# ---- int_multiplier ----
==> int_multiplier/clock_nets.png <==
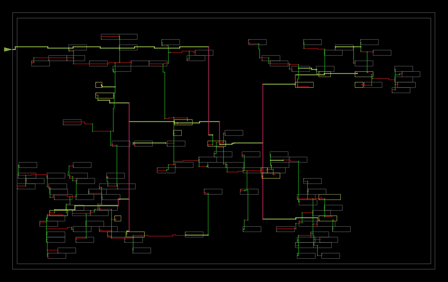

**config.mk**
```make
export PLATFORM = sky130hd
export DESIGN_NAME = int_multiplier
export DESIGN_NICKNAME = d
export VERILOG_FILES = /design/src/rtl/int_multiplier_pkg.sv /design/src/rtl/int_mul_step.sv /design/src/rtl/int_multiplier.sv
export SDC_FILE = /design/constraint.sdc
export NUM_CORES = 1
export LEC_CHECK = 0
export CAP_MARGIN = 20
export CORE_ASPECT_RATIO = 0.6
export CORE_MARGIN = 2
export CORE_UTILIZATION = 60
export DETAILED_ROUTE_END_ITERATION = 8
export DONT_BUFFER_PORTS = 1
export GPL_TIMING_DRIVEN = 0
export PLACE_DENSITY = 0.85
export RECOVER_POWER = 50
export SKIP_CTS_REPAIR_TIMING = 1
export SLEW_MARGIN = 20
export SYNTH_ARGS = -nofsm -noshare
export SYNTH_HDL_FRONTEND = slang
export SYNTH_SLANG_ARGS = --single-unit
```
**constraint.sdc**
```tcl
create_clock -name clk -period 7.8 [get_ports clk]
set_input_delay 2.34 -clock clk [delete_from_list [all_inputs] [get_ports clk]]
set_output_delay 2.34 -clock clk [all_outputs]
set_load 0.01 [all_outputs]
```
**src/rtl/int_multiplier_pkg.sv**
```systemverilog
// Shared definitions for the iterative integer multiplier: M-extension
// op codes, FSM state type and operand signedness classes.
// Optional feature macro used by the top: INT_MUL_REUSE_EN.

`ifndef INT_MULTIPLIER_OPS
`define INT_MULTIPLIER_OPS
`define MUL    2'b00
`define MULH   2'b01
`define MULHSU 2'b10
`define MULHU  2'b11
`endif

package int_multiplier_pkg;

    localparam logic [1:0] OP_MUL    = `MUL;
    localparam logic [1:0] OP_MULH   = `MULH;
    localparam logic [1:0] OP_MULHSU = `MULHSU;
    localparam logic [1:0] OP_MULHU  = `MULHU;

    typedef enum logic {
        IDLE = 1'b0,
        CALC = 1'b1
    } state_t;

    // Signedness class of the operand pair: both unsigned, signed x unsigned,
    // or both signed.
    typedef enum logic [1:0] {
        CLS_UU = 2'd0,
        CLS_SU = 2'd1,
        CLS_SS = 2'd2
    } op_class_t;

    function automatic op_class_t op_class(input logic [1:0] op_code);
        op_class_t cls;
        case (op_code)
            OP_MULH:   cls = CLS_SS;
            OP_MULHSU: cls = CLS_SU;
            default:   cls = CLS_UU;
        endcase
        return cls;
    endfunction

    // rs1 is treated as signed for MULH and MULHSU.
    function automatic logic a_is_signed(input logic [1:0] op_code);
        return (op_code == OP_MULH) || (op_code == OP_MULHSU);
    endfunction

    // rs2 is treated as signed for MULH only.
    function automatic logic b_is_signed(input logic [1:0] op_code);
        return (op_code == OP_MULH);
    endfunction

endpackage

```
**src/rtl/int_mul_step.sv**
```systemverilog
// One radix-2^M step: adds the multiplicand times an M-bit chunk of the
// multiplier onto the running upper half of the product.

module int_mul_step #(
    parameter int N = 32,
    parameter int M = 8
) (
    input  logic [N-1:0]   hi,
    input  logic [N-1:0]   a_mag,
    input  logic [M-1:0]   chunk,
    output logic [N+M-1:0] part
);

    // (2^N-1) + (2^N-1)*(2^M-1) < 2^(N+M), so the sum never overflows part.
    always_comb begin
        part = {{M{1'b0}}, hi} + ({{M{1'b0}}, a_mag} * {{N{1'b0}}, chunk});
    end

endmodule

```
**src/rtl/int_multiplier.sv**
```systemverilog
// Iterative radix-2^M multiplier for MUL/MULH/MULHSU/MULHU.
// Operands are turned into magnitudes, M multiplier bits are retired per
// CALC cycle, and the 2N-bit product is sign-corrected at the output.
// Define INT_MUL_REUSE_EN to let a repeated operand pair skip recomputation.

module int_multiplier
    import int_multiplier_pkg::*;
#(
    parameter int N = 32,
    parameter int M = 8
) (
    input  logic         clk,
    input  logic         reset,
    input  logic         valid_in,
    output logic         ready_out,
    output logic         valid_out,
    input  logic         ready_in,
    input  logic [1:0]   op,
    input  logic [N-1:0] a,
    input  logic [N-1:0] b,
    output logic [N-1:0] y
);

    localparam int STEPS = N / M;
    localparam int CNT_W = (STEPS > 1) ? $clog2(STEPS) : 1;
    localparam logic [CNT_W-1:0] LAST_STEP = CNT_W'(STEPS - 1);

    state_t           state_q, state_d;
    logic             valid_out_q, valid_out_d;
    logic [2*N-1:0]   prod_q, prod_d;
    logic [N-1:0]     a_mag_q, a_mag_d;
    logic [1:0]       op_q, op_d;
    logic             sgn_q, sgn_d;
    logic [CNT_W-1:0] cnt_q, cnt_d;

    logic             stall;
    logic             accept;
    logic             reuse_hit;
    logic             a_neg;
    logic             b_neg;
    logic [N-1:0]     a_mag_new;
    logic [N-1:0]     b_mag_new;
    logic [N+M-1:0]   part;
    logic [2*N-1:0]   prod_shift;
    logic [2*N-1:0]   full;

    assign stall     = (state_q != IDLE);
    assign ready_out = ready_in && !stall;
    assign accept    = valid_in && ready_out;

    assign a_neg     = a_is_signed(op) && a[N-1];
    assign b_neg     = b_is_signed(op) && b[N-1];
    assign a_mag_new = a_neg ? -a : a;
    assign b_mag_new = b_neg ? -b : b;

    int_mul_step #(
        .N(N),
        .M(M)
    ) u_step (
        .hi    (prod_q[2*N-1:N]),
        .a_mag (a_mag_q),
        .chunk (prod_q[M-1:0]),
        .part  (part)
    );

    // The new partial sum enters at the top while the consumed multiplier
    // chunk falls off the bottom; with M == N the partial sum is the whole product.
    generate
        if (M < N) begin : g_shift
            assign prod_shift = {part, prod_q[N-1:M]};
        end else begin : g_shift_full
            assign prod_shift = part;
        end
    endgenerate

`ifdef INT_MUL_REUSE_EN
    logic         prev_vld_q, prev_vld_d;
    logic [N-1:0] prev_a_q, prev_a_d;
    logic [N-1:0] prev_b_q, prev_b_d;
    op_class_t    prev_cls_q, prev_cls_d;

    // MUL's low half is the same for every signedness class, so it may reuse
    // any stored product; the high-half ops need a matching class.
    assign reuse_hit = prev_vld_q && (a == prev_a_q) && (b == prev_b_q) &&
                       ((op == OP_MUL) || (op_class(op) == prev_cls_q));

    // Remember the operands of every freshly computed product.
    always_comb begin
        prev_vld_d = prev_vld_q;
        prev_a_d   = prev_a_q;
        prev_b_d   = prev_b_q;
        prev_cls_d = prev_cls_q;
        if (accept && !reuse_hit) begin
            prev_vld_d = 1'b1;
            prev_a_d   = a;
            prev_b_d   = b;
            prev_cls_d = op_class(op);
        end
    end

    // Reuse tag registers; reset forgets any stored product.
    always_ff @(posedge clk or posedge reset) begin
        if (reset) begin
            prev_vld_q <= 1'b0;
            prev_a_q   <= '0;
            prev_b_q   <= '0;
            prev_cls_q <= CLS_UU;
        end else begin
            prev_vld_q <= prev_vld_d;
            prev_a_q   <= prev_a_d;
            prev_b_q   <= prev_b_d;
            prev_cls_q <= prev_cls_d;
        end
    end
`else
    assign reuse_hit = 1'b0;
`endif

    // Next-state logic: accept loads operands (accept beats a same-cycle
    // consume), CALC retires one chunk per cycle, consume drops valid_out.
    always_comb begin
        state_d     = state_q;
        valid_out_d = valid_out_q;
        prod_d      = prod_q;
        a_mag_d     = a_mag_q;
        op_d        = op_q;
        sgn_d       = sgn_q;
        cnt_d       = cnt_q;
        case (state_q)
            IDLE: begin
                if (accept) begin
                    op_d = op;
                    if (reuse_hit) begin
                        valid_out_d = 1'b1;
                    end else begin
                        a_mag_d     = a_mag_new;
                        sgn_d       = a_neg ^ b_neg;
                        prod_d      = {{N{1'b0}}, b_mag_new};
                        cnt_d       = '0;
                        valid_out_d = 1'b0;
                        state_d     = CALC;
                    end
                end else if (valid_out_q && ready_in) begin
                    valid_out_d = 1'b0;
                end
            end
            CALC: begin
                prod_d = prod_shift;
                if (cnt_q == LAST_STEP) begin
                    valid_out_d = 1'b1;
                    state_d     = IDLE;
                end else begin
                    cnt_d = cnt_q + CNT_W'(1);
                end
            end
            default: begin
                state_d = IDLE;
            end
        endcase
    end

    // State and datapath registers.
    always_ff @(posedge clk or posedge reset) begin
        if (reset) begin
            state_q     <= IDLE;
            valid_out_q <= 1'b0;
            prod_q      <= '0;
            a_mag_q     <= '0;
            op_q        <= '0;
            sgn_q       <= 1'b0;
            cnt_q       <= '0;
        end else begin
            state_q     <= state_d;
            valid_out_q <= valid_out_d;
            prod_q      <= prod_d;
            a_mag_q     <= a_mag_d;
            op_q        <= op_d;
            sgn_q       <= sgn_d;
            cnt_q       <= cnt_d;
        end
    end

    // Sign-correct the magnitude product and pick the half the op asks for.
    always_comb begin
        full = sgn_q ? -prod_q : prod_q;
        y    = (op_q == OP_MUL) ? full[N-1:0] : full[2*N-1:N];
    end

    assign valid_out = valid_out_q;

endmodule

```
# ---- turbo_rsc_encoder ----
===== src/rtl/turbo_rsc_encoder_pkg.sv =====
// Shared types and constants for the turbo RSC encoder: FSM states, RSC tap masks
// and the tap-parity helper used by both constituent encoders.
package turbo_pkg;

    typedef enum logic [2:0] {
        IDLE  = 3'd0,
        DATA  = 3'd1,
        TAIL1 = 3'd2,
        TAIL2 = 3'd3,
        DONE  = 3'd4
    } state_t;

    localparam int         TAIL_LEN = 3;
    // Tap masks over the state vector {s0,s1,s2}
    localparam logic [2:0] G_FB     = 3'b011;
    localparam logic [2:0] G_FF     = 3'b101;

    function automatic int cnt_width(input int n);
        return $clog2(n + 1);
    endfunction

    function automatic logic tap_parity(input logic [2:0] st, input logic [2:0] taps);
        return ^(st & taps);
    endfunction

endpackage


===== src/rtl/turbo_rsc_encoder_rsc_enc.sv =====
// 8-state recursive systematic convolutional encoder (fb 1+D^2+D^3, ff 1+D+D^3).
// In tail mode the input is replaced by the feedback so the register drains to zero.
module rsc_enc
    import turbo_pkg::*;
(
    input  logic       clk,
    input  logic       n_rst,
    input  logic       clr,
    input  logic       en,
    input  logic       tail,
    input  logic       u,
    output logic       p,
    output logic       u_eff,
    output logic [2:0] state
);

    logic [2:0] state_r;
    logic       fb_s;
    logic       a_s;

    // Feedback, recursive bit and parity for the current input
    always_comb begin
        fb_s = tap_parity(state_r, G_FB);
        if (tail) begin
            u_eff = fb_s;
        end else begin
            u_eff = u;
        end
        a_s = u_eff ^ fb_s;
        p   = a_s ^ tap_parity(state_r, G_FF);
    end

    // Shift register {s0,s1,s2}, advancing only on an accepted step
    always_ff @(posedge clk) begin
        if (!n_rst) begin
            state_r <= 3'b000;
        end else if (clr) begin
            state_r <= 3'b000;
        end else if (en) begin
            state_r <= {a_s, state_r[2:1]};
        end else begin
            state_r <= state_r;
        end
    end

    assign state = state_r;

endmodule


===== src/rtl/turbo_rsc_encoder.sv =====
// Turbo encoder core: credit-based reads from the interleaver into a 2-entry skid FIFO,
// two parallel RSC encoders, then three termination steps per encoder.
module turbo_rsc_encoder
    import turbo_pkg::*;
#(
    parameter int BLK_LEN = 128,
    parameter int RD_LAT  = 1
) (
    input  logic clk,
    input  logic n_rst,
    input  logic start,
    output logic request,
    input  logic rdata,
    input  logic rdata_itl,
    input  logic out_rdy,
    output logic out_vld,
    output logic enc_sys,
    output logic enc_p1,
    output logic enc_p2,
    output logic enc_tail,
    output logic busy,
    output logic done
);

    localparam int             CNT_W     = cnt_width(BLK_LEN);
    localparam logic [CNT_W-1:0] BLK_N   = CNT_W'(BLK_LEN);
    localparam logic [CNT_W-1:0] BLK_LAST = CNT_W'(BLK_LEN - 1);
    localparam logic [CNT_W-1:0] CNT_ONE = CNT_W'(1);
    localparam logic [1:0]     TAIL_LAST = 2'(TAIL_LEN - 1);

    state_t            state_r;
    state_t            state_s;
    logic [CNT_W-1:0]  req_cnt_r;
    logic [CNT_W-1:0]  out_cnt_r;
    logic [1:0]        tail_cnt_r;
    logic [RD_LAT-1:0] inflight_r;
    logic [1:0][1:0]   fifo_r;
    logic [1:0][1:0]   fifo_s;
    logic [1:0]        fifo_cnt_r;
    logic [1:0]        fifo_cnt_s;
    logic [2:0]        pending_s;
    logic [1:0]        head_s;
    logic [1:0]        ret_s;
    logic              accept_s;
    logic              push_s;
    logic              data_xfer_s;
    logic              tail_xfer_s;
    logic              rsc1_en_s;
    logic              rsc2_en_s;
    logic              rsc1_tail_s;
    logic              rsc2_tail_s;
    logic              p1_s;
    logic              p2_s;
    logic              u1_s;
    logic              u2_s;
    logic [2:0]        rsc1_state_unused_s;
    logic [2:0]        rsc2_state_unused_s;

    // FSM next state, read credit and encoder step control
    always_comb begin
        state_s     = state_r;
        request     = 1'b0;
        out_vld     = 1'b0;
        enc_tail    = 1'b0;
        busy        = 1'b0;
        done        = 1'b0;
        accept_s    = 1'b0;
        data_xfer_s = 1'b0;
        tail_xfer_s = 1'b0;
        rsc1_en_s   = 1'b0;
        rsc2_en_s   = 1'b0;
        rsc1_tail_s = 1'b0;
        rsc2_tail_s = 1'b0;
        ret_s       = {rdata, rdata_itl};
        pending_s   = {1'b0, fifo_cnt_r} + 3'($countones(inflight_r));
        push_s      = (state_r == DATA) && inflight_r[RD_LAT-1];
        // An empty FIFO lets the returning bit pair straight through to the outputs
        if (fifo_cnt_r != 2'd0) begin
            head_s = fifo_r[0];
        end else begin
            head_s = ret_s;
        end
        case (state_r)
            IDLE: begin
                if (start) begin
                    accept_s = 1'b1;
                    state_s  = DATA;
                end else begin
                    state_s  = IDLE;
                end
            end
            DATA: begin
                busy        = 1'b1;
                request     = (req_cnt_r < BLK_N) && (pending_s < 3'd2);
                out_vld     = (fifo_cnt_r != 2'd0) || push_s;
                data_xfer_s = out_vld && out_rdy;
                rsc1_en_s   = data_xfer_s;
                rsc2_en_s   = data_xfer_s;
                if (data_xfer_s && (out_cnt_r == BLK_LAST)) begin
                    state_s = TAIL1;
                end else begin
                    state_s = DATA;
                end
            end
            TAIL1: begin
                busy        = 1'b1;
                out_vld     = 1'b1;
                enc_tail    = 1'b1;
                rsc1_tail_s = 1'b1;
                tail_xfer_s = out_rdy;
                rsc1_en_s   = out_rdy;
                if (out_rdy && (tail_cnt_r == TAIL_LAST)) begin
                    state_s = TAIL2;
                end else begin
                    state_s = TAIL1;
                end
            end
            TAIL2: begin
                busy        = 1'b1;
                out_vld     = 1'b1;
                enc_tail    = 1'b1;
                rsc2_tail_s = 1'b1;
                tail_xfer_s = out_rdy;
                rsc2_en_s   = out_rdy;
                if (out_rdy && (tail_cnt_r == TAIL_LAST)) begin
                    state_s = DONE;
                end else begin
                    state_s = TAIL2;
                end
            end
            DONE: begin
                busy    = 1'b1;
                done    = 1'b1;
                state_s = IDLE;
            end
            default: begin
                state_s = IDLE;
            end
        endcase
    end

    // Output mux: FIFO head and RSC parities in DATA, termination steps in the tail
    always_comb begin
        enc_sys = 1'b0;
        enc_p1  = 1'b0;
        enc_p2  = 1'b0;
        case (state_r)
            DATA: begin
                if (out_vld) begin
                    enc_sys = head_s[1];
                    enc_p1  = p1_s;
                    enc_p2  = p2_s;
                end else begin
                    enc_sys = 1'b0;
                end
            end
            TAIL1: begin
                enc_sys = u1_s;
                enc_p1  = p1_s;
            end
            TAIL2: begin
                enc_sys = u2_s;
                enc_p2  = p2_s;
            end
            default: begin
                enc_sys = 1'b0;
            end
        endcase
    end

    // Skid FIFO next state; a push into an empty FIFO that is consumed at once is not stored
    always_comb begin
        fifo_s     = fifo_r;
        fifo_cnt_s = fifo_cnt_r;
        case (fifo_cnt_r)
            2'd0: begin
                if (push_s && !data_xfer_s) begin
                    fifo_s[0]  = ret_s;
                    fifo_cnt_s = 2'd1;
                end else begin
                    fifo_cnt_s = 2'd0;
                end
            end
            2'd1: begin
                if (data_xfer_s && push_s) begin
                    fifo_s[0]  = ret_s;
                end else if (data_xfer_s) begin
                    fifo_cnt_s = 2'd0;
                end else if (push_s) begin
                    fifo_s[1]  = ret_s;
                    fifo_cnt_s = 2'd2;
                end else begin
                    fifo_cnt_s = 2'd1;
                end
            end
            2'd2: begin
                if (data_xfer_s) begin
                    fifo_s[0] = fifo_r[1];
                    if (push_s) begin
                        fifo_s[1] = ret_s;
                    end else begin
                        fifo_cnt_s = 2'd1;
                    end
                end else begin
                    fifo_cnt_s = 2'd2;
                end
            end
            default: begin
                fifo_cnt_s = 2'd0;
            end
        endcase
    end

    // State, counters, inflight tracker and FIFO storage
    always_ff @(posedge clk) begin
        if (!n_rst) begin
            state_r    <= IDLE;
            req_cnt_r  <= {CNT_W{1'b0}};
            out_cnt_r  <= {CNT_W{1'b0}};
            tail_cnt_r <= 2'd0;
            inflight_r <= {RD_LAT{1'b0}};
            fifo_r     <= 4'b0000;
            fifo_cnt_r <= 2'd0;
        end else begin
            state_r    <= state_s;
            inflight_r <= RD_LAT'({inflight_r, request});
            fifo_r     <= fifo_s;
            fifo_cnt_r <= fifo_cnt_s;
            if (accept_s) begin
                req_cnt_r <= {CNT_W{1'b0}};
            end else if (request) begin
                req_cnt_r <= req_cnt_r + CNT_ONE;
            end else begin
                req_cnt_r <= req_cnt_r;
            end
            if (accept_s) begin
                out_cnt_r <= {CNT_W{1'b0}};
            end else if (data_xfer_s) begin
                out_cnt_r <= out_cnt_r + CNT_ONE;
            end else begin
                out_cnt_r <= out_cnt_r;
            end
            if (accept_s) begin
                tail_cnt_r <= 2'd0;
            end else if (tail_xfer_s) begin
                tail_cnt_r <= (tail_cnt_r == TAIL_LAST) ? 2'd0 : tail_cnt_r + 2'd1;
            end else begin
                tail_cnt_r <= tail_cnt_r;
            end
        end
    end

    rsc_enc u_rsc1 (
        .clk   (clk),
        .n_rst (n_rst),
        .clr   (accept_s),
        .en    (rsc1_en_s),
        .tail  (rsc1_tail_s),
        .u     (head_s[1]),
        .p     (p1_s),
        .u_eff (u1_s),
        .state (rsc1_state_unused_s)
    );

    rsc_enc u_rsc2 (
        .clk   (clk),
        .n_rst (n_rst),
        .clr   (accept_s),
        .en    (rsc2_en_s),
        .tail  (rsc2_tail_s),
        .u     (head_s[0]),
        .p     (p2_s),
        .u_eff (u2_s),
        .state (rsc2_state_unused_s)
    );

endmodule

===== config.mk =====
export PLATFORM = sky130hd
export DESIGN_NAME = turbo_rsc_encoder
export DESIGN_NICKNAME = d
export VERILOG_FILES = /design/src/rtl/turbo_rsc_encoder_pkg.sv /design/src/rtl/turbo_rsc_encoder_rsc_enc.sv /design/src/rtl/turbo_rsc_encoder.sv
export SDC_FILE = /design/constraint.sdc
export NUM_CORES = 1
export LEC_CHECK = 0
export ABC_AREA = 0
export CELL_PAD_IN_SITES_DETAIL_PLACEMENT = 0
export CELL_PAD_IN_SITES_GLOBAL_PLACEMENT = 2
export CORE_MARGIN = 2
export CORE_UTILIZATION = 37
export CTS_CLUSTER_SIZE = 12
export DETAILED_ROUTE_END_ITERATION = 12
export MAX_ROUTING_LAYER = met4
export PLACE_DENSITY = 0.8
export SETUP_SLACK_MARGIN = 0.1
export SKIP_LAST_GASP = 1
export SLEW_MARGIN = 25
export SYNTH_ARGS = -nofsm -noshare
export SYNTH_HDL_FRONTEND = slang
export SYNTH_SLANG_ARGS = --single-unit
export TNS_END_PERCENT = 5

===== constraint.sdc =====
create_clock -name clk -period 4.3 [get_ports clk]
set_input_delay 0.645 -clock clk [delete_from_list [all_inputs] [get_ports clk]]
set_output_delay 0.645 -clock clk [all_outputs]
set_load 0.01 [all_outputs]

# ---- protected_access_guard ----
==> src/rtl/protected_access_guard.sv <==
// ---------------------------------------------------------------------------
// protected_access_guard
//
// Sits between the core load/store request port and the memory bus and
// enforces the write-protect boundary published by the protected_flag lock.
// Reads and permitted writes pass through a one-entry request register.
// Writes below protected_addr are acknowledged but not forwarded while the
// lock is active, and each one is recorded as a violation.
//
// Ports
//   clk              system clock, rising edge
//   nreset           synchronous active-low reset
//   protected_flag   lock active
//   protected_addr   protect boundary (writes strictly below it are blocked)
//   req_valid        core request valid
//   req_ready        guard can accept a request (IDLE only)
//   req_write        1 = write, 0 = read
//   req_addr         request address
//   req_wdata        request write data
//   mem_valid        forwarded request valid
//   mem_ready        memory accepts the forwarded request
//   mem_write        forwarded write enable
//   mem_addr         forwarded address
//   mem_wdata        forwarded write data
//   fault_clear      clears fault / fault_addr (violation_count is kept)
//   fault_pulse      one-cycle pulse per blocked write
//   fault            sticky flag: a write was blocked since the last clear
//   fault_addr       address of the first blocked write since the last clear
//   violation_count  blocked writes since reset, saturating
// ---------------------------------------------------------------------------
module protected_access_guard #(
   parameter int unsigned BUS_WIDTH = 32,
   parameter int unsigned CNT_WIDTH = 8
) (
   input  logic                 clk,
   input  logic                 nreset,
   input  logic                 protected_flag,
   input  logic [BUS_WIDTH-1:0] protected_addr,
   input  logic                 req_valid,
   output logic                 req_ready,
   input  logic                 req_write,
   input  logic [BUS_WIDTH-1:0] req_addr,
   input  logic [BUS_WIDTH-1:0] req_wdata,
   output logic                 mem_valid,
   input  logic                 mem_ready,
   output logic                 mem_write,
   output logic [BUS_WIDTH-1:0] mem_addr,
   output logic [BUS_WIDTH-1:0] mem_wdata,
   input  logic                 fault_clear,
   output logic                 fault_pulse,
   output logic                 fault,
   output logic [BUS_WIDTH-1:0] fault_addr,
   output logic [CNT_WIDTH-1:0] violation_count
);

   typedef enum logic [1:0] {
      IDLE  = 2'd0,
      FWD   = 2'd1,
      BLOCK = 2'd2
   } state_t;

   // A write is blocked only while the lock is set and the address lies
   // strictly below the boundary (unsigned). A boundary of zero therefore
   // blocks nothing, and a write exactly at the boundary is allowed.
   function automatic logic is_protected_write(
      input logic                 flag,
      input logic [BUS_WIDTH-1:0] bound,
      input logic                 wr,
      input logic [BUS_WIDTH-1:0] addr
   );
      return wr & flag & (addr < bound);
   endfunction

   // Counter sticks at all-ones instead of wrapping.
   function automatic logic [CNT_WIDTH-1:0] sat_inc(
      input logic [CNT_WIDTH-1:0] v
   );
      logic [CNT_WIDTH-1:0] one;
      one = {{(CNT_WIDTH-1){1'b0}}, 1'b1};
      return (&v) ? v : v + one;
   endfunction

   state_t               state_q, state_d;
   logic                 latch_en;
   logic                 prot_wr;

   // Request holding register (data only, no reset needed: every output
   // derived from it is gated by the state).
   logic                 wr_q;
   logic [BUS_WIDTH-1:0] addr_q;
   logic [BUS_WIDTH-1:0] wdata_q;

   logic                 fault_q, fault_d;
   logic [BUS_WIDTH-1:0] fault_addr_q, fault_addr_d;
   logic [CNT_WIDTH-1:0] cnt_q, cnt_d;

   assign prot_wr = is_protected_write(protected_flag, protected_addr,
                                       req_write, req_addr);

   // Next-state logic. Flag and boundary are only looked at in the
   // handshake cycle, so later changes cannot affect a latched request.
   always_comb begin
      state_d  = state_q;
      latch_en = 1'b0;
      case (state_q)
         IDLE: begin
            if (req_valid) begin
               latch_en = 1'b1;
               state_d  = prot_wr ? BLOCK : FWD;
            end
         end
         FWD: begin
            if (mem_ready) begin
               state_d = IDLE;
            end
         end
         BLOCK: begin
            state_d = IDLE;
         end
         default: begin
            state_d = IDLE;
         end
      endcase
   end

   // Fault bookkeeping. A BLOCK cycle takes priority over fault_clear:
   // the fault stays set and the new address replaces the old one.
   always_comb begin
      fault_d      = fault_q;
      fault_addr_d = fault_addr_q;
      cnt_d        = cnt_q;
      if (state_q == BLOCK) begin
         fault_d = 1'b1;
         cnt_d   = sat_inc(cnt_q);
         if (!fault_q || fault_clear) begin
            fault_addr_d = addr_q;
         end
      end else if (fault_clear) begin
         fault_d      = 1'b0;
         fault_addr_d = '0;
      end
   end

   always_ff @(posedge clk) begin
      if (!nreset) begin
         state_q      <= IDLE;
         fault_q      <= 1'b0;
         fault_addr_q <= '0;
         cnt_q        <= '0;
      end else begin
         state_q      <= state_d;
         fault_q      <= fault_d;
         fault_addr_q <= fault_addr_d;
         cnt_q        <= cnt_d;
      end
   end

   always_ff @(posedge clk) begin
      if (latch_en) begin
         wr_q    <= req_write;
         addr_q  <= req_addr;
         wdata_q <= req_wdata;
      end
   end

   assign req_ready       = (state_q == IDLE);
   assign mem_valid       = (state_q == FWD);
   assign mem_write       = mem_valid & wr_q;
   assign mem_addr        = mem_valid ? addr_q  : '0;
   assign mem_wdata       = mem_valid ? wdata_q : '0;
   assign fault_pulse     = (state_q == BLOCK);
   assign fault           = fault_q;
   assign fault_addr      = fault_addr_q;
   assign violation_count = cnt_q;

endmodule

==> config.mk <==
export PLATFORM = sky130hd
export DESIGN_NAME = protected_access_guard
export DESIGN_NICKNAME = d
export VERILOG_FILES = /design/src/rtl/protected_access_guard.sv
export SDC_FILE = /design/constraint.sdc
export NUM_CORES = 1
export LEC_CHECK = 0
export ABC_AREA = 1
export CAP_MARGIN = 20
export CORE_UTILIZATION = 43
export CTS_CLUSTER_SIZE = 28
export DETAILED_ROUTE_END_ITERATION = 8
export GPL_TIMING_DRIVEN = 1
export PLACE_DENSITY = 0.8
export SYNTH_ARGS = -nofsm -noshare
export SYNTH_HDL_FRONTEND = slang
export SYNTH_SLANG_ARGS = --single-unit
==> constraint.sdc <==
create_clock -name clk -period 2.91 [get_ports clk]
set_input_delay 0.4365 -clock clk [delete_from_list [all_inputs] [get_ports clk]]
set_output_delay 0.4365 -clock clk [all_outputs]
set_load 0.01 [all_outputs]
# ---- vga_scanout ----
**src/rtl/vga_scanout.sv**
```systemverilog
// Programmable VGA timing generator with framebuffer scan-out.
// Compensates the framebuffer read latency so sync, DE and pixel leave aligned.
`timescale 1ns/1ps
module vga_scanout #(
    parameter int unsigned H_ACTIVE    = 640,
    parameter int unsigned H_FP        = 56,
    parameter int unsigned H_SYNC      = 56,
    parameter int unsigned H_BP        = 80,
    parameter int unsigned V_ACTIVE    = 480,
    parameter int unsigned V_FP        = 1,
    parameter int unsigned V_SYNC      = 3,
    parameter int unsigned V_BP        = 25,
    parameter int unsigned HSYNC_POL   = 0,
    parameter int unsigned VSYNC_POL   = 0,
    parameter int unsigned SCALE_SHIFT = 3,
    parameter int unsigned PIX_W       = 8,
    parameter int unsigned ADDR_W      = 13,
    parameter int unsigned MEM_LAT     = 1
) (
    input  logic              CLK,
    input  logic              RSTN,
    input  logic              en,
    input  logic [PIX_W-1:0]  border,
    output logic [ADDR_W-1:0] fb_addr,
    output logic              fb_rd,
    input  logic [PIX_W-1:0]  fb_data,
    output logic              hsync,
    output logic              vsync,
    output logic              de,
    output logic [PIX_W-1:0]  pixel,
    output logic              frame_start
);

    localparam int unsigned H_TOTAL = H_ACTIVE + H_FP + H_SYNC + H_BP;
    localparam int unsigned V_TOTAL = V_ACTIVE + V_FP + V_SYNC + V_BP;
    localparam int unsigned FB_W    = H_ACTIVE >> SCALE_SHIFT;
    localparam int unsigned HCW     = $clog2(H_TOTAL);
    localparam int unsigned VCW     = $clog2(V_TOTAL);

    localparam logic [HCW-1:0]    H_LAST = HCW'(H_TOTAL - 1);
    localparam logic [HCW-1:0]    H_ACT  = HCW'(H_ACTIVE);
    localparam logic [HCW-1:0]    HS_BEG = HCW'(H_ACTIVE + H_FP);
    localparam logic [HCW-1:0]    HS_END = HCW'(H_ACTIVE + H_FP + H_SYNC);
    localparam logic [VCW-1:0]    V_LAST = VCW'(V_TOTAL - 1);
    localparam logic [VCW-1:0]    V_ACT  = VCW'(V_ACTIVE);
    localparam logic [VCW-1:0]    VS_BEG = VCW'(V_ACTIVE + V_FP);
    localparam logic [VCW-1:0]    VS_END = VCW'(V_ACTIVE + V_FP + V_SYNC);
    localparam logic [VCW-1:0]    V_MASK = VCW'((1 << SCALE_SHIFT) - 1);
    localparam logic [ADDR_W-1:0] FB_W_A = ADDR_W'(FB_W);
    localparam logic              HS_ON  = 1'(HSYNC_POL);
    localparam logic              VS_ON  = 1'(VSYNC_POL);

    typedef struct packed {
        logic act;
        logic hs;
        logic vs;
        logic en;
        logic org;
    } flags_t;

    logic [HCW-1:0]    hcnt_q, hcnt_d;
    logic [VCW-1:0]    vcnt_q, vcnt_d;
    logic [ADDR_W-1:0] row_q, row_d;
    logic [ADDR_W-1:0] fb_addr_q, fb_addr_d;
    logic              fb_rd_q, fb_rd_d;
    logic              en_frame_q, en_frame_d;
    logic              first_q;
    logic              origin_d;
    logic              act_d;
    flags_t            s0_c;
    flags_t            tap_c;
    flags_t            dly_q [MEM_LAT];
    logic              de_q, de_d;
    logic [PIX_W-1:0]  pixel_q, pixel_d;
    logic              hsync_q, hsync_d;
    logic              vsync_q, vsync_d;
    logic              fs_q, fs_d;

    // Next raster position, row base and look-ahead fetch for that position.
    always_comb begin
        hcnt_d     = hcnt_q + HCW'(1);
        vcnt_d     = vcnt_q;
        row_d      = row_q;
        if (hcnt_q == H_LAST) begin
            hcnt_d = '0;
            vcnt_d = (vcnt_q == V_LAST) ? '0 : vcnt_q + VCW'(1);
            if (vcnt_d == '0) begin
                row_d = '0;
            end else if ((vcnt_d < V_ACT) && ((vcnt_d & V_MASK) == '0)) begin
                row_d = row_q + FB_W_A;
            end
        end
        origin_d   = (hcnt_d == '0) && (vcnt_d == '0);
        en_frame_d = (origin_d || first_q) ? en : en_frame_q;
        act_d      = (hcnt_d < H_ACT) && (vcnt_d < V_ACT);
        fb_rd_d    = act_d && en_frame_d;
        fb_addr_d  = fb_rd_d ? (row_d + ADDR_W'(hcnt_d >> SCALE_SHIFT)) : fb_addr_q;
    end

    // Stage-0 timing flags and the final output stage fed by the delay tap.
    always_comb begin
        s0_c.act = (hcnt_q < H_ACT) && (vcnt_q < V_ACT);
        s0_c.hs  = (hcnt_q >= HS_BEG) && (hcnt_q < HS_END);
        s0_c.vs  = (vcnt_q >= VS_BEG) && (vcnt_q < VS_END);
        s0_c.en  = en_frame_q;
        s0_c.org = (hcnt_q == '0) && (vcnt_q == '0);
        tap_c    = dly_q[MEM_LAT-1];
        de_d     = tap_c.act;
        pixel_d  = '0;
        if (tap_c.act) begin
            pixel_d = tap_c.en ? fb_data : border;
        end
        hsync_d  = tap_c.hs ? HS_ON : ~HS_ON;
        vsync_d  = tap_c.vs ? VS_ON : ~VS_ON;
        fs_d     = tap_c.org;
    end

    always_ff @(posedge CLK or negedge RSTN) begin
        if (!RSTN) begin
            hcnt_q     <= '0;
            vcnt_q     <= '0;
            row_q      <= '0;
            fb_addr_q  <= '0;
            fb_rd_q    <= 1'b0;
            en_frame_q <= 1'b0;
            first_q    <= 1'b1;
            for (int i = 0; i < int'(MEM_LAT); i++) begin
                dly_q[i] <= '0;
            end
            de_q       <= 1'b0;
            pixel_q    <= '0;
            hsync_q    <= ~HS_ON;
            vsync_q    <= ~VS_ON;
            fs_q       <= 1'b0;
        end else begin
            hcnt_q     <= hcnt_d;
            vcnt_q     <= vcnt_d;
            row_q      <= row_d;
            fb_addr_q  <= fb_addr_d;
            fb_rd_q    <= fb_rd_d;
            en_frame_q <= en_frame_d;
            first_q    <= 1'b0;
            dly_q[0]   <= s0_c;
            for (int i = 1; i < int'(MEM_LAT); i++) begin
                dly_q[i] <= dly_q[i-1];
            end
            de_q       <= de_d;
            pixel_q    <= pixel_d;
            hsync_q    <= hsync_d;
            vsync_q    <= vsync_d;
            fs_q       <= fs_d;
        end
    end

    assign fb_addr     = fb_addr_q;
    assign fb_rd       = fb_rd_q;
    assign de          = de_q;
    assign pixel       = pixel_q;
    assign hsync       = hsync_q;
    assign vsync       = vsync_q;
    assign frame_start = fs_q;

endmodule
```
**config.mk**
```make
export PLATFORM = sky130hd
export DESIGN_NAME = vga_scanout
export DESIGN_NICKNAME = d
export VERILOG_FILES = /design/src/rtl/vga_scanout.sv
export SDC_FILE = /design/constraint.sdc
export NUM_CORES = 1
export LEC_CHECK = 0
export ABC_CLOCK_PERIOD_IN_PS = 5700
export CAP_MARGIN = 20
export CORE_AREA = 8 8 89 91
export DETAILED_ROUTE_END_ITERATION = 7
export DIE_AREA = 0 0 97 99
export HOLD_SLACK_MARGIN = 0.03
export PLACE_DENSITY = 0.84
export SYNTH_ARGS = -nofsm -noshare
export SYNTH_HDL_FRONTEND = slang
export SYNTH_SLANG_ARGS = --single-unit
```
**constraint.sdc**
```tcl
create_clock -name CLK -period 5.7 [get_ports CLK]
set_input_delay 1.71 -clock CLK [delete_from_list [all_inputs] [get_ports CLK]]
set_output_delay 1.71 -clock CLK [all_outputs]
set_load 0.005 [all_outputs]
```

==> screenshots <==
Clock nets.
shot_01.png
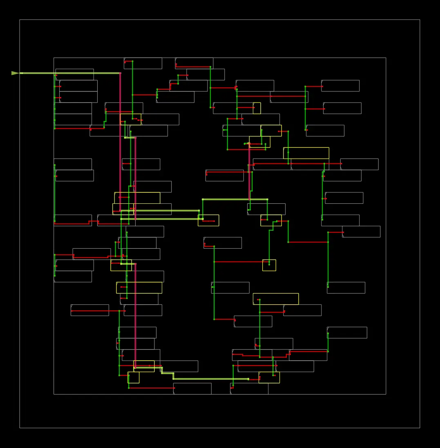
shot_02.png
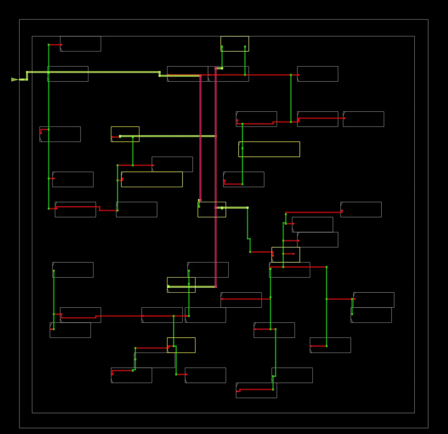
shot_03.png
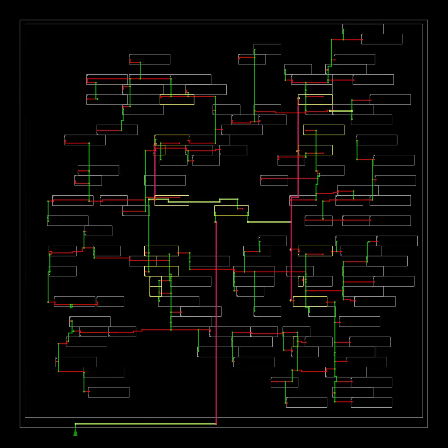
vga_scanout is shot_01.png.
protected_access_guard is shot_03.png.
turbo_rsc_encoder is shot_02.png.

==> turbo_rsc_encoder/m2.png <==
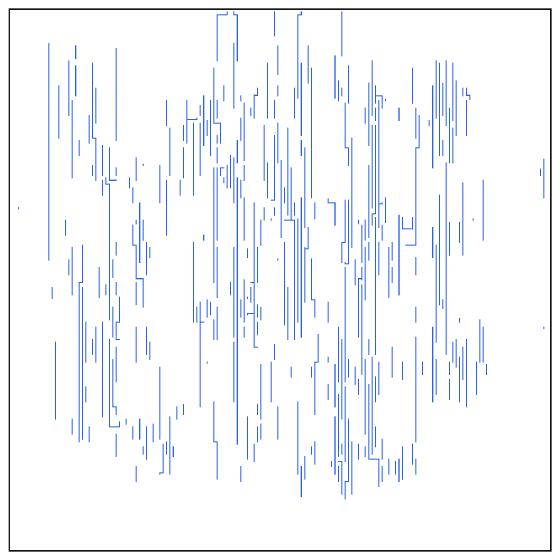
longest straight run	36.4 um
nets with wire on the layer	195
main direction	vertical
DR vias: 1,562
met2 Use GR: 24.2%
Post-Route WL: 3890 um

==> results.cfg, turbo_rsc_encoder <==
; synthesis and place-and-route metrics
[outcome]
status = finished, final reports clean

[yosys]
synthCells = 214
synth_nets = 222
top_area_cell = dfxtp_1

[final_timing]
fin_worst_skew_ns = 0.00846
max-slew-margin-rel_pct = 51.2
hold_ws_ns = 0.491
worst_slack_ns = 0.463
setup_viol = 0
fin_tns_setup_ns = 0

[worst_setup_path]
max_stage_delay_ns = 0.62
criticalPathCategory = in2out
crit_fanout = 3
critPathLaunchType = primary input

[global_routing]
grt_pass1_wl_um = 6510
gr-max-usage-layer = met2
grtUsageMet1_pct = 20.1

[routing]
antenna_left = 0
wl_met2_um = 1760
first_iter_violations = 83
drt_first_pass_iters = 4
topRoutingLayerUsed = met4

[hold_path]
min_from = u_rsc2.state[2]
hp-class = reg2reg

[placement]
portBuffers = 13
place_ws_ns = 0.441

[finish]
top_regs = out_cnt_r: 8 flops, req_cnt_r: 8 flops, fifo_r: 4 flops
num_antenna_cells = 0
lay_top_count = dfxtp_1

[clocking]
cts-buffers-inserted = 5
==> turbo_rsc_encoder: per-stage QoR <==
step	std cells	instance area [um^2]
floorplan	214	1800
global placement	272	1960
detailed placement	272	1960
CTS	280	2100
global route	280	2100
finish	280	2100
==> turbo_rsc_encoder: cells by family (layout without fill, tap and decap cells) <==
| logic type | Yosys count | in the layout | share of synthesized area (%) |
|---|---|---|---|
| AND-OR/OR-AND | 49 | 49 | 17.4 |
| buffers and inverters | 17 | 29 | 4.38 |
| XOR/XNOR | 15 | 15 | 7.30 |
| multiplexers | 8 | 8 | 4.45 |
| adder cells (fa/ha/maj) | 2 | 2 | 1.39 |
| flip-flops | 34 | 34 | 37.8 |
| AND/OR/NAND/NOR | 89 | 89 | 27.3 |
==> turbo_rsc_encoder: final cells by class <==
class	count	area share (%)
multi-input combinational	163	49.6
sequential	34	32.4
timing repair buffer	15	6.91
clock buffer	6	3.93
tap	54	3.22
clock inverter	2	2.86
inverter	6	1.07
==> turbo_rsc_encoder: critical path, delay by kind of cell <==
kind,cells,cell delay (ns)
buffers and inverters,2,1.11
and+or+nand+nor,3,1.04
AOI/OAI and AO/OA,1,0.39
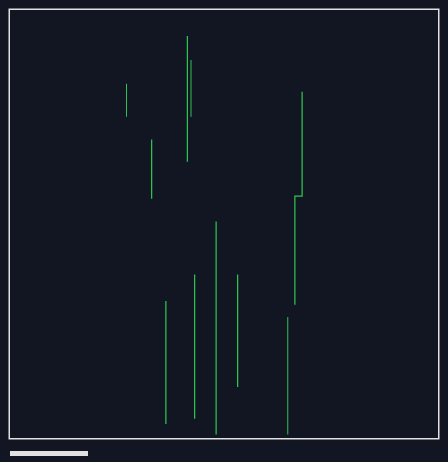
(protected_access_guard/m4.png)
The bar under the picture is 20 um long.
main direction	vertical
nets with wire on the layer	9
longest straight run	54.4 um
Post-Route WL: 13,700 um
DR vias: 4,467

==> results.cfg, protected_access_guard <==
; synthesis and place-and-route metrics
[outcome]
status = finished, final reports clean

[flow_run]
tool_warnings = 26

[die]
pin_count = 212

[yosys]
flop_cell = edfxtp_1
synth_seq_share_pct = 56.2
ys_cells = 551
syn_area_um2 = 5000
synthCells = 551

[final_timing]
finalCriticalPeriod_ns = 2.42
report.final.hold_viol_count = 0

[clocking]
ctsHoldBuffers = 0

[global_routing]
globalRouteMet3Util_pct = 4.68

[finish]
drive_gt1_share_pct = 4.84
areaGrowthSynthToFinish_pct = 52.3

[worst_setup_path]
cp_top_family = buffers and inverters
worst-r2r-setup-slack_ns = 1.18
crit_fanout = 57
cp.depth = 6

[placement]
place_ws_ns = 0.598

[routing]
dr_wl_met3_um = 1090
antenna_left = 0
-- protected_access_guard: per-stage QoR --
step                      utilization [%]  hold WS, ns  instances  area [um^2]
after floorplan                         -        0.496        551         5000
after global placement               63.8        0.470        889         7260
after detailed placement             63.8        0.472        889         7260
after CTS                            66.6        0.482        905         7570
after global routing                 67.0        0.507        907         7620
final                                67.0        0.479        907         7620
-- protected_access_guard: registers in the layout, summed over array words and instances, names as in the netlist --
name	cells
violation_count	8
fault	1
wr_q	1
addr_q	32
state_q	2
fault_addr	32
wdata_q	32
-- protected_access_guard: final cells by class --
class                      count  area [um^2]  share of cell area [%]
inverter                     117          442                    5.80
timing repair buffer         220         2220                    29.2
clock buffer                  12          258                    3.38
sequential                   108         2810                    36.9
multi-input combinational    303         1650                    21.6
clock inverter                 4         56.3                   0.739
tap                          143          179                    2.35
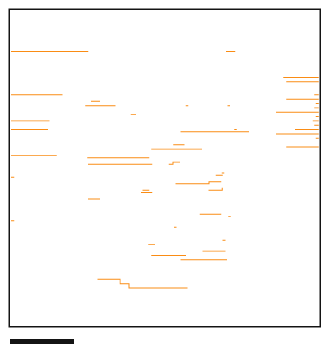
(vga_scanout/m3.png)
The bar under the picture is 20 um long.
wire length on this layer	360 um
longest straight run	23.9 um
nets with wire on the layer	38
main direction	horizontal
GR Util met3: 4.76%
Post-Route WL: 8590 um
DR vias: 2,801

==> results.cfg, vga_scanout <==
; synthesis and place-and-route metrics
[outcome]
status = finished, final reports clean

[finish]
layout.nets = 425
n_all_inverters = 12
areaGrowthSynthToFinish_pct = 16.4

[yosys]
avgSynthCellArea_um2 = 10.8
yosys.area_share.adder_pct = 4.77
yosys_warnings = 0

[worst_setup_path]
cp.depth = 18

[placement]
dpl-instance-area_um2 = 4190
gp_congestion = 0.881

[die]
num_rows = 30
coreArea_um2 = 6570

[global_routing]
grt_pass1_wl_um = 14700

[hold_path]
hp-class = reg2reg

[routing]
antenna_left = 0
via_per_inst = 5.87

[final_timing]
layout_worst_path_cycle_share_pct = 79.5
max-slew-margin-rel_pct = 46.3
## vga_scanout: state kept, by name, indices dropped and copies added (netlist names)
name / count
de: 1
de_d: 1
dly_q: 3
en_frame_q: 1
fb_addr: 13
fb_rd: 1
first_q: 1
frame_start: 1
fs_d: 1
hcnt_q: 10
hsync: 1
pixel: 8
row_q: 13
vcnt_q: 9
vsync: 1
## vga_scanout: cells in the final DEF (no fill, tap or decap), drive strengths merged, types with 3 or more instances in the layout
cell type and count:
or3 3, mux2i 14, nand2 22, o21a 3
nand3 8, o211ai 3, xor2 8, nand4 8
dfrtp 62, clkbuf 9, a21o 4, a21oi 13
and3 5, dfstp 3, ha 13, bufinv 4
xnor2 18, and2 8, or4 3, mux2 13
or2 3, buf 3, clkdlybuf4s50 43, o21bai 3
nor2b 13, nor2 24, nor3 7, inv 13
nand3b 5, o21ai 19
## vga_scanout: layer usage
metal,track usage (%),share of wire (%),vias up
li1,-,-,1333
met1,20.8,41,1383
met2,33.0,52,69
met3,4.76,4.2,16
met4,8.88,2.2,0
met5,0,0,-
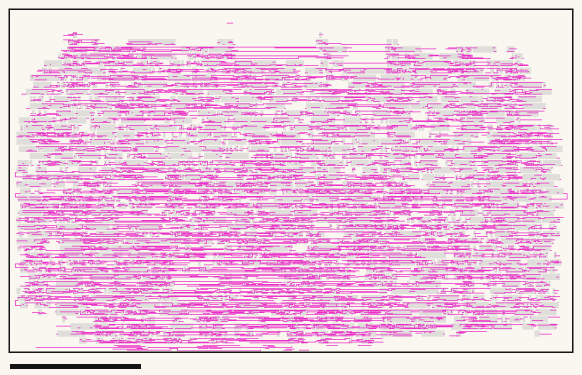
(int_multiplier/m1.png)
The bar under the picture is 50 um long.
share of all routed wire	41%
wire length on this layer	20.9 mm
longest straight run	91.5 um
main direction	horizontal
Post-Route WL: 50,800 um
M1 GR Usage: 52.9%
DR vias: 14,408

## Picture notes: int_multiplier/clock_nets.png
number of buffers created by CTS: 9
Late-Pin Clk Latency: 0.39 ns
clk sinks: 103
Clock buffer cells: 9

==> results.cfg, int_multiplier <==
; synthesis and place-and-route metrics
[routing]
wl_per_cell_um = 21.8

[flow_run]
cap_violations = 2

[outcome]
status = finished, violations left
violations = max-capacitance violations, max-slew violations

[finish]
layout.nets = 2308
drive_gt1_share_pct = 2.03

[yosys]
top_area_share_pct = 26.5
simple_gate_share_pct = 20.3

[final_timing]
slew_violations = 106
fin_worst_skew_ns = 0.0163

[global_routing]
gr-usage-met2_pct = 52.9
grt_max_degree = 60

[worst_setup_path]
crit_chain = clkbuf_1 -> clkbuf_1 -> nand2_1 -> fa_1 -> inv_1 -> fa_1 -> fa_1 -> inv_1 -> fa_1 -> inv_1 -> ha_1 -> clkbuf_1 -> and4_1 -> and2_1 -> a2111oi_0 -> nor4_1 -> o21ai_0 -> a31oi_1 -> or3_1 -> a32o_1
cp-startpoint = prod_q[6]

[clocking]
htree_levels = 3
int_multiplier: flip-flops by register name, summed over array words and instances (netlist names):
| signal | count |
|---|---|
| valid_out | 1 |
| op_q | 2 |
| cnt_q | 2 |
| sgn_q | 1 |
| stall | 1 |
| a_mag_q | 32 |
| prod_q | 64 |
int_multiplier: stage by stage:
stage               util [%]  setup slack [ns]  hold WS, ns
floorplan                  -              2.40        0.450
CTS                     63.9             0.474        0.500
global placement        62.6             0.547        0.463
finish                  63.8            0.0623        0.508
detailed placement      62.7             0.479        0.470
global route            63.8           0.00182        0.535
int_multiplier: cells in the final DEF (no fill, tap or decap), types with 65 or more instances in the layout:
cell type / synthesis / layout
nor2_1: 68 / 68
clkbuf_1: 91 / 92
a21oi_1: 88 / 88
nand2_1: 268 / 268
xnor2_1: 118 / 118
inv_1: 305 / 304
dfrtp_1: 103 / 103
fa_1: 212 / 212
o21ai_0: 128 / 128
ha_1: 65 / 65
and2_1: 172 / 171

# ---- rom_fetch_arbiter_flat ----
==> rom_fetch_arbiter_flat/m4.png <==
The bar under the picture is 20 um long.
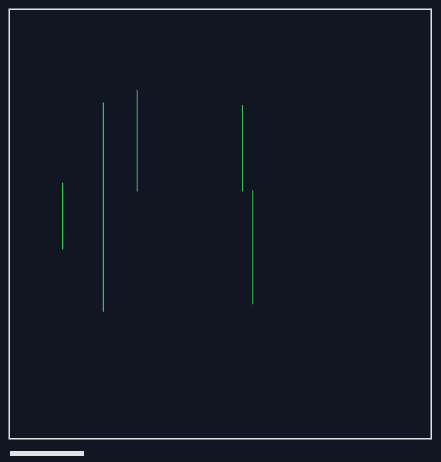

--- src/rtl/rom_fetch_arbiter_if.sv ---
// rom_fetch_arbiter_if: one requester port of the ROM fetch arbiter.
//   req/addr/rready  requester -> arbiter
//   gnt/rvalid/rdata arbiter -> requester
// The requester side uses modport master. The arbiter side uses modport slave.
interface rom_fetch_arbiter_if #(
    parameter int ADDR_W = 6,
    parameter int DATA_W = 32
);
    logic              req;
    logic [ADDR_W-1:0] addr;
    logic              gnt;
    logic              rvalid;
    logic [DATA_W-1:0] rdata;
    logic              rready;

    modport master (output req, addr, rready, input gnt, rvalid, rdata);
    modport slave  (input req, addr, rready, output gnt, rvalid, rdata);
endinterface

--- src/rtl/rom_fetch_arbiter.sv ---
// rom_fetch_arbiter: arbitrates the single read port of the 64x32 instruction
// ROM between the core fetch port (I) and the debug/trace port (D).
// The ROM read has 1-cycle latency. Each response is returned on the owning
// port in the cycle after its grant, and is held until the requester accepts it.
//   clk, rst_n  clock (also clocks the ROM) and async active-low reset
//   i_port      I requester (slave modport of rom_fetch_arbiter_if)
//   d_port      D requester (slave modport of rom_fetch_arbiter_if)
//   rom_addr    ROM read address (combinational)
//   rom_dout    ROM registered read data
// Optional feature: define ROM_ARB_RR_EN for round-robin conflict resolution.
// When it is not defined, I has fixed priority.
module rom_fetch_arbiter #(
    parameter int ADDR_W = 6,
    parameter int DATA_W = 32
) (
    input  logic               clk,
    input  logic               rst_n,
    rom_fetch_arbiter_if.slave i_port,
    rom_fetch_arbiter_if.slave d_port,
    output logic [ADDR_W-1:0]  rom_addr,
    input  logic [DATA_W-1:0]  rom_dout
);
    localparam int NP = 2;  // port 0 = I, port 1 = D

    logic [NP-1:0]             req, rready, rvalid, free, elig, gnt;
    logic [NP-1:0]             pend, hold_vld;
    logic [NP-1:0][ADDR_W-1:0] addr;
    logic [NP-1:0][DATA_W-1:0] hold_q, rdata;
    logic [ADDR_W-1:0]         last_addr;
    logic                      i_wins;

    assign req    = {d_port.req,    i_port.req};
    assign rready = {d_port.rready, i_port.rready};
    assign addr   = {d_port.addr,   i_port.addr};

    assign i_port.gnt    = gnt[0];
    assign d_port.gnt    = gnt[1];
    assign i_port.rvalid = rvalid[0];
    assign d_port.rvalid = rvalid[1];
    assign i_port.rdata  = rdata[0];
    assign d_port.rdata  = rdata[1];

    // The response slot frees up in the cycle its current response is accepted.
    // This allows a hand-off and a new grant in the same cycle.
    assign rvalid = pend | hold_vld;
    assign free   = ~rvalid | rready;
    assign elig   = req & free;

`ifdef ROM_ARB_RR_EN
    // last_d = 1 means D was granted most recently. I wins the next conflict.
    logic last_d;
    assign i_wins = ~elig[1] | last_d;

    always_ff @(posedge clk or negedge rst_n) begin
        if (!rst_n)      last_d <= 1'b1;
        else if (|gnt)   last_d <= gnt[1];
    end
`else
    assign i_wins = 1'b1;
`endif

    assign gnt[0] = elig[0] & i_wins;
    assign gnt[1] = elig[1] & ~gnt[0];

    // With no grant, re-present the last address so that rom_dout stays stable.
    always_comb begin
        rom_addr = last_addr;
        if (gnt[0])      rom_addr = addr[0];
        else if (gnt[1]) rom_addr = addr[1];
    end

    always_comb begin
        rdata = '0;
        for (int p = 0; p < NP; p++) begin
            if (hold_vld[p])  rdata[p] = hold_q[p];
            else if (pend[p]) rdata[p] = rom_dout;
        end
    end

    always_ff @(posedge clk or negedge rst_n) begin
        if (!rst_n) begin
            pend      <= '0;
            hold_vld  <= '0;
            hold_q    <= '0;
            last_addr <= '0;
        end else begin
            pend <= gnt;
            if (|gnt) last_addr <= rom_addr;
            for (int p = 0; p < NP; p++) begin
                // rom_dout is valid only in the cycle after the grant.
                // Capture it there if the requester stalls.
                if (pend[p] && !rready[p]) begin
                    hold_vld[p] <= 1'b1;
                    hold_q[p]   <= rom_dout;
                end else if (rvalid[p] && rready[p]) begin
                    // A grant landing in this cycle sets pend, which keeps rvalid up.
                    hold_vld[p] <= 1'b0;
                end
            end
        end
    end
endmodule

--- src/flat_wrapper.sv ---
// flat-port wrapper written by rule: the top's interface ports become plain ports
module rom_fetch_arbiter_flat 
#(
    parameter int ADDR_W = 6,
    parameter int DATA_W = 32
)
  (clk, rst_n, rom_addr, rom_dout, i_port_req, i_port_addr, i_port_rready, i_port_gnt, i_port_rvalid, i_port_rdata, d_port_req, d_port_addr, d_port_rready, d_port_gnt, d_port_rvalid, d_port_rdata);
  rom_fetch_arbiter_if #(.ADDR_W(ADDR_W), .DATA_W(DATA_W)) i_port_i ();
  rom_fetch_arbiter_if #(.ADDR_W(ADDR_W), .DATA_W(DATA_W)) d_port_i ();
  input  logic clk;
  input  logic rst_n;
  output logic [ADDR_W-1:0] rom_addr;
  input  logic [DATA_W-1:0] rom_dout;
  input wire logic [$bits(i_port_i.req)-1:0] i_port_req;
  input wire logic [$bits(i_port_i.addr)-1:0] i_port_addr;
  input wire logic [$bits(i_port_i.rready)-1:0] i_port_rready;
  output wire logic [$bits(i_port_i.gnt)-1:0] i_port_gnt;
  output wire logic [$bits(i_port_i.rvalid)-1:0] i_port_rvalid;
  output wire logic [$bits(i_port_i.rdata)-1:0] i_port_rdata;
  input wire logic [$bits(d_port_i.req)-1:0] d_port_req;
  input wire logic [$bits(d_port_i.addr)-1:0] d_port_addr;
  input wire logic [$bits(d_port_i.rready)-1:0] d_port_rready;
  output wire logic [$bits(d_port_i.gnt)-1:0] d_port_gnt;
  output wire logic [$bits(d_port_i.rvalid)-1:0] d_port_rvalid;
  output wire logic [$bits(d_port_i.rdata)-1:0] d_port_rdata;
  assign i_port_i.req = i_port_req;
  assign i_port_i.addr = i_port_addr;
  assign i_port_i.rready = i_port_rready;
  assign i_port_gnt = i_port_i.gnt;
  assign i_port_rvalid = i_port_i.rvalid;
  assign i_port_rdata = i_port_i.rdata;
  assign d_port_i.req = d_port_req;
  assign d_port_i.addr = d_port_addr;
  assign d_port_i.rready = d_port_rready;
  assign d_port_gnt = d_port_i.gnt;
  assign d_port_rvalid = d_port_i.rvalid;
  assign d_port_rdata = d_port_i.rdata;
  rom_fetch_arbiter #(.ADDR_W(ADDR_W), .DATA_W(DATA_W)) u_core (.clk(clk), .rst_n(rst_n), .i_port(i_port_i), .d_port(d_port_i), .rom_addr(rom_addr), .rom_dout(rom_dout));
endmodule
--- config.mk ---
export PLATFORM = sky130hd
export DESIGN_NAME = rom_fetch_arbiter_flat
export DESIGN_NICKNAME = d
export VERILOG_FILES = /design/src/rtl/rom_fetch_arbiter_if.sv /design/src/rtl/rom_fetch_arbiter.sv /design/src/flat_wrapper.sv
export SDC_FILE = /design/constraint.sdc
export NUM_CORES = 1
export LEC_CHECK = 0
export ABC_AREA = 0
export CORE_AREA = 2 2 112 114
export CTS_BUF_LIST = sky130_fd_sc_hd__clkbuf_2 sky130_fd_sc_hd__clkbuf_4 sky130_fd_sc_hd__clkbuf_8
export CTS_CLUSTER_DIAMETER = 40
export CTS_CLUSTER_SIZE = 16
export DETAILED_ROUTE_END_ITERATION = 12
export DIE_AREA = 0 0 114 116
export GPL_TIMING_DRIVEN = 1
export PLACE_DENSITY = 0.66
export SLEW_MARGIN = 20
export SYNTH_ARGS = -nofsm -noshare
export SYNTH_HDL_FRONTEND = slang
export SYNTH_SLANG_ARGS = --single-unit
--- constraint.sdc ---
create_clock -name clk -period 1.7 [get_ports clk]
set_input_delay 0.34 -clock clk [delete_from_list [all_inputs] [get_ports clk]]
set_output_delay 0.34 -clock clk [all_outputs]
set_load 0.1 [all_outputs]
# ---- mips_bus_mem_unit ----
## config.mk

```make
export PLATFORM = sky130hd
export DESIGN_NAME = mips_bus_mem_unit
export DESIGN_NICKNAME = d
export VERILOG_FILES = /design/src/rtl/mips_bus_mem_unit.sv
export SDC_FILE = /design/constraint.sdc
export NUM_CORES = 1
export LEC_CHECK = 0
export CORE_UTILIZATION = 45
export DETAILED_ROUTE_END_ITERATION = 10
export PLACE_DENSITY = 0.89
export SYNTH_ARGS = -nofsm -noshare
export SYNTH_HDL_FRONTEND = slang
export SYNTH_SLANG_ARGS = --single-unit
```

## constraint.sdc

```tcl
create_clock -name clk -period 5 [get_ports clk]
set_clock_uncertainty 0.2 [all_clocks]
set_input_delay 0.5 -clock clk [delete_from_list [all_inputs] [get_ports clk]]
set_output_delay 0.5 -clock clk [all_outputs]
set_load 0.02 [all_outputs]
```

## src/rtl/mips_bus_mem_unit.sv

```systemverilog
// Avalon-MM master front-end for the multicycle MIPS core: one port shared by fetch, load and
// store. Aligns requests onto bus lanes, holds them across waitrequest and extends load data.
module mips_bus_mem_unit #(
  parameter int unsigned ADDR_W  = 32,
  parameter int unsigned DATA_W  = 32,
  parameter int unsigned TIMEOUT = 0
) (
  input  logic                  clk,
  input  logic                  reset,
  input  logic                  req_valid,
  output logic                  req_ready,
  input  logic                  req_write,
  input  logic [1:0]            req_size,
  input  logic                  req_signed,
  input  logic [ADDR_W-1:0]     req_addr,
  input  logic [DATA_W-1:0]     req_wdata,
  output logic                  resp_valid,
  output logic [DATA_W-1:0]     resp_rdata,
  output logic [1:0]            resp_err,
  output logic [ADDR_W-1:0]     address,
  output logic                  read,
  output logic                  write,
  input  logic                  waitrequest,
  output logic [DATA_W-1:0]     writedata,
  output logic [DATA_W/8-1:0]   byteenable,
  input  logic [DATA_W-1:0]     readdata
);

  localparam int unsigned BYTES = DATA_W / 8;
  localparam int unsigned LSB   = $clog2(BYTES);
  localparam int unsigned IDX_W = $clog2(DATA_W);

  localparam logic [1:0] ErrNone    = 2'd0;
  localparam logic [1:0] ErrAlign   = 2'd1;
  localparam logic [1:0] ErrTimeout = 2'd2;

  typedef enum logic [1:0] {StIdle, StBus, StResp} state_e;

  state_e           state_q;
  logic             write_q;
  logic             signed_q;
  logic [1:0]       size_q;
  logic [LSB-1:0]   lane_q;
  logic [31:0]      wait_cnt_q;

  // Request decode, evaluated on the live req_* inputs during IDLE.
  logic [LSB-1:0]   req_lane;
  logic [2:0]       align_mask;
  logic [BYTES-1:0] be_base;
  logic             size_ok;
  logic             aligned;

  assign req_lane = req_addr[LSB-1:0];

  always_comb begin
    size_ok    = 1'b1;
    align_mask = 3'b000;
    be_base    = BYTES'(1);
    unique case (req_size)
      2'd0: begin
        align_mask = 3'b000;
        be_base    = BYTES'(1);
      end
      2'd1: begin
        align_mask = 3'b001;
        be_base    = BYTES'(2'b11);
      end
      2'd2: begin
        align_mask = 3'b011;
        be_base    = BYTES'(4'hF);
      end
      2'd3: begin
        size_ok    = (DATA_W == 64);
        align_mask = 3'b111;
        be_base    = '1;
      end
    endcase
  end

  assign aligned = (req_addr[2:0] & align_mask) == 3'b000;

  // Load extraction: shift the addressed lane down, then fill above the access MSB.
  logic [DATA_W-1:0] shifted;
  logic [DATA_W-1:0] load_ext;
  logic [IDX_W-1:0]  msb;
  logic              fill;

  always_comb begin
    shifted = readdata >> {lane_q, 3'b000};
    case (size_q)
      2'd0:    msb = IDX_W'(7);
      2'd1:    msb = IDX_W'(15);
      2'd2:    msb = IDX_W'(31);
      default: msb = IDX_W'(DATA_W - 1);
    endcase
    fill     = signed_q & shifted[msb];
    load_ext = '0;
    for (int i = 0; i < DATA_W; i++) begin
      load_ext[i] = (i > int'(msb)) ? fill : shifted[i];
    end
  end

  always_ff @(posedge clk) begin
    if (reset) begin
      state_q    <= StIdle;
      req_ready  <= 1'b1;
      resp_valid <= 1'b0;
      resp_rdata <= '0;
      resp_err   <= ErrNone;
      read       <= 1'b0;
      write      <= 1'b0;
      address    <= '0;
      writedata  <= '0;
      byteenable <= '0;
      wait_cnt_q <= '0;
      write_q    <= 1'b0;
      signed_q   <= 1'b0;
      size_q     <= 2'd0;
      lane_q     <= '0;
    end else begin
      unique case (state_q)
        StIdle: begin
          if (req_valid) begin
            write_q    <= req_write;
            signed_q   <= req_signed;
            size_q     <= req_size;
            lane_q     <= req_lane;
            req_ready  <= 1'b0;
            wait_cnt_q <= '0;
            if (size_ok && aligned) begin
              state_q    <= StBus;
              read       <= !req_write;
              write      <= req_write;
              address    <= req_addr & ~ADDR_W'(BYTES - 1);
              writedata  <= req_wdata << {req_lane, 3'b000};
              byteenable <= be_base << req_lane;
            end else begin
              // Illegal request: answer straight away without touching the bus.
              state_q    <= StResp;
              resp_valid <= 1'b1;
              resp_err   <= ErrAlign;
              resp_rdata <= '0;
            end
          end
        end
        StBus: begin
          if (!waitrequest) begin
            state_q    <= StResp;
            read       <= 1'b0;
            write      <= 1'b0;
            resp_valid <= 1'b1;
            resp_err   <= ErrNone;
            resp_rdata <= write_q ? '0 : load_ext;
          end else if (TIMEOUT != 0 && wait_cnt_q == 32'(TIMEOUT - 1)) begin
            state_q    <= StResp;
            read       <= 1'b0;
            write      <= 1'b0;
            resp_valid <= 1'b1;
            resp_err   <= ErrTimeout;
            resp_rdata <= '0;
          end else begin
            wait_cnt_q <= wait_cnt_q + 32'd1;
          end
        end
        StResp: begin
          state_q    <= StIdle;
          resp_valid <= 1'b0;
          req_ready  <= 1'b1;
        end
        default: begin
          state_q   <= StIdle;
          req_ready <= 1'b1;
        end
      endcase
    end
  end

endmodule

```

==> mips_bus_mem_unit/m3.png <==
The bar under the picture is 20 um long.
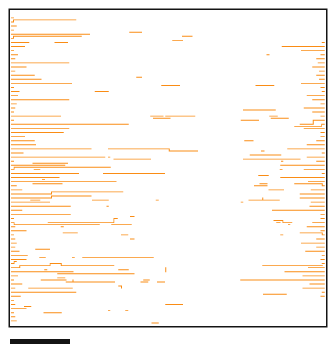
main direction	horizontal
wire length on this layer	1,530 um
nets with wire on the layer	185
share of all routed wire	10%
longest straight run	38.9 um
DR vias: 4,856
Post-Route WL: 15,300 um
GR Util met3: 8.92%

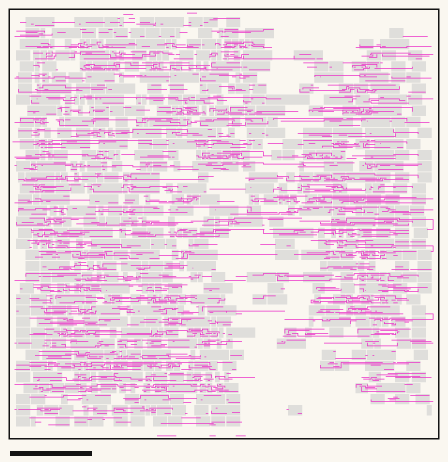
(mips_bus_mem_unit/m1.png)
The bar under the picture is 20 um long.
longest straight run	29.0 um
share of all routed wire	39%
nets with wire on the layer	717
M1 GR Usage: 32.4%

==> results.cfg, mips_bus_mem_unit <==
; synthesis and place-and-route metrics
[clocking]
clock_sinks = 111
worst_skew_pair.late_latency_ns = 0.37
ctsHoldBuffers = 0

[worst_setup_path]
ff2ff_path_depth = 4
reg2reg_from = lane_q[1]
worst-r2r-setup-slack_ns = 2.01
crit_fanout = 60
arrival_ns = 3.11
r2r_end = resp_rdata[24]

[final_timing]
layout_worst_path_cycle_share_pct = 60.1

[hold_path]
hp-class = reg2reg
min_from = writedata[7]

[routing]
drt_first_pass_iters = 6
wl_met1_um = 5950

[global_routing]
grt_overflow = 0
antenna_found_initial = 0

[placement]
gp_congestion = 0.877
place_ws_ns = 1.62

[finish]
clk_share_pct = 3.06
clkbuf_count = 9
final_util_pct = 69.2

[outcome]
status = finished, final reports clean

[yosys]
ys_chip_area_um2 = 4770
synthCells = 545
numSynthFlops = 111
top_cells_by_count = dfxtp_1, nand2_1, a21oi_1

[power]
ir_worst_vdd_uv = 152

[die]
nWellTaps = 136
num_rows = 37
## mips_bus_mem_unit: registers in the layout, summed over array words and instances (netlist names)
signal and count:
resp_rdata 32, writedata 32, address 30, byteenable 4, lane_q 2, size_q 2
state_q 2, read 1, req_ready 1, resp_err 1, resp_valid 1, signed_q 1
write 1, write_q 1
## mips_bus_mem_unit: critical path, cell delays in order
cell             delay (ns)
clkdlybuf4s50_1        0.40
buf_4                  0.27
nor3_1                 0.52
o21a_2                 0.95
o211ai_1               0.24
a21oi_1                0.21
## mips_bus_mem_unit: worst max path at each step
stage / end / slack, ns / cells past startpoint
finish: writedata[27] / 1.99 / 6
floorplan: resp_rdata[16] / 2.77 / 5
CTS: writedata[27] / 2.01 / 6
global placement: writedata[30] / 1.74 / 6
detailed placement: writedata[27] / 1.62 / 6
global route: writedata[27] / 1.83 / 6
## mips_bus_mem_unit: per-layer routing
layer	global-route usage [%]	vias up
met3	8.92	38
met4	12.1	0
met1	32.4	2263
met2	45.4	266
met5	0	-
li1	-	2289
## mips_bus_mem_unit: power by group
group          switching [mW]  internal, mW  total, mW
Combinational           0.212         0.198      0.410
Clock                   0.341         0.247      0.588
Sequential             0.0285         0.922      0.951
Total                   0.581          1.37       1.95
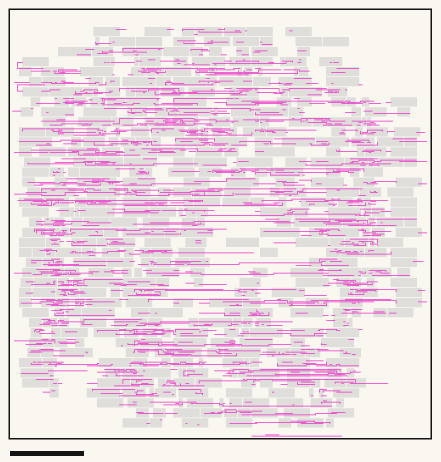
(rom_fetch_arbiter_flat/m1.png)
The bar under the picture is 20 um long.
wire length on this layer	5,430 um
main direction	horizontal
nets with wire on the layer	472
M1 GR Usage: 22.1%
DR vias: 3,390
Post-Route WL: 12,500 um

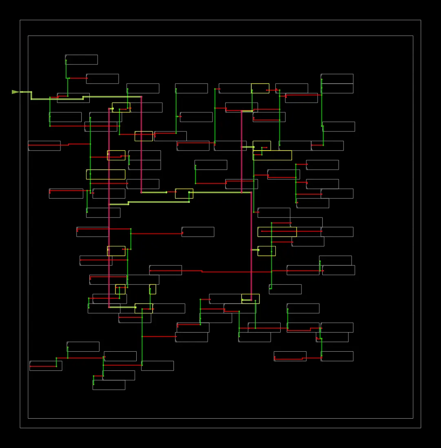
(rom_fetch_arbiter_flat/clock_nets.png)
Late-Pin Clk Latency: 0.35 ns
Seq cells: 74
clk sinks: 74
number of buffers created by CTS: 9
Power Clock: 1.67 mW

About rom_fetch_arbiter_flat/m4.png:
wire length on this layer	155 um
longest straight run	56.4 um

==> results.cfg, rom_fetch_arbiter_flat <==
; synthesis and place-and-route metrics
[outcome]
status = finished, violations left
violations = negative setup slack

[finish]
final_cell_mix = buf_12, dfrtp_1, mux2_2
comb_area_um2 = 2570
sh_seq_area_pct = 23.7
layout.nets = 567
ff_latch_area_um2 = 1860
n_all_buffers = 202
lay_top_count = buf_12
largestClassByArea = buffers
clk_share_pct = 3.06
finish.instance_area_um2 = 7840

[worst_setup_path]
crit_chain = o21bai_4 -> buf_6 -> a32o_2 -> o22a_2 -> buf_12
crit_end = rom_addr[2]
r2r_end = u_core.hold_q[28]
path_buffers = 2
reg2reg_from = u_core.pend[0]

[placement]
dpl-instance-area_um2 = 6900

[final_timing]
fin_tns_setup_ns = -19.60
finalCriticalPeriod_ns = 2.08
setup_viol = 74
max-slew-margin-rel_pct = 68.4
worst_slack_ns = -0.380

[power]
leakage_nw = 3.40
power_mw = 8.67
powerDensity_nw_per_um2 = 1110

[yosys]
synthCells = 332
top_area_share_pct = 48.8
synth_nets = 382
avgSynthCellArea_um2 = 11.4
top_area_cell = dfrtp_1
ys_sh_mux_pct = 19.6

[die]
pin_count = 124
chipArea_um2 = 13200

[clocking]
clockBufferDepth = 2
ctsHoldBuffers = 1

[flow_run]
tool_warnings = 29

[routing]
via_per_inst = 5.07
first_iter_violations = 104
wl_per_cell_um = 18.7

[global_routing]
grt_pass1_vias = 3623
antenna_found_initial = 0
grt_max_degree = 39
grt_usage_pct = 18.0
==> rom_fetch_arbiter_flat: per-layer routing <==
layer | part of all wire, % | routed length [um] | track usage [%]
met1 | 44 | 5430 | 22.1
met2 | 49 | 6170 | 31.2
met4 | 1.2 | 155 | 5.37
met3 | 5.8 | 726 | 4.86
met5 | 0 | 0 | 0
==> rom_fetch_arbiter_flat: power by group <==
| group | switching [mW] | internal [mW] | total, mW |
|---|---|---|---|
| Sequential | 0.273 | 2.13 | 2.40 |
| Combinational | 2.62 | 1.97 | 4.59 |
| Clock | 0.669 | 1.00 | 1.67 |
==> rom_fetch_arbiter_flat: synthesized netlist by cell type <==
library cell  instances
a21boi_0              5
a21boi_1              1
a22o_1               32
a32o_1                6
and3_1                1
buf_2                 4
buf_4                 1
buf_6                12
clkbuf_1             13
dfrtp_1              74
inv_1                 3
mux2_2               58
mux2_4                6
nand2_1              64
nand2_4               1
nand2b_1              1
nand2b_2              1
nor2b_1               1
o21ai_0              32
o21bai_4              2
o22a_1               12
or2_2                 2

# ---- bcd_to_binary ----
`config.mk`:
```
export PLATFORM = sky130hd
export DESIGN_NAME = bcd_to_binary
export DESIGN_NICKNAME = d
export VERILOG_FILES = /design/src/rtl/bcd_to_binary.sv
export SDC_FILE = /design/constraint.sdc
export NUM_CORES = 1
export LEC_CHECK = 0
export CORE_UTILIZATION = 46
export DETAILED_ROUTE_END_ITERATION = 10
export PLACE_DENSITY = 0.69
export SLEW_MARGIN = 20
export SYNTH_ARGS = -nofsm -noshare
export SYNTH_HDL_FRONTEND = slang
export SYNTH_SLANG_ARGS = --single-unit
```
`constraint.sdc`:
```
create_clock -name clk -period 6.8 [get_ports clk]
set_input_delay 1.36 -clock clk [delete_from_list [all_inputs] [get_ports clk]]
set_output_delay 1.36 -clock clk [all_outputs]
set_load 0.05 [all_outputs]
```
`src/rtl/bcd_to_binary.sv`:
```
// Sequential BCD-to-binary converter (reverse double-dabble, 32 shift cycles).
// Optional macro BCD_CHECK_EN rejects inputs with any digit > 9 and raises err.
module bcd_to_binary (
   input  logic        clk,
   input  logic        rst,
   input  logic        start,
   input  logic [31:0] bcd_in,
   output logic [31:0] bin_out,
   output logic        busy,
   output logic        done,
   output logic        err
);

   typedef enum logic [1:0] {StIdle, StShift, StDone} state_e;

   state_e      state_q, state_d;
   logic [31:0] digits_q, digits_d;
   logic [31:0] result_q, result_d;
   logic [31:0] bin_q, bin_d;
   logic [5:0]  cnt_q, cnt_d;
   logic        busy_q, busy_d;
   logic        done_q, done_d;
   logic        check_fail;
   logic        copy_ok;
   logic [63:0] shifted;
   logic [31:0] adj_digits;

`ifdef BCD_CHECK_EN
   logic err_q, err_d;

   function automatic logic has_bad_digit(input logic [31:0] v);
      logic bad;
      bad = 1'b0;
      for (int i = 0; i < 8; i++) begin
         if (v[4*i +: 4] > 4'd9) bad = 1'b1;
      end
      return bad;
   endfunction

   assign check_fail = has_bad_digit(bcd_in);
   // A rejected request must leave the previous result visible.
   assign copy_ok    = ~err_q;
   assign err        = err_q;
`else
   assign check_fail = 1'b0;
   assign copy_ok    = 1'b1;
   assign err        = 1'b0;
`endif

   always_comb begin
      shifted    = {digits_q, result_q} >> 1;
      adj_digits = shifted[63:32];
      for (int i = 0; i < 8; i++) begin
         if (adj_digits[4*i+3]) adj_digits[4*i +: 4] = adj_digits[4*i +: 4] - 4'd3;
      end
   end

   always_comb begin
      state_d  = state_q;
      digits_d = digits_q;
      result_d = result_q;
      bin_d    = bin_q;
      cnt_d    = cnt_q;
      busy_d   = busy_q;
      done_d   = 1'b0;
`ifdef BCD_CHECK_EN
      err_d    = err_q;
`endif
      unique case (state_q)
         StIdle: begin
            if (start && check_fail) begin
               state_d = StDone;
`ifdef BCD_CHECK_EN
               err_d   = 1'b1;
`endif
            end else if (start) begin
               digits_d = bcd_in;
               result_d = 32'd0;
               cnt_d    = 6'd32;
               busy_d   = 1'b1;
               state_d  = StShift;
`ifdef BCD_CHECK_EN
               err_d    = 1'b0;
`endif
            end
         end
         StShift: begin
            digits_d = adj_digits;
            result_d = shifted[31:0];
            cnt_d    = cnt_q - 6'd1;
            if (cnt_q == 6'd1) state_d = StDone;
         end
         StDone: begin
            // Two cycles in DONE: first raises the pulse, second returns to IDLE.
            if (!done_q) begin
               done_d = 1'b1;
               busy_d = 1'b0;
               if (copy_ok) bin_d = result_q;
            end else begin
               state_d = StIdle;
            end
         end
         default: state_d = StIdle;
      endcase
   end

   always_ff @(posedge clk or posedge rst) begin
      if (rst) begin
         state_q  <= StIdle;
         digits_q <= 32'd0;
         result_q <= 32'd0;
         bin_q    <= 32'd0;
         cnt_q    <= 6'd0;
         busy_q   <= 1'b0;
         done_q   <= 1'b0;
`ifdef BCD_CHECK_EN
         err_q    <= 1'b0;
`endif
      end else begin
         state_q  <= state_d;
         digits_q <= digits_d;
         result_q <= result_d;
         bin_q    <= bin_d;
         cnt_q    <= cnt_d;
         busy_q   <= busy_d;
         done_q   <= done_d;
`ifdef BCD_CHECK_EN
         err_q    <= err_d;
`endif
      end
   end

   assign bin_out = bin_q;
   assign busy    = busy_q;
   assign done    = done_q;

endmodule

```
# ---- mem_arbiter ----
## src/rtl/mem_arb_pkg.sv

```systemverilog
// Shared types and constants for the line-memory arbiter.
package mem_arb_pkg;

    typedef enum logic [1:0] {
        IDLE = 2'd0,
        BUSY = 2'd1,
        DONE = 2'd2
    } state_t;

    localparam int PORT_D = 0;   // D-cache miss handler
    localparam int PORT_I = 1;   // I-cache miss handler
    localparam int LINE_W = 256;
    localparam int ADDR_W = 32;

endpackage

```

## src/rtl/rr_arb2.sv

```systemverilog
// Two-way round-robin pick: a lone requester always wins, and when both
// ports ask at once the pointer decides.
module rr_arb2 (
    input  logic [1:0] req,
    input  logic       ptr,
    output logic       valid,
    output logic       gnt
);

    // Winner selection; gnt is don't-care when valid is low and is left at 0
    always_comb begin
        valid = |req;
        gnt   = 1'b0;
        if (req == 2'b11) begin
            gnt = ptr;
        end else begin
            gnt = req[1];
        end
    end

endmodule

```

## src/rtl/mem_arbiter.sv

```systemverilog
// Arbiter between the D-cache and I-cache miss handlers for the single
// line-wide data memory. One transaction at a time; a down-counter holds the
// memory enable for LATENCY cycles to model DRAM access time, and the final
// BUSY cycle waits for mem_ack_i before completing.
module mem_arbiter
    import mem_arb_pkg::*;
#(
    parameter int LATENCY = 4
) (
    input  logic              clk_i,
    input  logic              rst_i,
    input  logic              req0_i,
    input  logic              req1_i,
    input  logic              wr0_i,
    input  logic              wr1_i,
    input  logic [ADDR_W-1:0] addr0_i,
    input  logic [ADDR_W-1:0] addr1_i,
    input  logic [LINE_W-1:0] wdata0_i,
    input  logic [LINE_W-1:0] wdata1_i,
    output logic [LINE_W-1:0] rdata0_o,
    output logic [LINE_W-1:0] rdata1_o,
    output logic              ack0_o,
    output logic              ack1_o,
    output logic              mem_enable_o,
    output logic              mem_write_o,
    output logic [ADDR_W-1:0] mem_addr_o,
    output logic [LINE_W-1:0] mem_data_o,
    input  logic [LINE_W-1:0] mem_data_i,
    input  logic              mem_ack_i
);

    localparam int CNT_W = $clog2(LATENCY + 1);

    state_t            state;
    logic              ptr;
    logic              gnt_q;
    logic [CNT_W-1:0]  cnt;
    logic              en_q;
    logic              write_q;
    logic [1:0]        ack_q;
    logic [LINE_W-1:0] rdata_q;

    logic              wr_q;
    logic [ADDR_W-1:0] addr_q;
    logic [LINE_W-1:0] wdata_q;

    logic              arb_valid;
    logic              arb_gnt;
    logic              win_wr;
    logic [ADDR_W-1:0] win_addr;
    logic [LINE_W-1:0] win_wdata;

    rr_arb2 u_arb (
        .req   ({req1_i, req0_i}),
        .ptr   (ptr),
        .valid (arb_valid),
        .gnt   (arb_gnt)
    );

    // Steer the winning port's transaction fields; the loser never reaches memory
    always_comb begin
        win_wr    = wr0_i;
        win_addr  = addr0_i;
        win_wdata = wdata0_i;
        if (arb_gnt) begin
            win_wr    = wr1_i;
            win_addr  = addr1_i;
            win_wdata = wdata1_i;
        end
    end

    // Transaction payload captured at grant; it only reaches the outputs while enabled
    always_ff @(posedge clk_i) begin
        if (state == IDLE && arb_valid) begin
            wr_q    <= win_wr;
            addr_q  <= win_addr;
            wdata_q <= win_wdata;
        end
    end

    // Control FSM: grant in IDLE, count down the access in BUSY, pulse ack in DONE
    always_ff @(posedge clk_i or posedge rst_i) begin
        if (rst_i) begin
            state   <= IDLE;
            ptr     <= 1'b0;
            gnt_q   <= 1'b0;
            cnt     <= '0;
            en_q    <= 1'b0;
            write_q <= 1'b0;
            ack_q   <= '0;
            rdata_q <= '0;
        end else begin
            case (state)
                IDLE: begin
                    if (arb_valid) begin
                        gnt_q   <= arb_gnt;
                        cnt     <= CNT_W'(LATENCY - 1);
                        en_q    <= 1'b1;
                        // With a single-cycle access the first BUSY cycle is also the last
                        write_q <= win_wr && (LATENCY == 1);
                        state   <= BUSY;
                    end
                end
                BUSY: begin
                    if (cnt != '0) begin
                        cnt     <= cnt - CNT_W'(1);
                        write_q <= wr_q && (cnt == CNT_W'(1));
                    end else if (mem_ack_i) begin
                        // Writes capture too; the requester ignores rdata on a write
                        rdata_q      <= mem_data_i;
                        ptr          <= ~gnt_q;
                        en_q         <= 1'b0;
                        write_q      <= 1'b0;
                        ack_q[gnt_q] <= 1'b1;
                        state        <= DONE;
                    end
                end
                DONE: begin
                    ack_q <= '0;
                    state <= IDLE;
                end
                default: begin
                    state <= IDLE;
                end
            endcase
        end
    end

    assign mem_enable_o = en_q;
    assign mem_write_o  = write_q;
    assign mem_addr_o   = en_q ? addr_q : '0;
    assign mem_data_o   = en_q ? wdata_q : '0;
    assign ack0_o       = ack_q[PORT_D];
    assign ack1_o       = ack_q[PORT_I];
    assign rdata0_o     = rdata_q;
    assign rdata1_o     = rdata_q;

endmodule

```

## config.mk

```make
export PLATFORM = sky130hd
export DESIGN_NAME = mem_arbiter
export DESIGN_NICKNAME = d
export VERILOG_FILES = /design/src/rtl/mem_arb_pkg.sv /design/src/rtl/rr_arb2.sv /design/src/rtl/mem_arbiter.sv
export SDC_FILE = /design/constraint.sdc
export NUM_CORES = 1
export LEC_CHECK = 0
export CAP_MARGIN = 25
export CORE_AREA = 5 5 643 645
export CTS_CLUSTER_DIAMETER = 120
export CTS_CLUSTER_SIZE = 12
export DETAILED_ROUTE_END_ITERATION = 8
export DIE_AREA = 0 0 648 650
export PLACE_DENSITY = 0.3
export SYNTH_ARGS = -nofsm -noshare
export SYNTH_HDL_FRONTEND = slang
export SYNTH_HIERARCHICAL = 1
export SYNTH_SLANG_ARGS = --single-unit
```

## constraint.sdc

```tcl
create_clock -name clk_i -period 51 [get_ports clk_i]
set_input_delay 7.65 -clock clk_i [delete_from_list [all_inputs] [get_ports clk_i]]
set_output_delay 7.65 -clock clk_i [all_outputs]
set_load 0.1 [all_outputs]
```

# ---- mem_access_stage ----
File: config.mk
export PLATFORM = sky130hd
export DESIGN_NAME = mem_access_stage
export DESIGN_NICKNAME = d
export VERILOG_FILES = /design/src/rtl/mem_access_stage.sv
export SDC_FILE = /design/constraint.sdc
export NUM_CORES = 1
export LEC_CHECK = 0
export ABC_AREA = 1
export CORE_MARGIN = 2
export CORE_UTILIZATION = 50
export CTS_BUF_LIST = sky130_fd_sc_hd__clkbuf_16
export DETAILED_ROUTE_END_ITERATION = 7
export PLACE_DENSITY = 0.81
export SLEW_MARGIN = 30
export SYNTH_ARGS = -nofsm -noshare
export SYNTH_HDL_FRONTEND = slang
export SYNTH_SLANG_ARGS = --single-unit
File: constraint.sdc
create_clock -name clock -period 2 [get_ports clock]
set_clock_uncertainty 0.15 [all_clocks]
set_input_delay 0.4 -clock clock [delete_from_list [all_inputs] [get_ports clock]]
set_output_delay 0.4 -clock clock [all_outputs]
set_load 0.1 [all_outputs]
File: src/rtl/mem_access_stage.sv
// Memory-access pipeline stage: accepts one instruction at a time, issues an
// aligned big-endian memory request, waits for completion or timeout, and
// retires the result into held output registers.
module mem_access_stage #(
  parameter int DATA_W  = 32,
  parameter int REG_W   = 5,
  parameter int CTRL_W  = 16,
  parameter int TIMEOUT = 15
) (
  input  logic              clock,
  input  logic              reset_n,
  input  logic              in_valid,
  output logic              in_ready,
  input  logic [DATA_W-1:0] address,
  input  logic [DATA_W-1:0] data_in,
  input  logic              mem_rd,
  input  logic              mem_wr,
  input  logic [1:0]        size,
  input  logic              is_unsigned,
  input  logic              link,
  input  logic [CTRL_W-1:0] control,
  input  logic [REG_W-1:0]  rdIn,
  output logic              mreq,
  output logic              mwe,
  output logic [3:0]        mbe,
  output logic [DATA_W-1:0] maddr,
  output logic [DATA_W-1:0] mwdata,
  input  logic [DATA_W-1:0] mrdata,
  input  logic              mack,
  output logic              out_valid,
  output logic [DATA_W-1:0] address_out,
  output logic [DATA_W-1:0] data_out,
  output logic [DATA_W-1:0] mem_data_out,
  output logic [CTRL_W-1:0] control_out,
  output logic [REG_W-1:0]  rdOut,
  output logic [1:0]        fault
);

  localparam int CNT_W = (TIMEOUT > 1) ? $clog2(TIMEOUT) : 1;
  localparam logic [CNT_W-1:0] CNT_LAST = CNT_W'(TIMEOUT - 1);

  localparam logic [1:0] SZ_BYTE = 2'b00;
  localparam logic [1:0] SZ_HALF = 2'b01;

  localparam logic [1:0] F_NONE  = 2'b00;
  localparam logic [1:0] F_ALIGN = 2'b01;
  localparam logic [1:0] F_TMO   = 2'b10;

  typedef enum logic [1:0] {IDLE, WAIT, RETIRE} state_t;

  state_t state_q, state_d;
  logic [CNT_W-1:0]  wait_cnt_q, wait_cnt_d;
  logic [DATA_W-1:0] addr_q, addr_d, din_q, din_d, ldata_q, ldata_d;
  logic              link_q, link_d, uns_q, uns_d;
  logic [1:0]        size_q, size_d, pend_fault_q, pend_fault_d;
  logic [CTRL_W-1:0] ctrl_q, ctrl_d;
  logic [REG_W-1:0]  rd_q, rd_d;
  logic              mreq_q, mreq_d, mwe_q, mwe_d;
  logic [3:0]        mbe_q, mbe_d;
  logic [DATA_W-1:0] maddr_q, maddr_d, mwdata_q, mwdata_d;
  logic              out_valid_q, out_valid_d;
  logic [DATA_W-1:0] address_out_q, address_out_d, data_out_q, data_out_d;
  logic [DATA_W-1:0] mem_data_q, mem_data_d;
  logic [CTRL_W-1:0] control_out_q, control_out_d;
  logic [REG_W-1:0]  rd_out_q, rd_out_d;
  logic [1:0]        fault_q, fault_d;

  logic              misaligned;
  logic [3:0]        acc_mbe;
  logic [DATA_W-1:0] acc_wdata;
  logic [7:0]        ld_byte;
  logic [15:0]       ld_half;
  logic [DATA_W-1:0] ld_value;

  // Alignment check, big-endian byte enables and lane-replicated store data
  always_comb begin
    misaligned = 1'b0;
    acc_mbe    = 4'b1111;
    acc_wdata  = data_in;
    case (size)
      SZ_BYTE: begin
        acc_mbe   = 4'b1000 >> address[1:0];
        acc_wdata = {4{data_in[7:0]}};
      end
      SZ_HALF: begin
        misaligned = address[0];
        acc_mbe    = address[1] ? 4'b0011 : 4'b1100;
        acc_wdata  = {2{data_in[15:0]}};
      end
      default: misaligned = |address[1:0];
    endcase
  end

  // Lane extraction and sign/zero extension of returned load data
  always_comb begin
    ld_byte = '0;
    case (addr_q[1:0])
      2'b00:   ld_byte = mrdata[31:24];
      2'b01:   ld_byte = mrdata[23:16];
      2'b10:   ld_byte = mrdata[15:8];
      default: ld_byte = mrdata[7:0];
    endcase
    ld_half  = addr_q[1] ? mrdata[15:0] : mrdata[31:16];
    ld_value = mrdata;
    case (size_q)
      SZ_BYTE: ld_value = uns_q ? {24'b0, ld_byte} : {{24{ld_byte[7]}}, ld_byte};
      SZ_HALF: ld_value = uns_q ? {16'b0, ld_half} : {{16{ld_half[15]}}, ld_half};
      default: ld_value = mrdata;
    endcase
  end

  // Next-state logic: accept, wait for completion/timeout, retire
  always_comb begin
    state_d       = state_q;
    wait_cnt_d    = wait_cnt_q;
    addr_d        = addr_q;
    din_d         = din_q;
    link_d        = link_q;
    uns_d         = uns_q;
    size_d        = size_q;
    ctrl_d        = ctrl_q;
    rd_d          = rd_q;
    pend_fault_d  = pend_fault_q;
    ldata_d       = ldata_q;
    mreq_d        = mreq_q;
    mwe_d         = mwe_q;
    mbe_d         = mbe_q;
    maddr_d       = maddr_q;
    mwdata_d      = mwdata_q;
    out_valid_d   = 1'b0;
    address_out_d = address_out_q;
    data_out_d    = data_out_q;
    mem_data_d    = mem_data_q;
    control_out_d = control_out_q;
    rd_out_d      = rd_out_q;
    fault_d       = fault_q;
    unique case (state_q)
      IDLE: begin
        if (in_valid) begin
          addr_d       = address;
          din_d        = data_in;
          link_d       = link;
          uns_d        = is_unsigned;
          size_d       = size;
          ctrl_d       = control;
          rd_d         = rdIn;
          ldata_d      = '0;
          wait_cnt_d   = '0;
          pend_fault_d = F_NONE;
          state_d      = RETIRE;
          if (mem_rd || mem_wr) begin
            if (misaligned) begin
              pend_fault_d = F_ALIGN;
            end else begin
              state_d  = WAIT;
              mreq_d   = 1'b1;
              mwe_d    = mem_wr;
              mbe_d    = acc_mbe;
              maddr_d  = {address[DATA_W-1:2], 2'b00};
              mwdata_d = acc_wdata;
            end
          end
        end
      end
      WAIT: begin
        // Completion wins over a timeout landing on the same cycle
        if (mack) begin
          mreq_d  = 1'b0;
          mwe_d   = 1'b0;
          mbe_d   = '0;
          state_d = RETIRE;
          if (!mwe_q) ldata_d = ld_value;
        end else if (wait_cnt_q == CNT_LAST) begin
          mreq_d       = 1'b0;
          mwe_d        = 1'b0;
          mbe_d        = '0;
          pend_fault_d = F_TMO;
          state_d      = RETIRE;
        end else begin
          wait_cnt_d = wait_cnt_q + 1'b1;
        end
      end
      RETIRE: begin
        state_d       = IDLE;
        out_valid_d   = 1'b1;
        address_out_d = addr_q;
        data_out_d    = link_q ? din_q : addr_q;
        mem_data_d    = ldata_q;
        control_out_d = (pend_fault_q != F_NONE) ? '0 : ctrl_q;
        rd_out_d      = (pend_fault_q != F_NONE) ? '0 : rd_q;
        fault_d       = pend_fault_q;
      end
      default: state_d = IDLE;
    endcase
  end

  // State and output registers with asynchronous active-low clear
  always_ff @(posedge clock or negedge reset_n) begin
    if (!reset_n) begin
      state_q       <= IDLE;
      wait_cnt_q    <= '0;
      addr_q        <= '0;
      din_q         <= '0;
      link_q        <= 1'b0;
      uns_q         <= 1'b0;
      size_q        <= '0;
      ctrl_q        <= '0;
      rd_q          <= '0;
      pend_fault_q  <= '0;
      ldata_q       <= '0;
      mreq_q        <= 1'b0;
      mwe_q         <= 1'b0;
      mbe_q         <= '0;
      maddr_q       <= '0;
      mwdata_q      <= '0;
      out_valid_q   <= 1'b0;
      address_out_q <= '0;
      data_out_q    <= '0;
      mem_data_q    <= '0;
      control_out_q <= '0;
      rd_out_q      <= '0;
      fault_q       <= '0;
    end else begin
      state_q       <= state_d;
      wait_cnt_q    <= wait_cnt_d;
      addr_q        <= addr_d;
      din_q         <= din_d;
      link_q        <= link_d;
      uns_q         <= uns_d;
      size_q        <= size_d;
      ctrl_q        <= ctrl_d;
      rd_q          <= rd_d;
      pend_fault_q  <= pend_fault_d;
      ldata_q       <= ldata_d;
      mreq_q        <= mreq_d;
      mwe_q         <= mwe_d;
      mbe_q         <= mbe_d;
      maddr_q       <= maddr_d;
      mwdata_q      <= mwdata_d;
      out_valid_q   <= out_valid_d;
      address_out_q <= address_out_d;
      data_out_q    <= data_out_d;
      mem_data_q    <= mem_data_d;
      control_out_q <= control_out_d;
      rd_out_q      <= rd_out_d;
      fault_q       <= fault_d;
    end
  end

  assign in_ready     = (state_q == IDLE);
  assign mreq         = mreq_q;
  assign mwe          = mwe_q;
  assign mbe          = mbe_q;
  assign maddr        = maddr_q;
  assign mwdata       = mwdata_q;
  assign out_valid    = out_valid_q;
  assign address_out  = address_out_q;
  assign data_out     = data_out_q;
  assign mem_data_out = mem_data_q;
  assign control_out  = control_out_q;
  assign rdOut        = rd_out_q;
  assign fault        = fault_q;

endmodule

==> mem_arbiter/m3.png <==
The bar under the picture is 200 um long.
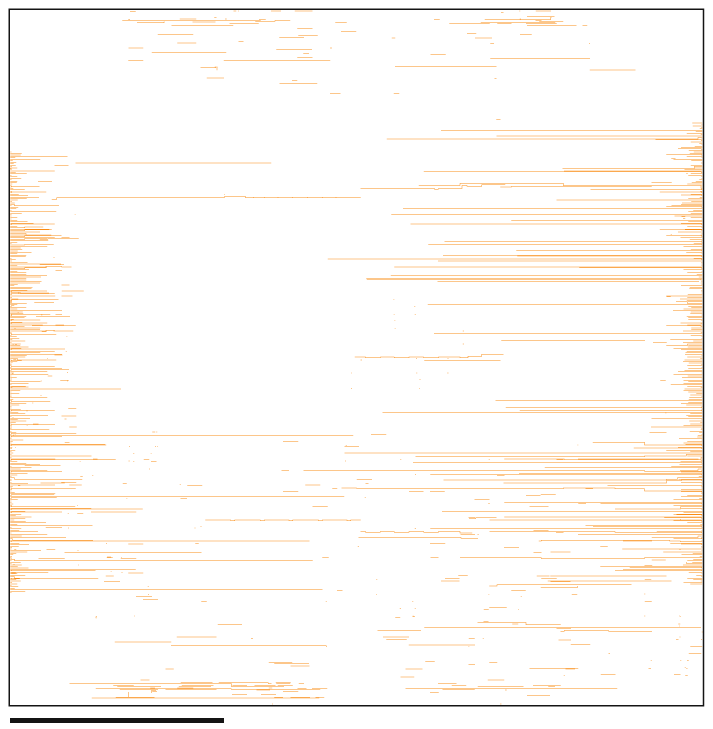
longest straight run	350 um
nets with wire on the layer	778
main direction	horizontal
share of all routed wire	11%
wire length on this layer	30.8 mm
GR Util met3: 6.37%
DR vias: 21,282
Post-Route WL: 285,000 um

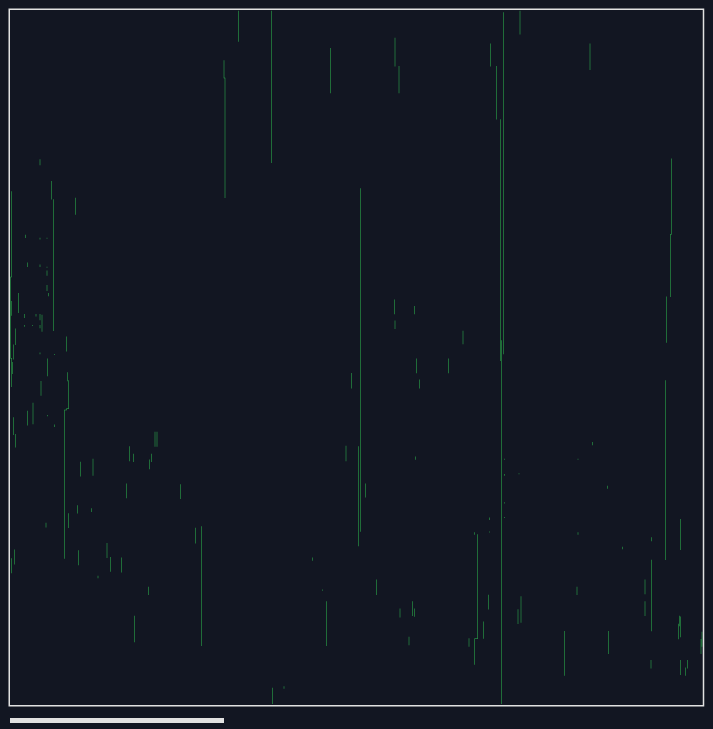
(mem_arbiter/m4.png)
The bar under the picture is 200 um long.
main direction	vertical
nets with wire on the layer	104
wire length on this layer	4,060 um

==> results.cfg, mem_arbiter <==
; synthesis and place-and-route metrics
[outcome]
status = finished, final reports clean

[worst_setup_path]
r2r_end = wdata_q[146]
crit_end = mem_data_o[210]
worst-r2r-setup-slack_ns = 46.54
crit_required_ns = 43.35
criticalPathCategory = reg2out

[finish]
areaGrowthSynthToFinish_pct = 84.7
lay_top_count = clkdlybuf4s50_1
final_cell_mix = clkdlybuf4s50_1, mux2_2, edfxtp_1

[yosys]
edf_count = 289
ys_chip_area_um2 = 27100
most_common_cell = mux2_2
synthCells = 1777
yosys.area_share.adder_pct = 0.139
flop_cell = edfxtp_1
ys_cells = 1777
top_cells_by_count = mux2_2, edfxtp_1, and2_1

[final_timing]
slew_violations = 0
max_freq_mhz = 84.2
max-slew-margin-rel_pct = 24.9
worst_pin_slew_ns = 1.12
fin_worst_skew_ns = 0.0544
finalCriticalPeriod_ns = 11.87

[placement]
place_ws_ns = 38.76
portBuffers = 1642
dpl-instance-area_um2 = 47900

[clocking]
clockBufferDepth = 3
cts.reportedPaths.clkPinSlew_ns = 0.07
postCtsSetupRepairBufs = 0
worst_skew_pair.late_latency_ns = 0.77

[routing]
drt_first_pass_iters = 5
wl_per_cell_um = 32.7
via_per_inst = 2.44

[die]
die_w_um = 648
-- mem_arbiter: cell type report --
class | instances | area (um^2) | area share, %
antenna | 50 | 125 | 0.250
clock buffer | 86 | 1670 | 3.35
clock inverter | 13 | 179 | 0.358
inverter | 6 | 46.3 | 0.0926
multi-input combinational | 866 | 8980 | 18.0
sequential | 556 | 15400 | 30.7
tap | 5451 | 6820 | 13.6
timing repair buffer | 1703 | 16800 | 33.6
-- mem_arbiter: layer usage --
layer	share of wire [%]	global-route usage, %	up-vias
li1	-	-	8869
met1	37	13.8	10867
met2	51	23.3	1163
met3	11	6.37	305
met4	1.4	1.71	78
met5	0.18	0	-
-- mem_arbiter: metrics by stage --
| step | std cells | hold WS, ns |
|---|---|---|
| after floorplan | 1777 | 0.458 |
| after global placement | 8545 | 0.511 |
| after detailed placement | 8580 | 0.490 |
| after CTS | 8679 | 0.519 |
| after global routing | 8685 | 0.535 |
| final | 8731 | 0.509 |
-- mem_arbiter: critical path, delay by kind of cell, from the launching register on --
kind	cells	cell delay [ns]
buffers and inverters	4	2.51
and+or+nand+nor	1	0.20
DFF	1	0.63
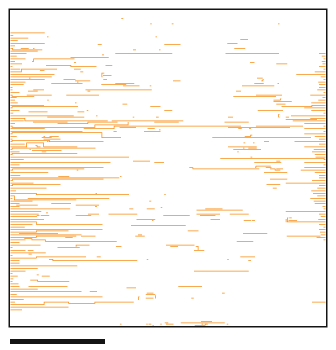
(mem_access_stage/m3.png)
The bar under the picture is 50 um long.
share of all routed wire	9.7%
wire length on this layer	4,150 um
nets with wire on the layer	311
main direction	horizontal
DR vias: 11,889
GR Util met3: 9.15%

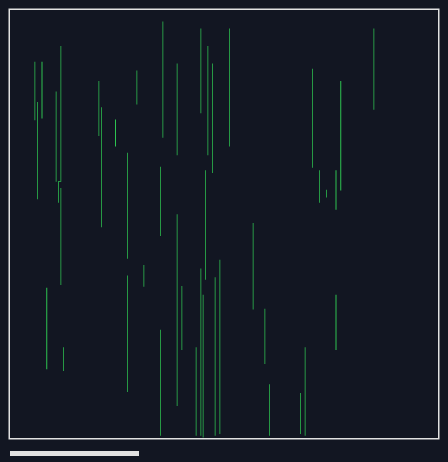
(mem_access_stage/m4.png)
The bar under the picture is 50 um long.
nets with wire on the layer	35
wire length on this layer	1,460 um
Post-Route WL: 42,700 um

==> results.cfg, mem_access_stage <==
; synthesis and place-and-route metrics
[outcome]
status = finished, final reports clean

[worst_setup_path]
r2r_end = rdOut[2]
max_stage_delay_ns = 0.48

[global_routing]
grt_usage_pct = 31.1
grt_max_degree = 98
gr-usage-met2_pct = 53.0
grt_pass1_wl_um = 67900

[yosys]
flop_cell = dfrtp_1
numSynthFlops = 317
top_area_cell = dfrtp_1

[final_timing]
worst_slack_ns = 0.0953

[finish]
comb.multi_input.count = 1024
mem_access_stage: how the worst max path moves through the flow:
stage / startpoint / slack [ns] / endpoint / cells past startpoint
global placement: in_valid / -0.23 / ldata_q[13] / 8
floorplan: state_q[0] / 0.009 / maddr[14] / 8
finish: state_q[0] / 0.1 / in_ready / 2
detailed placement: in_valid / -0.25 / ldata_q[18] / 8
global route: state_q[0] / 0.06 / in_ready / 2
CTS: state_q[0] / 0.002 / in_ready / 2
mem_access_stage: cells by family after synthesis:
group / Yosys count / share of synthesized area [%]
and+or+nand+nor: 715 / 21.3
DFF: 317 / 60.4
AOI/OAI and AO/OA: 295 / 11.3
buffers and inverters: 186 / 6.00
muxes: 8 / 0.610
adders and majority gates: 2 / 0.190
xor gates and xnor gates: 2 / 0.133
other: 1 / 0.0285
mem_access_stage: flip-flops by register name, summed over array words and instances, names as in the netlist, 2 cells and up:
name and count:
din_q 32, ldata_q 32, addr_q 32, rd_q 5, address_out 32, state_q 2
data_out 32, mem_data_out 32, mbe 4, size_q 2, fault 2, rdOut 5
maddr 30, ctrl_q 16, mwdata 32, wait_cnt_q 4, control_out 16, pend_fault_q 2
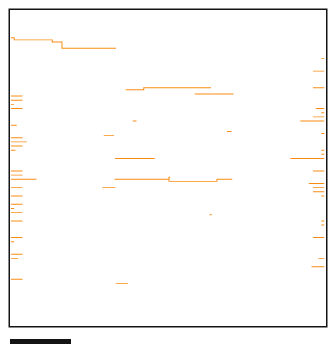
(bcd_to_binary/m3.png)
The bar under the picture is 20 um long.
wire length on this layer	276 um
longest straight run	21.8 um
main direction	horizontal
share of all routed wire	3.3%
nets with wire on the layer	49
GR Util met3: 3.49%
Post-Route WL: 8360 um
DR vias: 2,904

==> results.cfg, bcd_to_binary <==
; synthesis and place-and-route metrics
[outcome]
status = finished, final reports clean

[final_timing]
layout_worst_path_cycle_share_pct = 43.4
worst_slack_ns = 3.85
max_freq_mhz = 339

[yosys]
syn_area_um2 = 4720
edf_count = 0
top_area_share_pct = 56.2
top_area_cell = dfrtp_1

[worst_setup_path]
r2r_end = digits_q[4]
path_buffers = 1
crit_fanout = 2

[routing]
drt_first_pass_iters = 4
via_per_inst = 5.32

[finish]
ff_latch_area_um2 = 2650
finish.instance_area_um2 = 5640
layout.nets = 452

[global_routing]
grt_pass1_wl_um = 13900
antenna_found_initial = 0

[placement]
place_ws_ns = 3.72
dpl-instance-area_um2 = 5440

[clocking]
cts_resized = 0
-- bcd_to_binary: placed cells by master, fill, tap and decap left out, drive strengths merged, types with 10 or more instances in the layout --
| master | netlist | layout |
|---|---|---|
| nand2 | 13 | 13 |
| mux2i | 25 | 25 |
| nor2 | 10 | 10 |
| a21oi | 11 | 11 |
| a221o | 14 | 14 |
| dfrtp | 106 | 106 |
| clkdlybuf4s50 | 0 | 68 |
| mux2 | 32 | 32 |
| o21ai | 17 | 17 |
| a22o | 33 | 33 |
-- bcd_to_binary: layout make-up --
type                            instances  area share, %
Clock buffer                            9           2.20
Clock inverter                          7           1.22
Inverter                                4          0.311
Multi-Input combinational cell        216           33.8
Sequential cell                       106           47.1
Tap cell                              133           2.95
Timing Repair Buffer                   71           12.5

# ---- path_reader_flat ----
==> path_reader_flat/m2.png <==
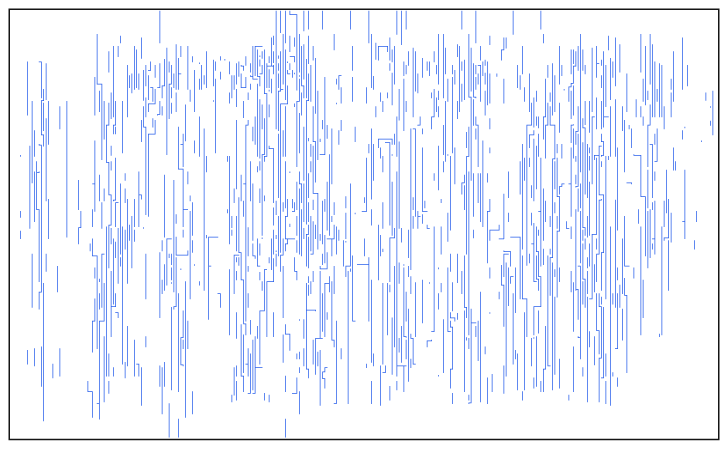

### config.mk
export PLATFORM = sky130hd
export DESIGN_NAME = path_reader_flat
export DESIGN_NICKNAME = d
export VERILOG_FILES = /design/src/rtl/path_pkg.sv /design/src/rtl/path_reader_if.sv /design/src/rtl/path_mem.sv /design/src/rtl/path_reader.sv /design/src/flat_wrapper.sv
export SDC_FILE = /design/constraint.sdc
export NUM_CORES = 1
export LEC_CHECK = 0
export CORE_ASPECT_RATIO = 0.6
export CORE_UTILIZATION = 55
export CTS_CLUSTER_DIAMETER = 150
export DETAILED_ROUTE_END_ITERATION = 12
export PLACE_DENSITY = 0.74
export SLEW_MARGIN = 20
export SYNTH_ARGS = -nofsm -noshare
export SYNTH_HDL_FRONTEND = slang
export SYNTH_HIERARCHICAL = 1
export SYNTH_SLANG_ARGS = --single-unit
### constraint.sdc
create_clock -name clk -period 9.35 [get_ports clk]
set_input_delay 0.935 -clock clk [delete_from_list [all_inputs] [get_ports clk]]
set_output_delay 0.935 -clock clk [all_outputs]
set_load 0.02 [all_outputs]
### src/rtl/path_pkg.sv
`default_nettype none
// ============================================================================
//  Module      : path_pkg
//  Description : Shared definitions for the maze path store: FSM state
//                encodings and default coordinate width / path depth.
//  Revision    : 1.0 - initial release
// ============================================================================
package path_pkg;

   localparam int c_W_DEFAULT     = 4;
   localparam int c_DEPTH_DEFAULT = 16;

   typedef enum logic [1:0] {
      S_IDLE = 2'd0,
      S_READ = 2'd1,
      S_DONE = 2'd2
   } state_t;

endpackage : path_pkg
`default_nettype wire

### src/rtl/path_reader_if.sv
`default_nettype none
// ============================================================================
//  Module      : path_reader_if
//  Description : Push/pop command and replay stream bundle between the
//                solver/consumer side (master) and the path store (slave).
//  Revision    : 1.0 - initial release
// ============================================================================
interface path_reader_if
   import path_pkg::*;
#(
   parameter int W     = c_W_DEFAULT,
   parameter int DEPTH = c_DEPTH_DEFAULT
);
   localparam int c_CW = $clog2(DEPTH) + 1;

   logic            push;
   logic            pop;
   logic [W-1:0]    xIn;
   logic [W-1:0]    yIn;
   logic            start;
   logic            ready;
   logic [W-1:0]    xOut;
   logic [W-1:0]    yOut;
   logic            valid;
   logic            done;
   logic            fail;
   logic            full;
   logic            empty;
   logic [c_CW-1:0] count;

   modport master (
      output push, pop, xIn, yIn, start, ready,
      input  xOut, yOut, valid, done, fail, full, empty, count
   );

   modport slave (
      input  push, pop, xIn, yIn, start, ready,
      output xOut, yOut, valid, done, fail, full, empty, count
   );

endinterface : path_reader_if
`default_nettype wire

### src/rtl/path_mem.sv
`default_nettype none
// ============================================================================
//  Module      : path_mem
//  Description : DEPTH x DW path storage. Synchronous write, combinational
//                read, independent write and read addresses.
//  Revision    : 1.0 - initial release
// ============================================================================
module path_mem #(
   parameter int DW    = 8,
   parameter int DEPTH = 16
) (
   input  wire logic                     clk,
   input  wire logic                     i_we,
   input  wire logic [$clog2(DEPTH)-1:0] i_wr_addr,
   input  wire logic [DW-1:0]            i_wr_data,
   input  wire logic [$clog2(DEPTH)-1:0] i_rd_addr,
   output      logic [DW-1:0]            o_rd_data
);

   logic [DW-1:0] r_mem [DEPTH];

   // Write port: one entry per cycle when enabled.
   always_ff @(posedge clk) begin
      if (i_we) begin
         r_mem[i_wr_addr] <= i_wr_data;
      end
   end

   assign o_rd_data = r_mem[i_rd_addr];

endmodule : path_mem
`default_nettype wire

### src/rtl/path_reader.sv
`default_nettype none
// ============================================================================
//  Module      : path_reader
//  Description : LIFO store of (x,y) path cells with an oldest-first,
//                non-destructive valid/ready replay and done/fail pulses.
//  Revision    : 1.0 - initial release
// ============================================================================
module path_reader
   import path_pkg::*;
#(
   parameter int W     = c_W_DEFAULT,
   parameter int DEPTH = c_DEPTH_DEFAULT
) (
   input  wire logic    clk,
   input  wire logic    rst,
   path_reader_if.slave bus
);

   localparam int c_AW = $clog2(DEPTH);
   localparam int c_CW = c_AW + 1;

   state_t          r_state;
   logic [c_CW-1:0] r_sp;
   logic [c_AW-1:0] r_rd_ptr;
   logic            r_valid;
   logic            r_done;
   logic            r_fail;
   logic [W-1:0]    r_x;
   logic [W-1:0]    r_y;

   logic            w_idle;
   logic            w_empty;
   logic            w_full;
   logic [c_AW-1:0] w_top_addr;
   logic            w_replace;
   logic            w_push_ok;
   logic            w_pop_ok;
   logic            w_we;
   logic [c_AW-1:0] w_wr_addr;
   logic [c_AW-1:0] w_rd_addr;
   logic [2*W-1:0]  w_rd_data;
   logic            w_accept;
   logic            w_last;
   logic            w_fail_next;

   assign w_idle     = (r_state == S_IDLE);
   assign w_empty    = (r_sp == '0);
   assign w_full     = (r_sp == c_CW'(DEPTH));
   assign w_top_addr = c_AW'(r_sp - c_CW'(1));

   // Stack commands, only meaningful in IDLE without start.
   // push+pop on an empty stack degrades to a plain push.
   assign w_replace = bus.push & bus.pop & ~w_empty;
   assign w_push_ok = bus.push & ((~bus.pop & ~w_full) | (bus.pop & w_empty));
   assign w_pop_ok  = bus.pop & ~bus.push & ~w_empty;
   assign w_we      = w_idle & ~bus.start & (w_replace | w_push_ok);
   assign w_wr_addr = w_replace ? w_top_addr : r_sp[c_AW-1:0];

   // Read address looks one entry ahead so output data can be registered.
   assign w_rd_addr = w_idle ? '0 : (r_rd_ptr + c_AW'(1));
   assign w_accept  = (r_state == S_READ) & r_valid & bus.ready;
   assign w_last    = w_accept & (r_rd_ptr == w_top_addr);

   // Any command the current state cannot honour raises a one-cycle fail.
   assign w_fail_next = w_idle
                      ? (bus.start ? (bus.push | bus.pop)
                                   : ((bus.push & ~bus.pop & w_full) |
                                      (bus.pop & ~bus.push & w_empty)))
                      : (bus.push | bus.pop | bus.start);

   path_mem #(
      .DW    (2 * W),
      .DEPTH (DEPTH)
   ) u_mem (
      .clk       (clk),
      .i_we      (w_we),
      .i_wr_addr (w_wr_addr),
      .i_wr_data ({bus.xIn, bus.yIn}),
      .i_rd_addr (w_rd_addr),
      .o_rd_data (w_rd_data)
   );

   // Control FSM with stack pointer, replay pointer and registered outputs.
   always_ff @(posedge clk) begin
      if (rst) begin
         r_state  <= S_IDLE;
         r_sp     <= '0;
         r_rd_ptr <= '0;
         r_valid  <= 1'b0;
         r_done   <= 1'b0;
         r_fail   <= 1'b0;
         r_x      <= '0;
         r_y      <= '0;
      end else begin
         r_fail <= w_fail_next;
         r_done <= 1'b0;
         case (r_state)
            S_IDLE: begin
               if (bus.start) begin
                  if (w_empty) begin
                     r_state <= S_DONE;
                     r_done  <= 1'b1;
                  end else begin
                     r_state  <= S_READ;
                     r_rd_ptr <= '0;
                     r_valid  <= 1'b1;
                     r_x      <= w_rd_data[2*W-1:W];
                     r_y      <= w_rd_data[W-1:0];
                  end
               end else if (w_push_ok) begin
                  r_sp <= r_sp + c_CW'(1);
               end else if (w_pop_ok) begin
                  r_sp <= r_sp - c_CW'(1);
               end
            end
            S_READ: begin
               if (w_last) begin
                  r_state <= S_DONE;
                  r_valid <= 1'b0;
                  r_done  <= 1'b1;
                  r_x     <= '0;
                  r_y     <= '0;
               end else if (w_accept) begin
                  r_rd_ptr <= r_rd_ptr + c_AW'(1);
                  r_x      <= w_rd_data[2*W-1:W];
                  r_y      <= w_rd_data[W-1:0];
               end
            end
            S_DONE: begin
               r_state <= S_IDLE;
            end
            default: begin
               r_state <= S_IDLE;
               r_valid <= 1'b0;
            end
         endcase
      end
   end

   assign bus.xOut  = r_x;
   assign bus.yOut  = r_y;
   assign bus.valid = r_valid;
   assign bus.done  = r_done;
   assign bus.fail  = r_fail;
   assign bus.full  = w_full;
   assign bus.empty = w_empty;
   assign bus.count = r_sp;

endmodule : path_reader
`default_nettype wire

### src/flat_wrapper.sv
// flat-port wrapper written by rule: the top's interface ports become plain ports
module path_reader_flat import path_pkg::*;
#(
   parameter int W     = c_W_DEFAULT,
   parameter int DEPTH = c_DEPTH_DEFAULT
)
  (clk, rst, bus_push, bus_pop, bus_xIn, bus_yIn, bus_start, bus_ready, bus_xOut, bus_yOut, bus_valid, bus_done, bus_fail, bus_full, bus_empty, bus_count);
  path_reader_if #(.W(W), .DEPTH(DEPTH)) bus_i ();
  input  wire logic clk;
  input  wire logic rst;
  input wire logic [$bits(bus_i.push)-1:0] bus_push;
  input wire logic [$bits(bus_i.pop)-1:0] bus_pop;
  input wire logic [$bits(bus_i.xIn)-1:0] bus_xIn;
  input wire logic [$bits(bus_i.yIn)-1:0] bus_yIn;
  input wire logic [$bits(bus_i.start)-1:0] bus_start;
  input wire logic [$bits(bus_i.ready)-1:0] bus_ready;
  output wire logic [$bits(bus_i.xOut)-1:0] bus_xOut;
  output wire logic [$bits(bus_i.yOut)-1:0] bus_yOut;
  output wire logic [$bits(bus_i.valid)-1:0] bus_valid;
  output wire logic [$bits(bus_i.done)-1:0] bus_done;
  output wire logic [$bits(bus_i.fail)-1:0] bus_fail;
  output wire logic [$bits(bus_i.full)-1:0] bus_full;
  output wire logic [$bits(bus_i.empty)-1:0] bus_empty;
  output wire logic [$bits(bus_i.count)-1:0] bus_count;
  assign bus_i.push = bus_push;
  assign bus_i.pop = bus_pop;
  assign bus_i.xIn = bus_xIn;
  assign bus_i.yIn = bus_yIn;
  assign bus_i.start = bus_start;
  assign bus_i.ready = bus_ready;
  assign bus_xOut = bus_i.xOut;
  assign bus_yOut = bus_i.yOut;
  assign bus_valid = bus_i.valid;
  assign bus_done = bus_i.done;
  assign bus_fail = bus_i.fail;
  assign bus_full = bus_i.full;
  assign bus_empty = bus_i.empty;
  assign bus_count = bus_i.count;
  path_reader #(.W(W), .DEPTH(DEPTH)) u_core (.clk(clk), .rst(rst), .bus(bus_i));
endmodule
# ---- nn_act_pingpong_buffer ----
**src/rtl/nn_act_pingpong_buffer_pkg.sv**
```systemverilog
// rtl/nn_act_pingpong_buffer_pkg.sv - shared types and constants for the activation ping-pong buffer
package nn_act_pingpong_buffer_pkg;
  typedef enum logic {
    EMPTY = 1'b0,
    FULL  = 1'b1
  } bank_state_e;

  localparam int DATA_W        = 8;
  localparam int ERR_UNDERFLOW = 0;
  localparam int ERR_BAD_ADDR  = 1;
endpackage

```
**src/rtl/nn_act_bank.sv**
```systemverilog
// rtl/nn_act_bank.sv - one N x W activation register bank, parallel load, async indexed read
module nn_act_bank #(
  parameter int N  = 2,
  parameter int W  = 8,
  parameter int AW = 1
) (
  input  logic           clk,
  input  logic           we_i,
  input  logic [N*W-1:0] wdata_i,
  input  logic [AW-1:0]  idx_i,
  output logic [W-1:0]   rdata_o
);
  localparam logic [AW:0] N_L = (AW+1)'(N);

  logic [W-1:0] mem_q [N];

  // Contents are deliberately left unreset; readers gate on bank state.
  always_ff @(posedge clk) begin
    if (we_i) begin
      for (int i = 0; i < N; i++) begin
        mem_q[i] <= wdata_i[i*W +: W];
      end
    end
  end

  always_comb begin
    rdata_o = '0;
    if ({1'b0, idx_i} < N_L) rdata_o = mem_q[idx_i];
  end
endmodule

```
**src/rtl/nn_act_pingpong_buffer.sv**
```systemverilog
// rtl/nn_act_pingpong_buffer.sv - two-bank activation vector buffer with element-wise read port
module nn_act_pingpong_buffer
  import nn_act_pingpong_buffer_pkg::*;
#(
  parameter int N  = 2,
  parameter int W  = DATA_W,
  parameter int AW = 1
) (
  input  logic           clk,
  input  logic           rst,
  input  logic           wr_valid,
  output logic           wr_ready,
  input  logic [N*W-1:0] wr_data,
  output logic           rd_req,
  input  logic           rd_trig,
  input  logic [AW-1:0]  rd_addr,
  output logic [W-1:0]   rd_data,
  input  logic           rd_release,
  output logic [1:0]     occupancy,
  output logic [1:0]     err
);
  localparam logic [AW:0] N_L = (AW+1)'(N);

  bank_state_e state_q [2];
  logic        wr_ptr_q;
  logic        rd_ptr_q;
  logic [1:0]  err_q;
  logic [1:0]  err_d;

  logic        wr_fire;
  logic        rel_fire;
  logic        addr_ok;
  logic [1:0]  bank_we;
  logic [W-1:0] bank_rd [2];

  assign wr_ready = (state_q[wr_ptr_q] == EMPTY);
  assign rd_req   = (state_q[rd_ptr_q] == FULL);
  assign wr_fire  = wr_valid & wr_ready;
  assign rel_fire = rd_release & rd_req;
  assign addr_ok  = ({1'b0, rd_addr} < N_L);

  always_comb begin
    err_d = err_q;
    if (rd_trig && !addr_ok) err_d[ERR_BAD_ADDR] = 1'b1;
    if (rd_release && !rd_req) err_d[ERR_UNDERFLOW] = 1'b1;
  end

  // A write needs an EMPTY bank and a release a FULL one, so both may fire on one edge.
  always_ff @(posedge clk) begin
    if (rst) begin
      state_q[0] <= EMPTY;
      state_q[1] <= EMPTY;
      wr_ptr_q   <= 1'b0;
      rd_ptr_q   <= 1'b0;
      err_q      <= 2'b00;
    end else begin
      if (wr_fire) begin
        state_q[wr_ptr_q] <= FULL;
        wr_ptr_q          <= ~wr_ptr_q;
      end
      if (rel_fire) begin
        state_q[rd_ptr_q] <= EMPTY;
        rd_ptr_q          <= ~rd_ptr_q;
      end
      err_q <= err_d;
    end
  end

  assign bank_we[0] = wr_fire & ~wr_ptr_q;
  assign bank_we[1] = wr_fire &  wr_ptr_q;

  for (genvar b = 0; b < 2; b++) begin : g_bank
    nn_act_bank #(.N(N), .W(W), .AW(AW)) u_bank (
      .clk     (clk),
      .we_i    (bank_we[b]),
      .wdata_i (wr_data),
      .idx_i   (rd_addr),
      .rdata_o (bank_rd[b])
    );
  end

  assign rd_data   = (rd_req && addr_ok) ? bank_rd[rd_ptr_q] : '0;
  assign occupancy = {1'b0, state_q[0] == FULL} + {1'b0, state_q[1] == FULL};
  assign err       = err_q;
endmodule

```
**config.mk**
```make
export PLATFORM = sky130hd
export DESIGN_NAME = nn_act_pingpong_buffer
export DESIGN_NICKNAME = d
export VERILOG_FILES = /design/src/rtl/nn_act_pingpong_buffer_pkg.sv /design/src/rtl/nn_act_bank.sv /design/src/rtl/nn_act_pingpong_buffer.sv
export SDC_FILE = /design/constraint.sdc
export NUM_CORES = 1
export LEC_CHECK = 0
export CAP_MARGIN = 25
export CELL_PAD_IN_SITES_DETAIL_PLACEMENT = 1
export CELL_PAD_IN_SITES_GLOBAL_PLACEMENT = 1
export CORE_ASPECT_RATIO = 0.7
export CORE_UTILIZATION = 44
export CTS_CLUSTER_DIAMETER = 150
export CTS_CLUSTER_SIZE = 24
export DETAILED_ROUTE_END_ITERATION = 6
export HOLD_SLACK_MARGIN = 0.06
export PLACE_DENSITY_LB_ADDON = 0.1
export RECOVER_POWER = 100
export SLEW_MARGIN = 20
export SYNTH_ARGS = -nofsm -noshare
export SYNTH_HDL_FRONTEND = slang
export SYNTH_SLANG_ARGS = --single-unit
```
**constraint.sdc**
```tcl
create_clock -name clk -period 3 [get_ports clk]
set_input_delay 0.6 -clock clk [delete_from_list [all_inputs] [get_ports clk]]
set_output_delay 0.6 -clock clk [all_outputs]
set_load 0.02 [all_outputs]
```

==> layout pictures side by side <==
Clock nets.
Plate I
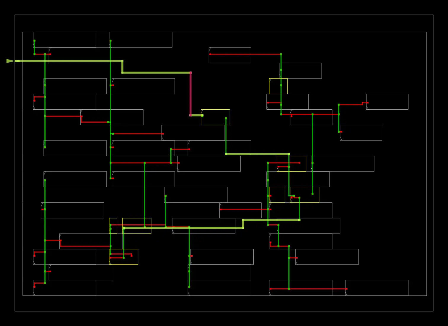
Plate II
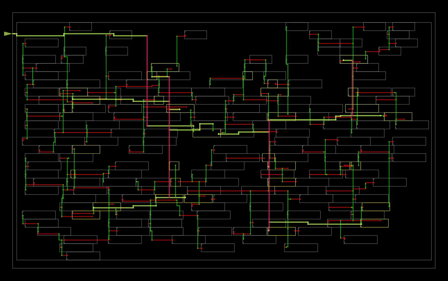
Of these, most sequential cells: Plate II
Of these, most clock buffers: Plate II
Plate I comes from nn_act_pingpong_buffer.
Plate II comes from path_reader_flat.

==> path_reader_flat/m3.png <==
The bar under the picture is 50 um long.
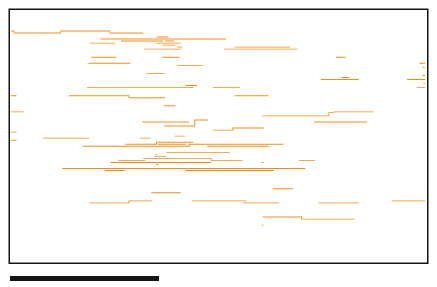
longest straight run	81.4 um
main direction	horizontal
Post-Route WL: 13,300 um
GR Util met3: 6.04%
DR vias: 3,628

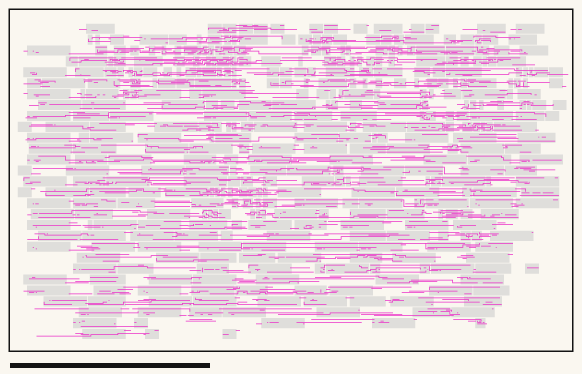
(path_reader_flat/m1.png)
The bar under the picture is 50 um long.
wire length on this layer	6,350 um
main direction	horizontal
nets with wire on the layer	411
M1 GR Usage: 38.5%

Notes on path_reader_flat/m2.png above:
longest straight run	40.5 um
wire length on this layer	5,850 um
met2 Use GR: 33.9%

==> results.cfg, path_reader_flat <==
; synthesis and place-and-route metrics
[die]
chipArea_um2 = 11900
fp_util_pct = 58.1
dieHeight_um = 84.9

[worst_setup_path]
cp.depth = 7
crit_slowest_cell = nor2_1
worst-r2r-setup-slack_ns = 5.54
ff2ff_path_depth = 9

[finish]
final_cell_mix = edfxtp_1, clkdlybuf4s50_1, nand2_1

[global_routing]
grt_pass1_vias = 3440
grt_pass1_wl_um = 20400

[yosys]
yosys_warnings = 6
top_cells_by_area = edfxtp_1, dfxtp_1, mux4_2, mux4_1, a22oi_1

[outcome]
status = finished, final reports clean

[final_timing]
rsz0062_at_grt = false
worst_slack_ns = 5.54

[routing]
drt_first_pass_iters = 5
via_per_inst = 6.38
[path_reader_flat: power breakdown]
group	internal, mW	leakage [nW]	switching [mW]	total (mW)
Clock	0.406	0.295	0.281	0.687
Combinational	0.125	0.706	0.157	0.282
Sequential	0.750	1.33	0.0162	0.766
[path_reader_flat: registers in the layout, indices dropped and copies added (netlist names)]
signal,count
u_core/u_mem/r_mem,128
u_core/bus.count,5
u_core/bus.xOut,4
u_core/bus.yOut,4
u_core/r_rd_ptr,4
u_core/r_state,2
u_core/bus.done,1
u_core/bus.fail,1
u_core/bus.valid,1
[path_reader_flat: layout make-up]
| type | instances | area (um^2) | share of cell area [%] |
|---|---|---|---|
| sequential | 150 | 4280 | 58.6 |
| multi-input combinational | 208 | 1890 | 25.8 |
| clock buffer | 20 | 479 | 6.56 |
| timing repair buffer | 34 | 333 | 4.55 |
| tap | 139 | 174 | 2.38 |
| clock inverter | 12 | 128 | 1.75 |
| inverter | 6 | 22.5 | 0.308 |
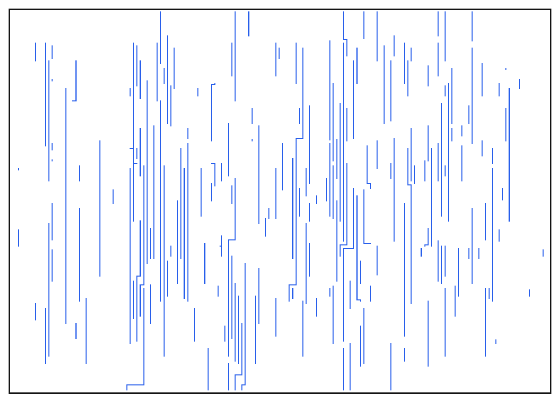
(nn_act_pingpong_buffer/m2.png)
wire length on this layer	1,440 um
main direction	vertical
met2 Use GR: 28.7%
DR vias: 872

==> results.cfg, nn_act_pingpong_buffer <==
; synthesis and place-and-route metrics
[outcome]
status = finished, final reports clean

[power]
ir_worst_vdd_uv = 359
seq_power_share_pct = 55.6

[yosys]
synthTopLogicFamily = multiplexers
synth_nets = 112
simple_gate_share_pct = 6.38
ys_sh_aoi_pct = 4.31
yosysUniqueCellTypes = 24
synthXorXnorAreaFrac_pct = 0
yosys_warnings = 0

[clocking]
cts.reportedPaths.clkPinSlew_ns = 0.07
htree_levels = 2
cts_resized = 7

[worst_setup_path]
cp-end-kind = primary output
ff2ff_path_depth = 4
cp.depth = 5
cp_top_family = buffers and inverters
crit_chain = clkdlybuf4s50_1 -> clkbuf_2 -> mux4_2 -> nor2b_1 -> dlygate4sd2_1

[finish]
top_regs = g_bank.u_bank.mem_q: 32 flops, state_q: 2 flops
comb.multi_input.count = 39
ff_latch_area_um2 = 1100
final_cells = 176

[final_timing]
fin_tns_setup_ns = 0
hold_ws_ns = 0.474
worst_pin_slew_ns = 0.958

[global_routing]
grt_pass1_wl_um = 4300
grt_max_degree = 17
grt_overflow = 0

[routing]
routed_wl_um = 2810

[die]
chipArea_um2 = 3810
[nn_act_pingpong_buffer: per-layer routing]
metal,GRT usage (%),routed length [um]
met1,19.1,1200
met2,28.7,1440
met3,6.20,164
met4,4.81,7
met5,0,0
[nn_act_pingpong_buffer: power by group through the flow]
stage	combinational [mW]	sequential (mW)	clock (mW)
finish	0.185	0.659	0.340
global route	0.201	0.663	0.369
CTS	0.204	0.659	0.351
detailed placement	0.210	0.671	0
global placement	0.204	0.667	0
floorplan	0.124	0.662	0
[nn_act_pingpong_buffer: synth_stat cells]
| library cell | number |
|---|---|
| edfxtp_1 | 32 |
| mux4_2 | 8 |
| nor2b_1 | 8 |
| dfxtp_1 | 7 |
| inv_1 | 4 |
| nor2_1 | 4 |
| ha_1 | 3 |
| a21oi_1 | 2 |
| buf_6 | 2 |
| nor3_1 | 2 |
| o21ba_2 | 2 |
| a311oi_2 | 1 |
| a31oi_1 | 1 |
| buf_2 | 1 |
| buf_4 | 1 |
| conb_1 | 1 |
| inv_2 | 1 |
| mux2_2 | 1 |
| mux2i_2 | 1 |
| nand2_1 | 1 |
| nor2b_2 | 1 |
| nor3b_2 | 1 |
| o21a_1 | 1 |
| o31a_1 | 1 |


==> screenshots <==
M2 wires.
(a)
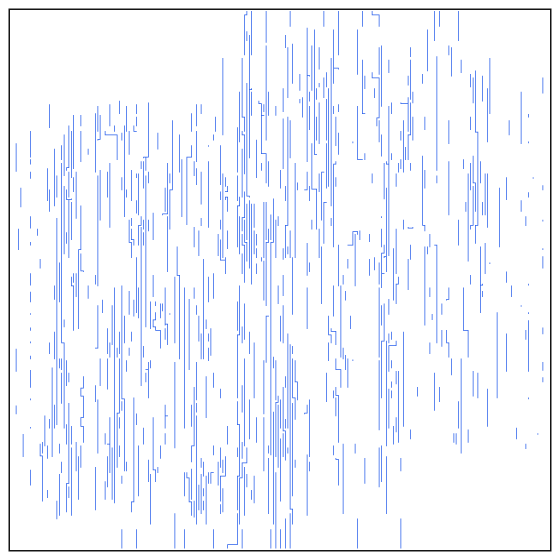
(b)
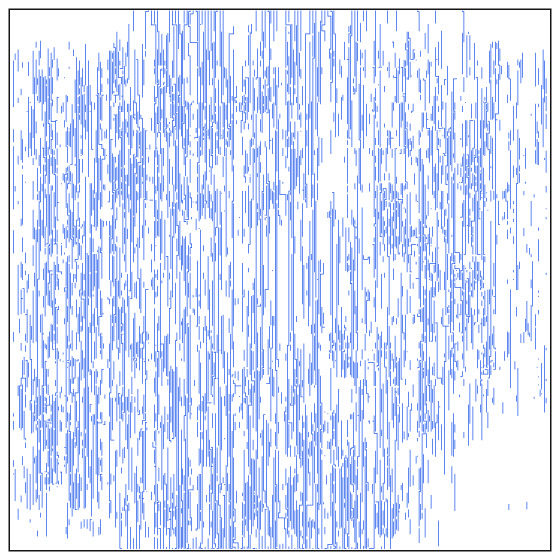
(c)
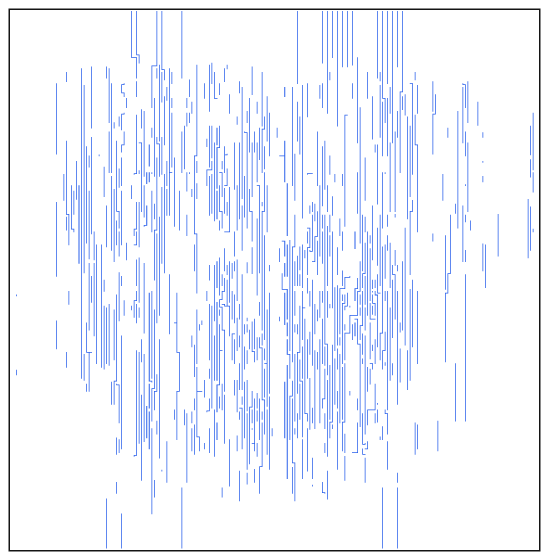
(d)
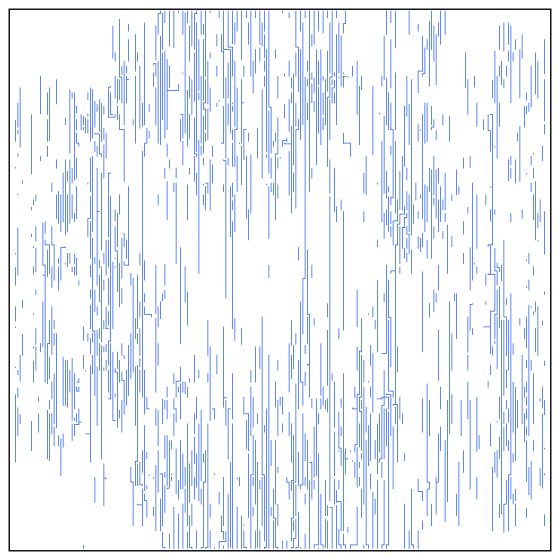
(e)
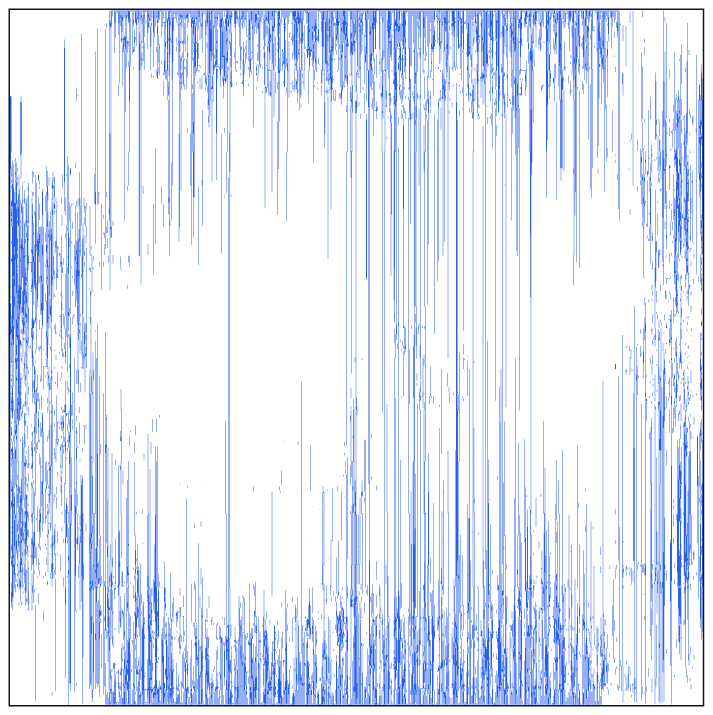
(f)
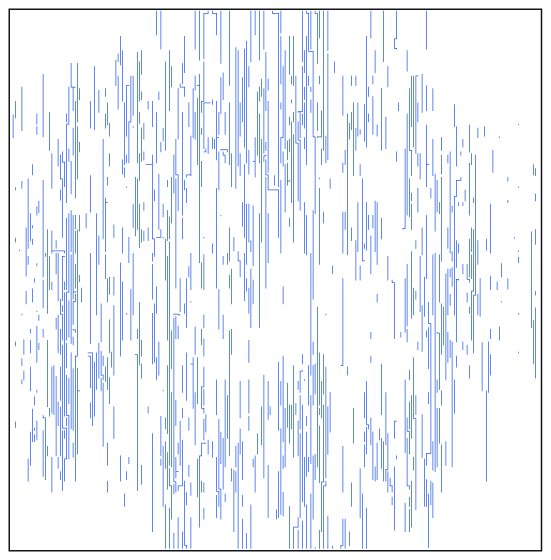
| from | picture |
|---|---|
| rom_fetch_arbiter_flat | (f) |
| vga_scanout | (c) |
| bcd_to_binary | (a) |
| protected_access_guard | (d) |
| mem_arbiter | (e) |
| mem_access_stage | (b) |

Key to (c):
share of all routed wire	52%
nets with wire on the layer	379


## Gallery

Metal 4.
picture 1
The bar under the picture is 50 um long.
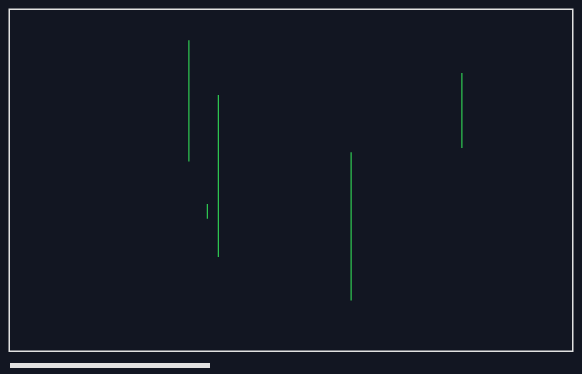
picture 2
The bar under the picture is 50 um long.
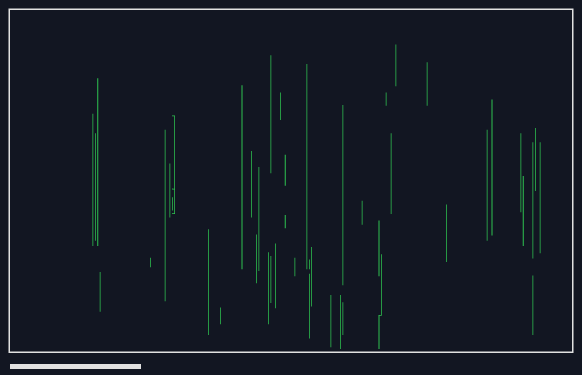
picture 3
The bar under the picture is 20 um long.
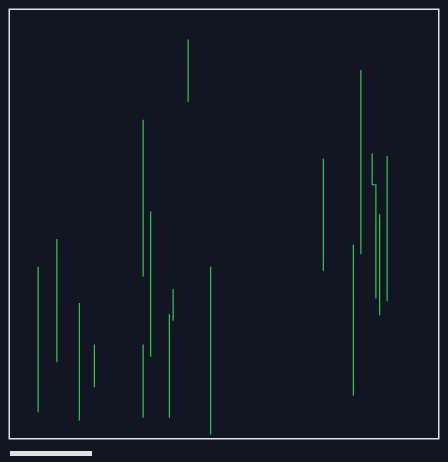
picture 4
The bar under the picture is 20 um long.
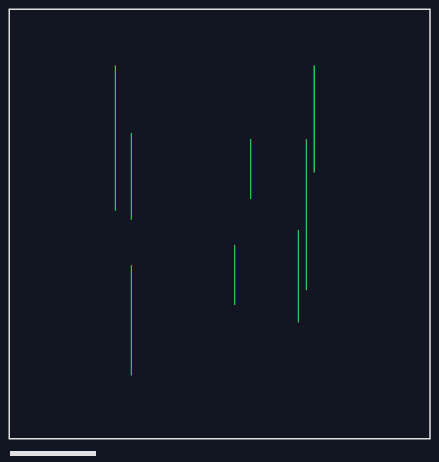
picture 3: mips_bus_mem_unit
picture 1: path_reader_flat
picture 4: vga_scanout
picture 2: int_multiplier
Of these, largest die: picture 2

No activity file was given, so power comes from the tool's default toggle rates.
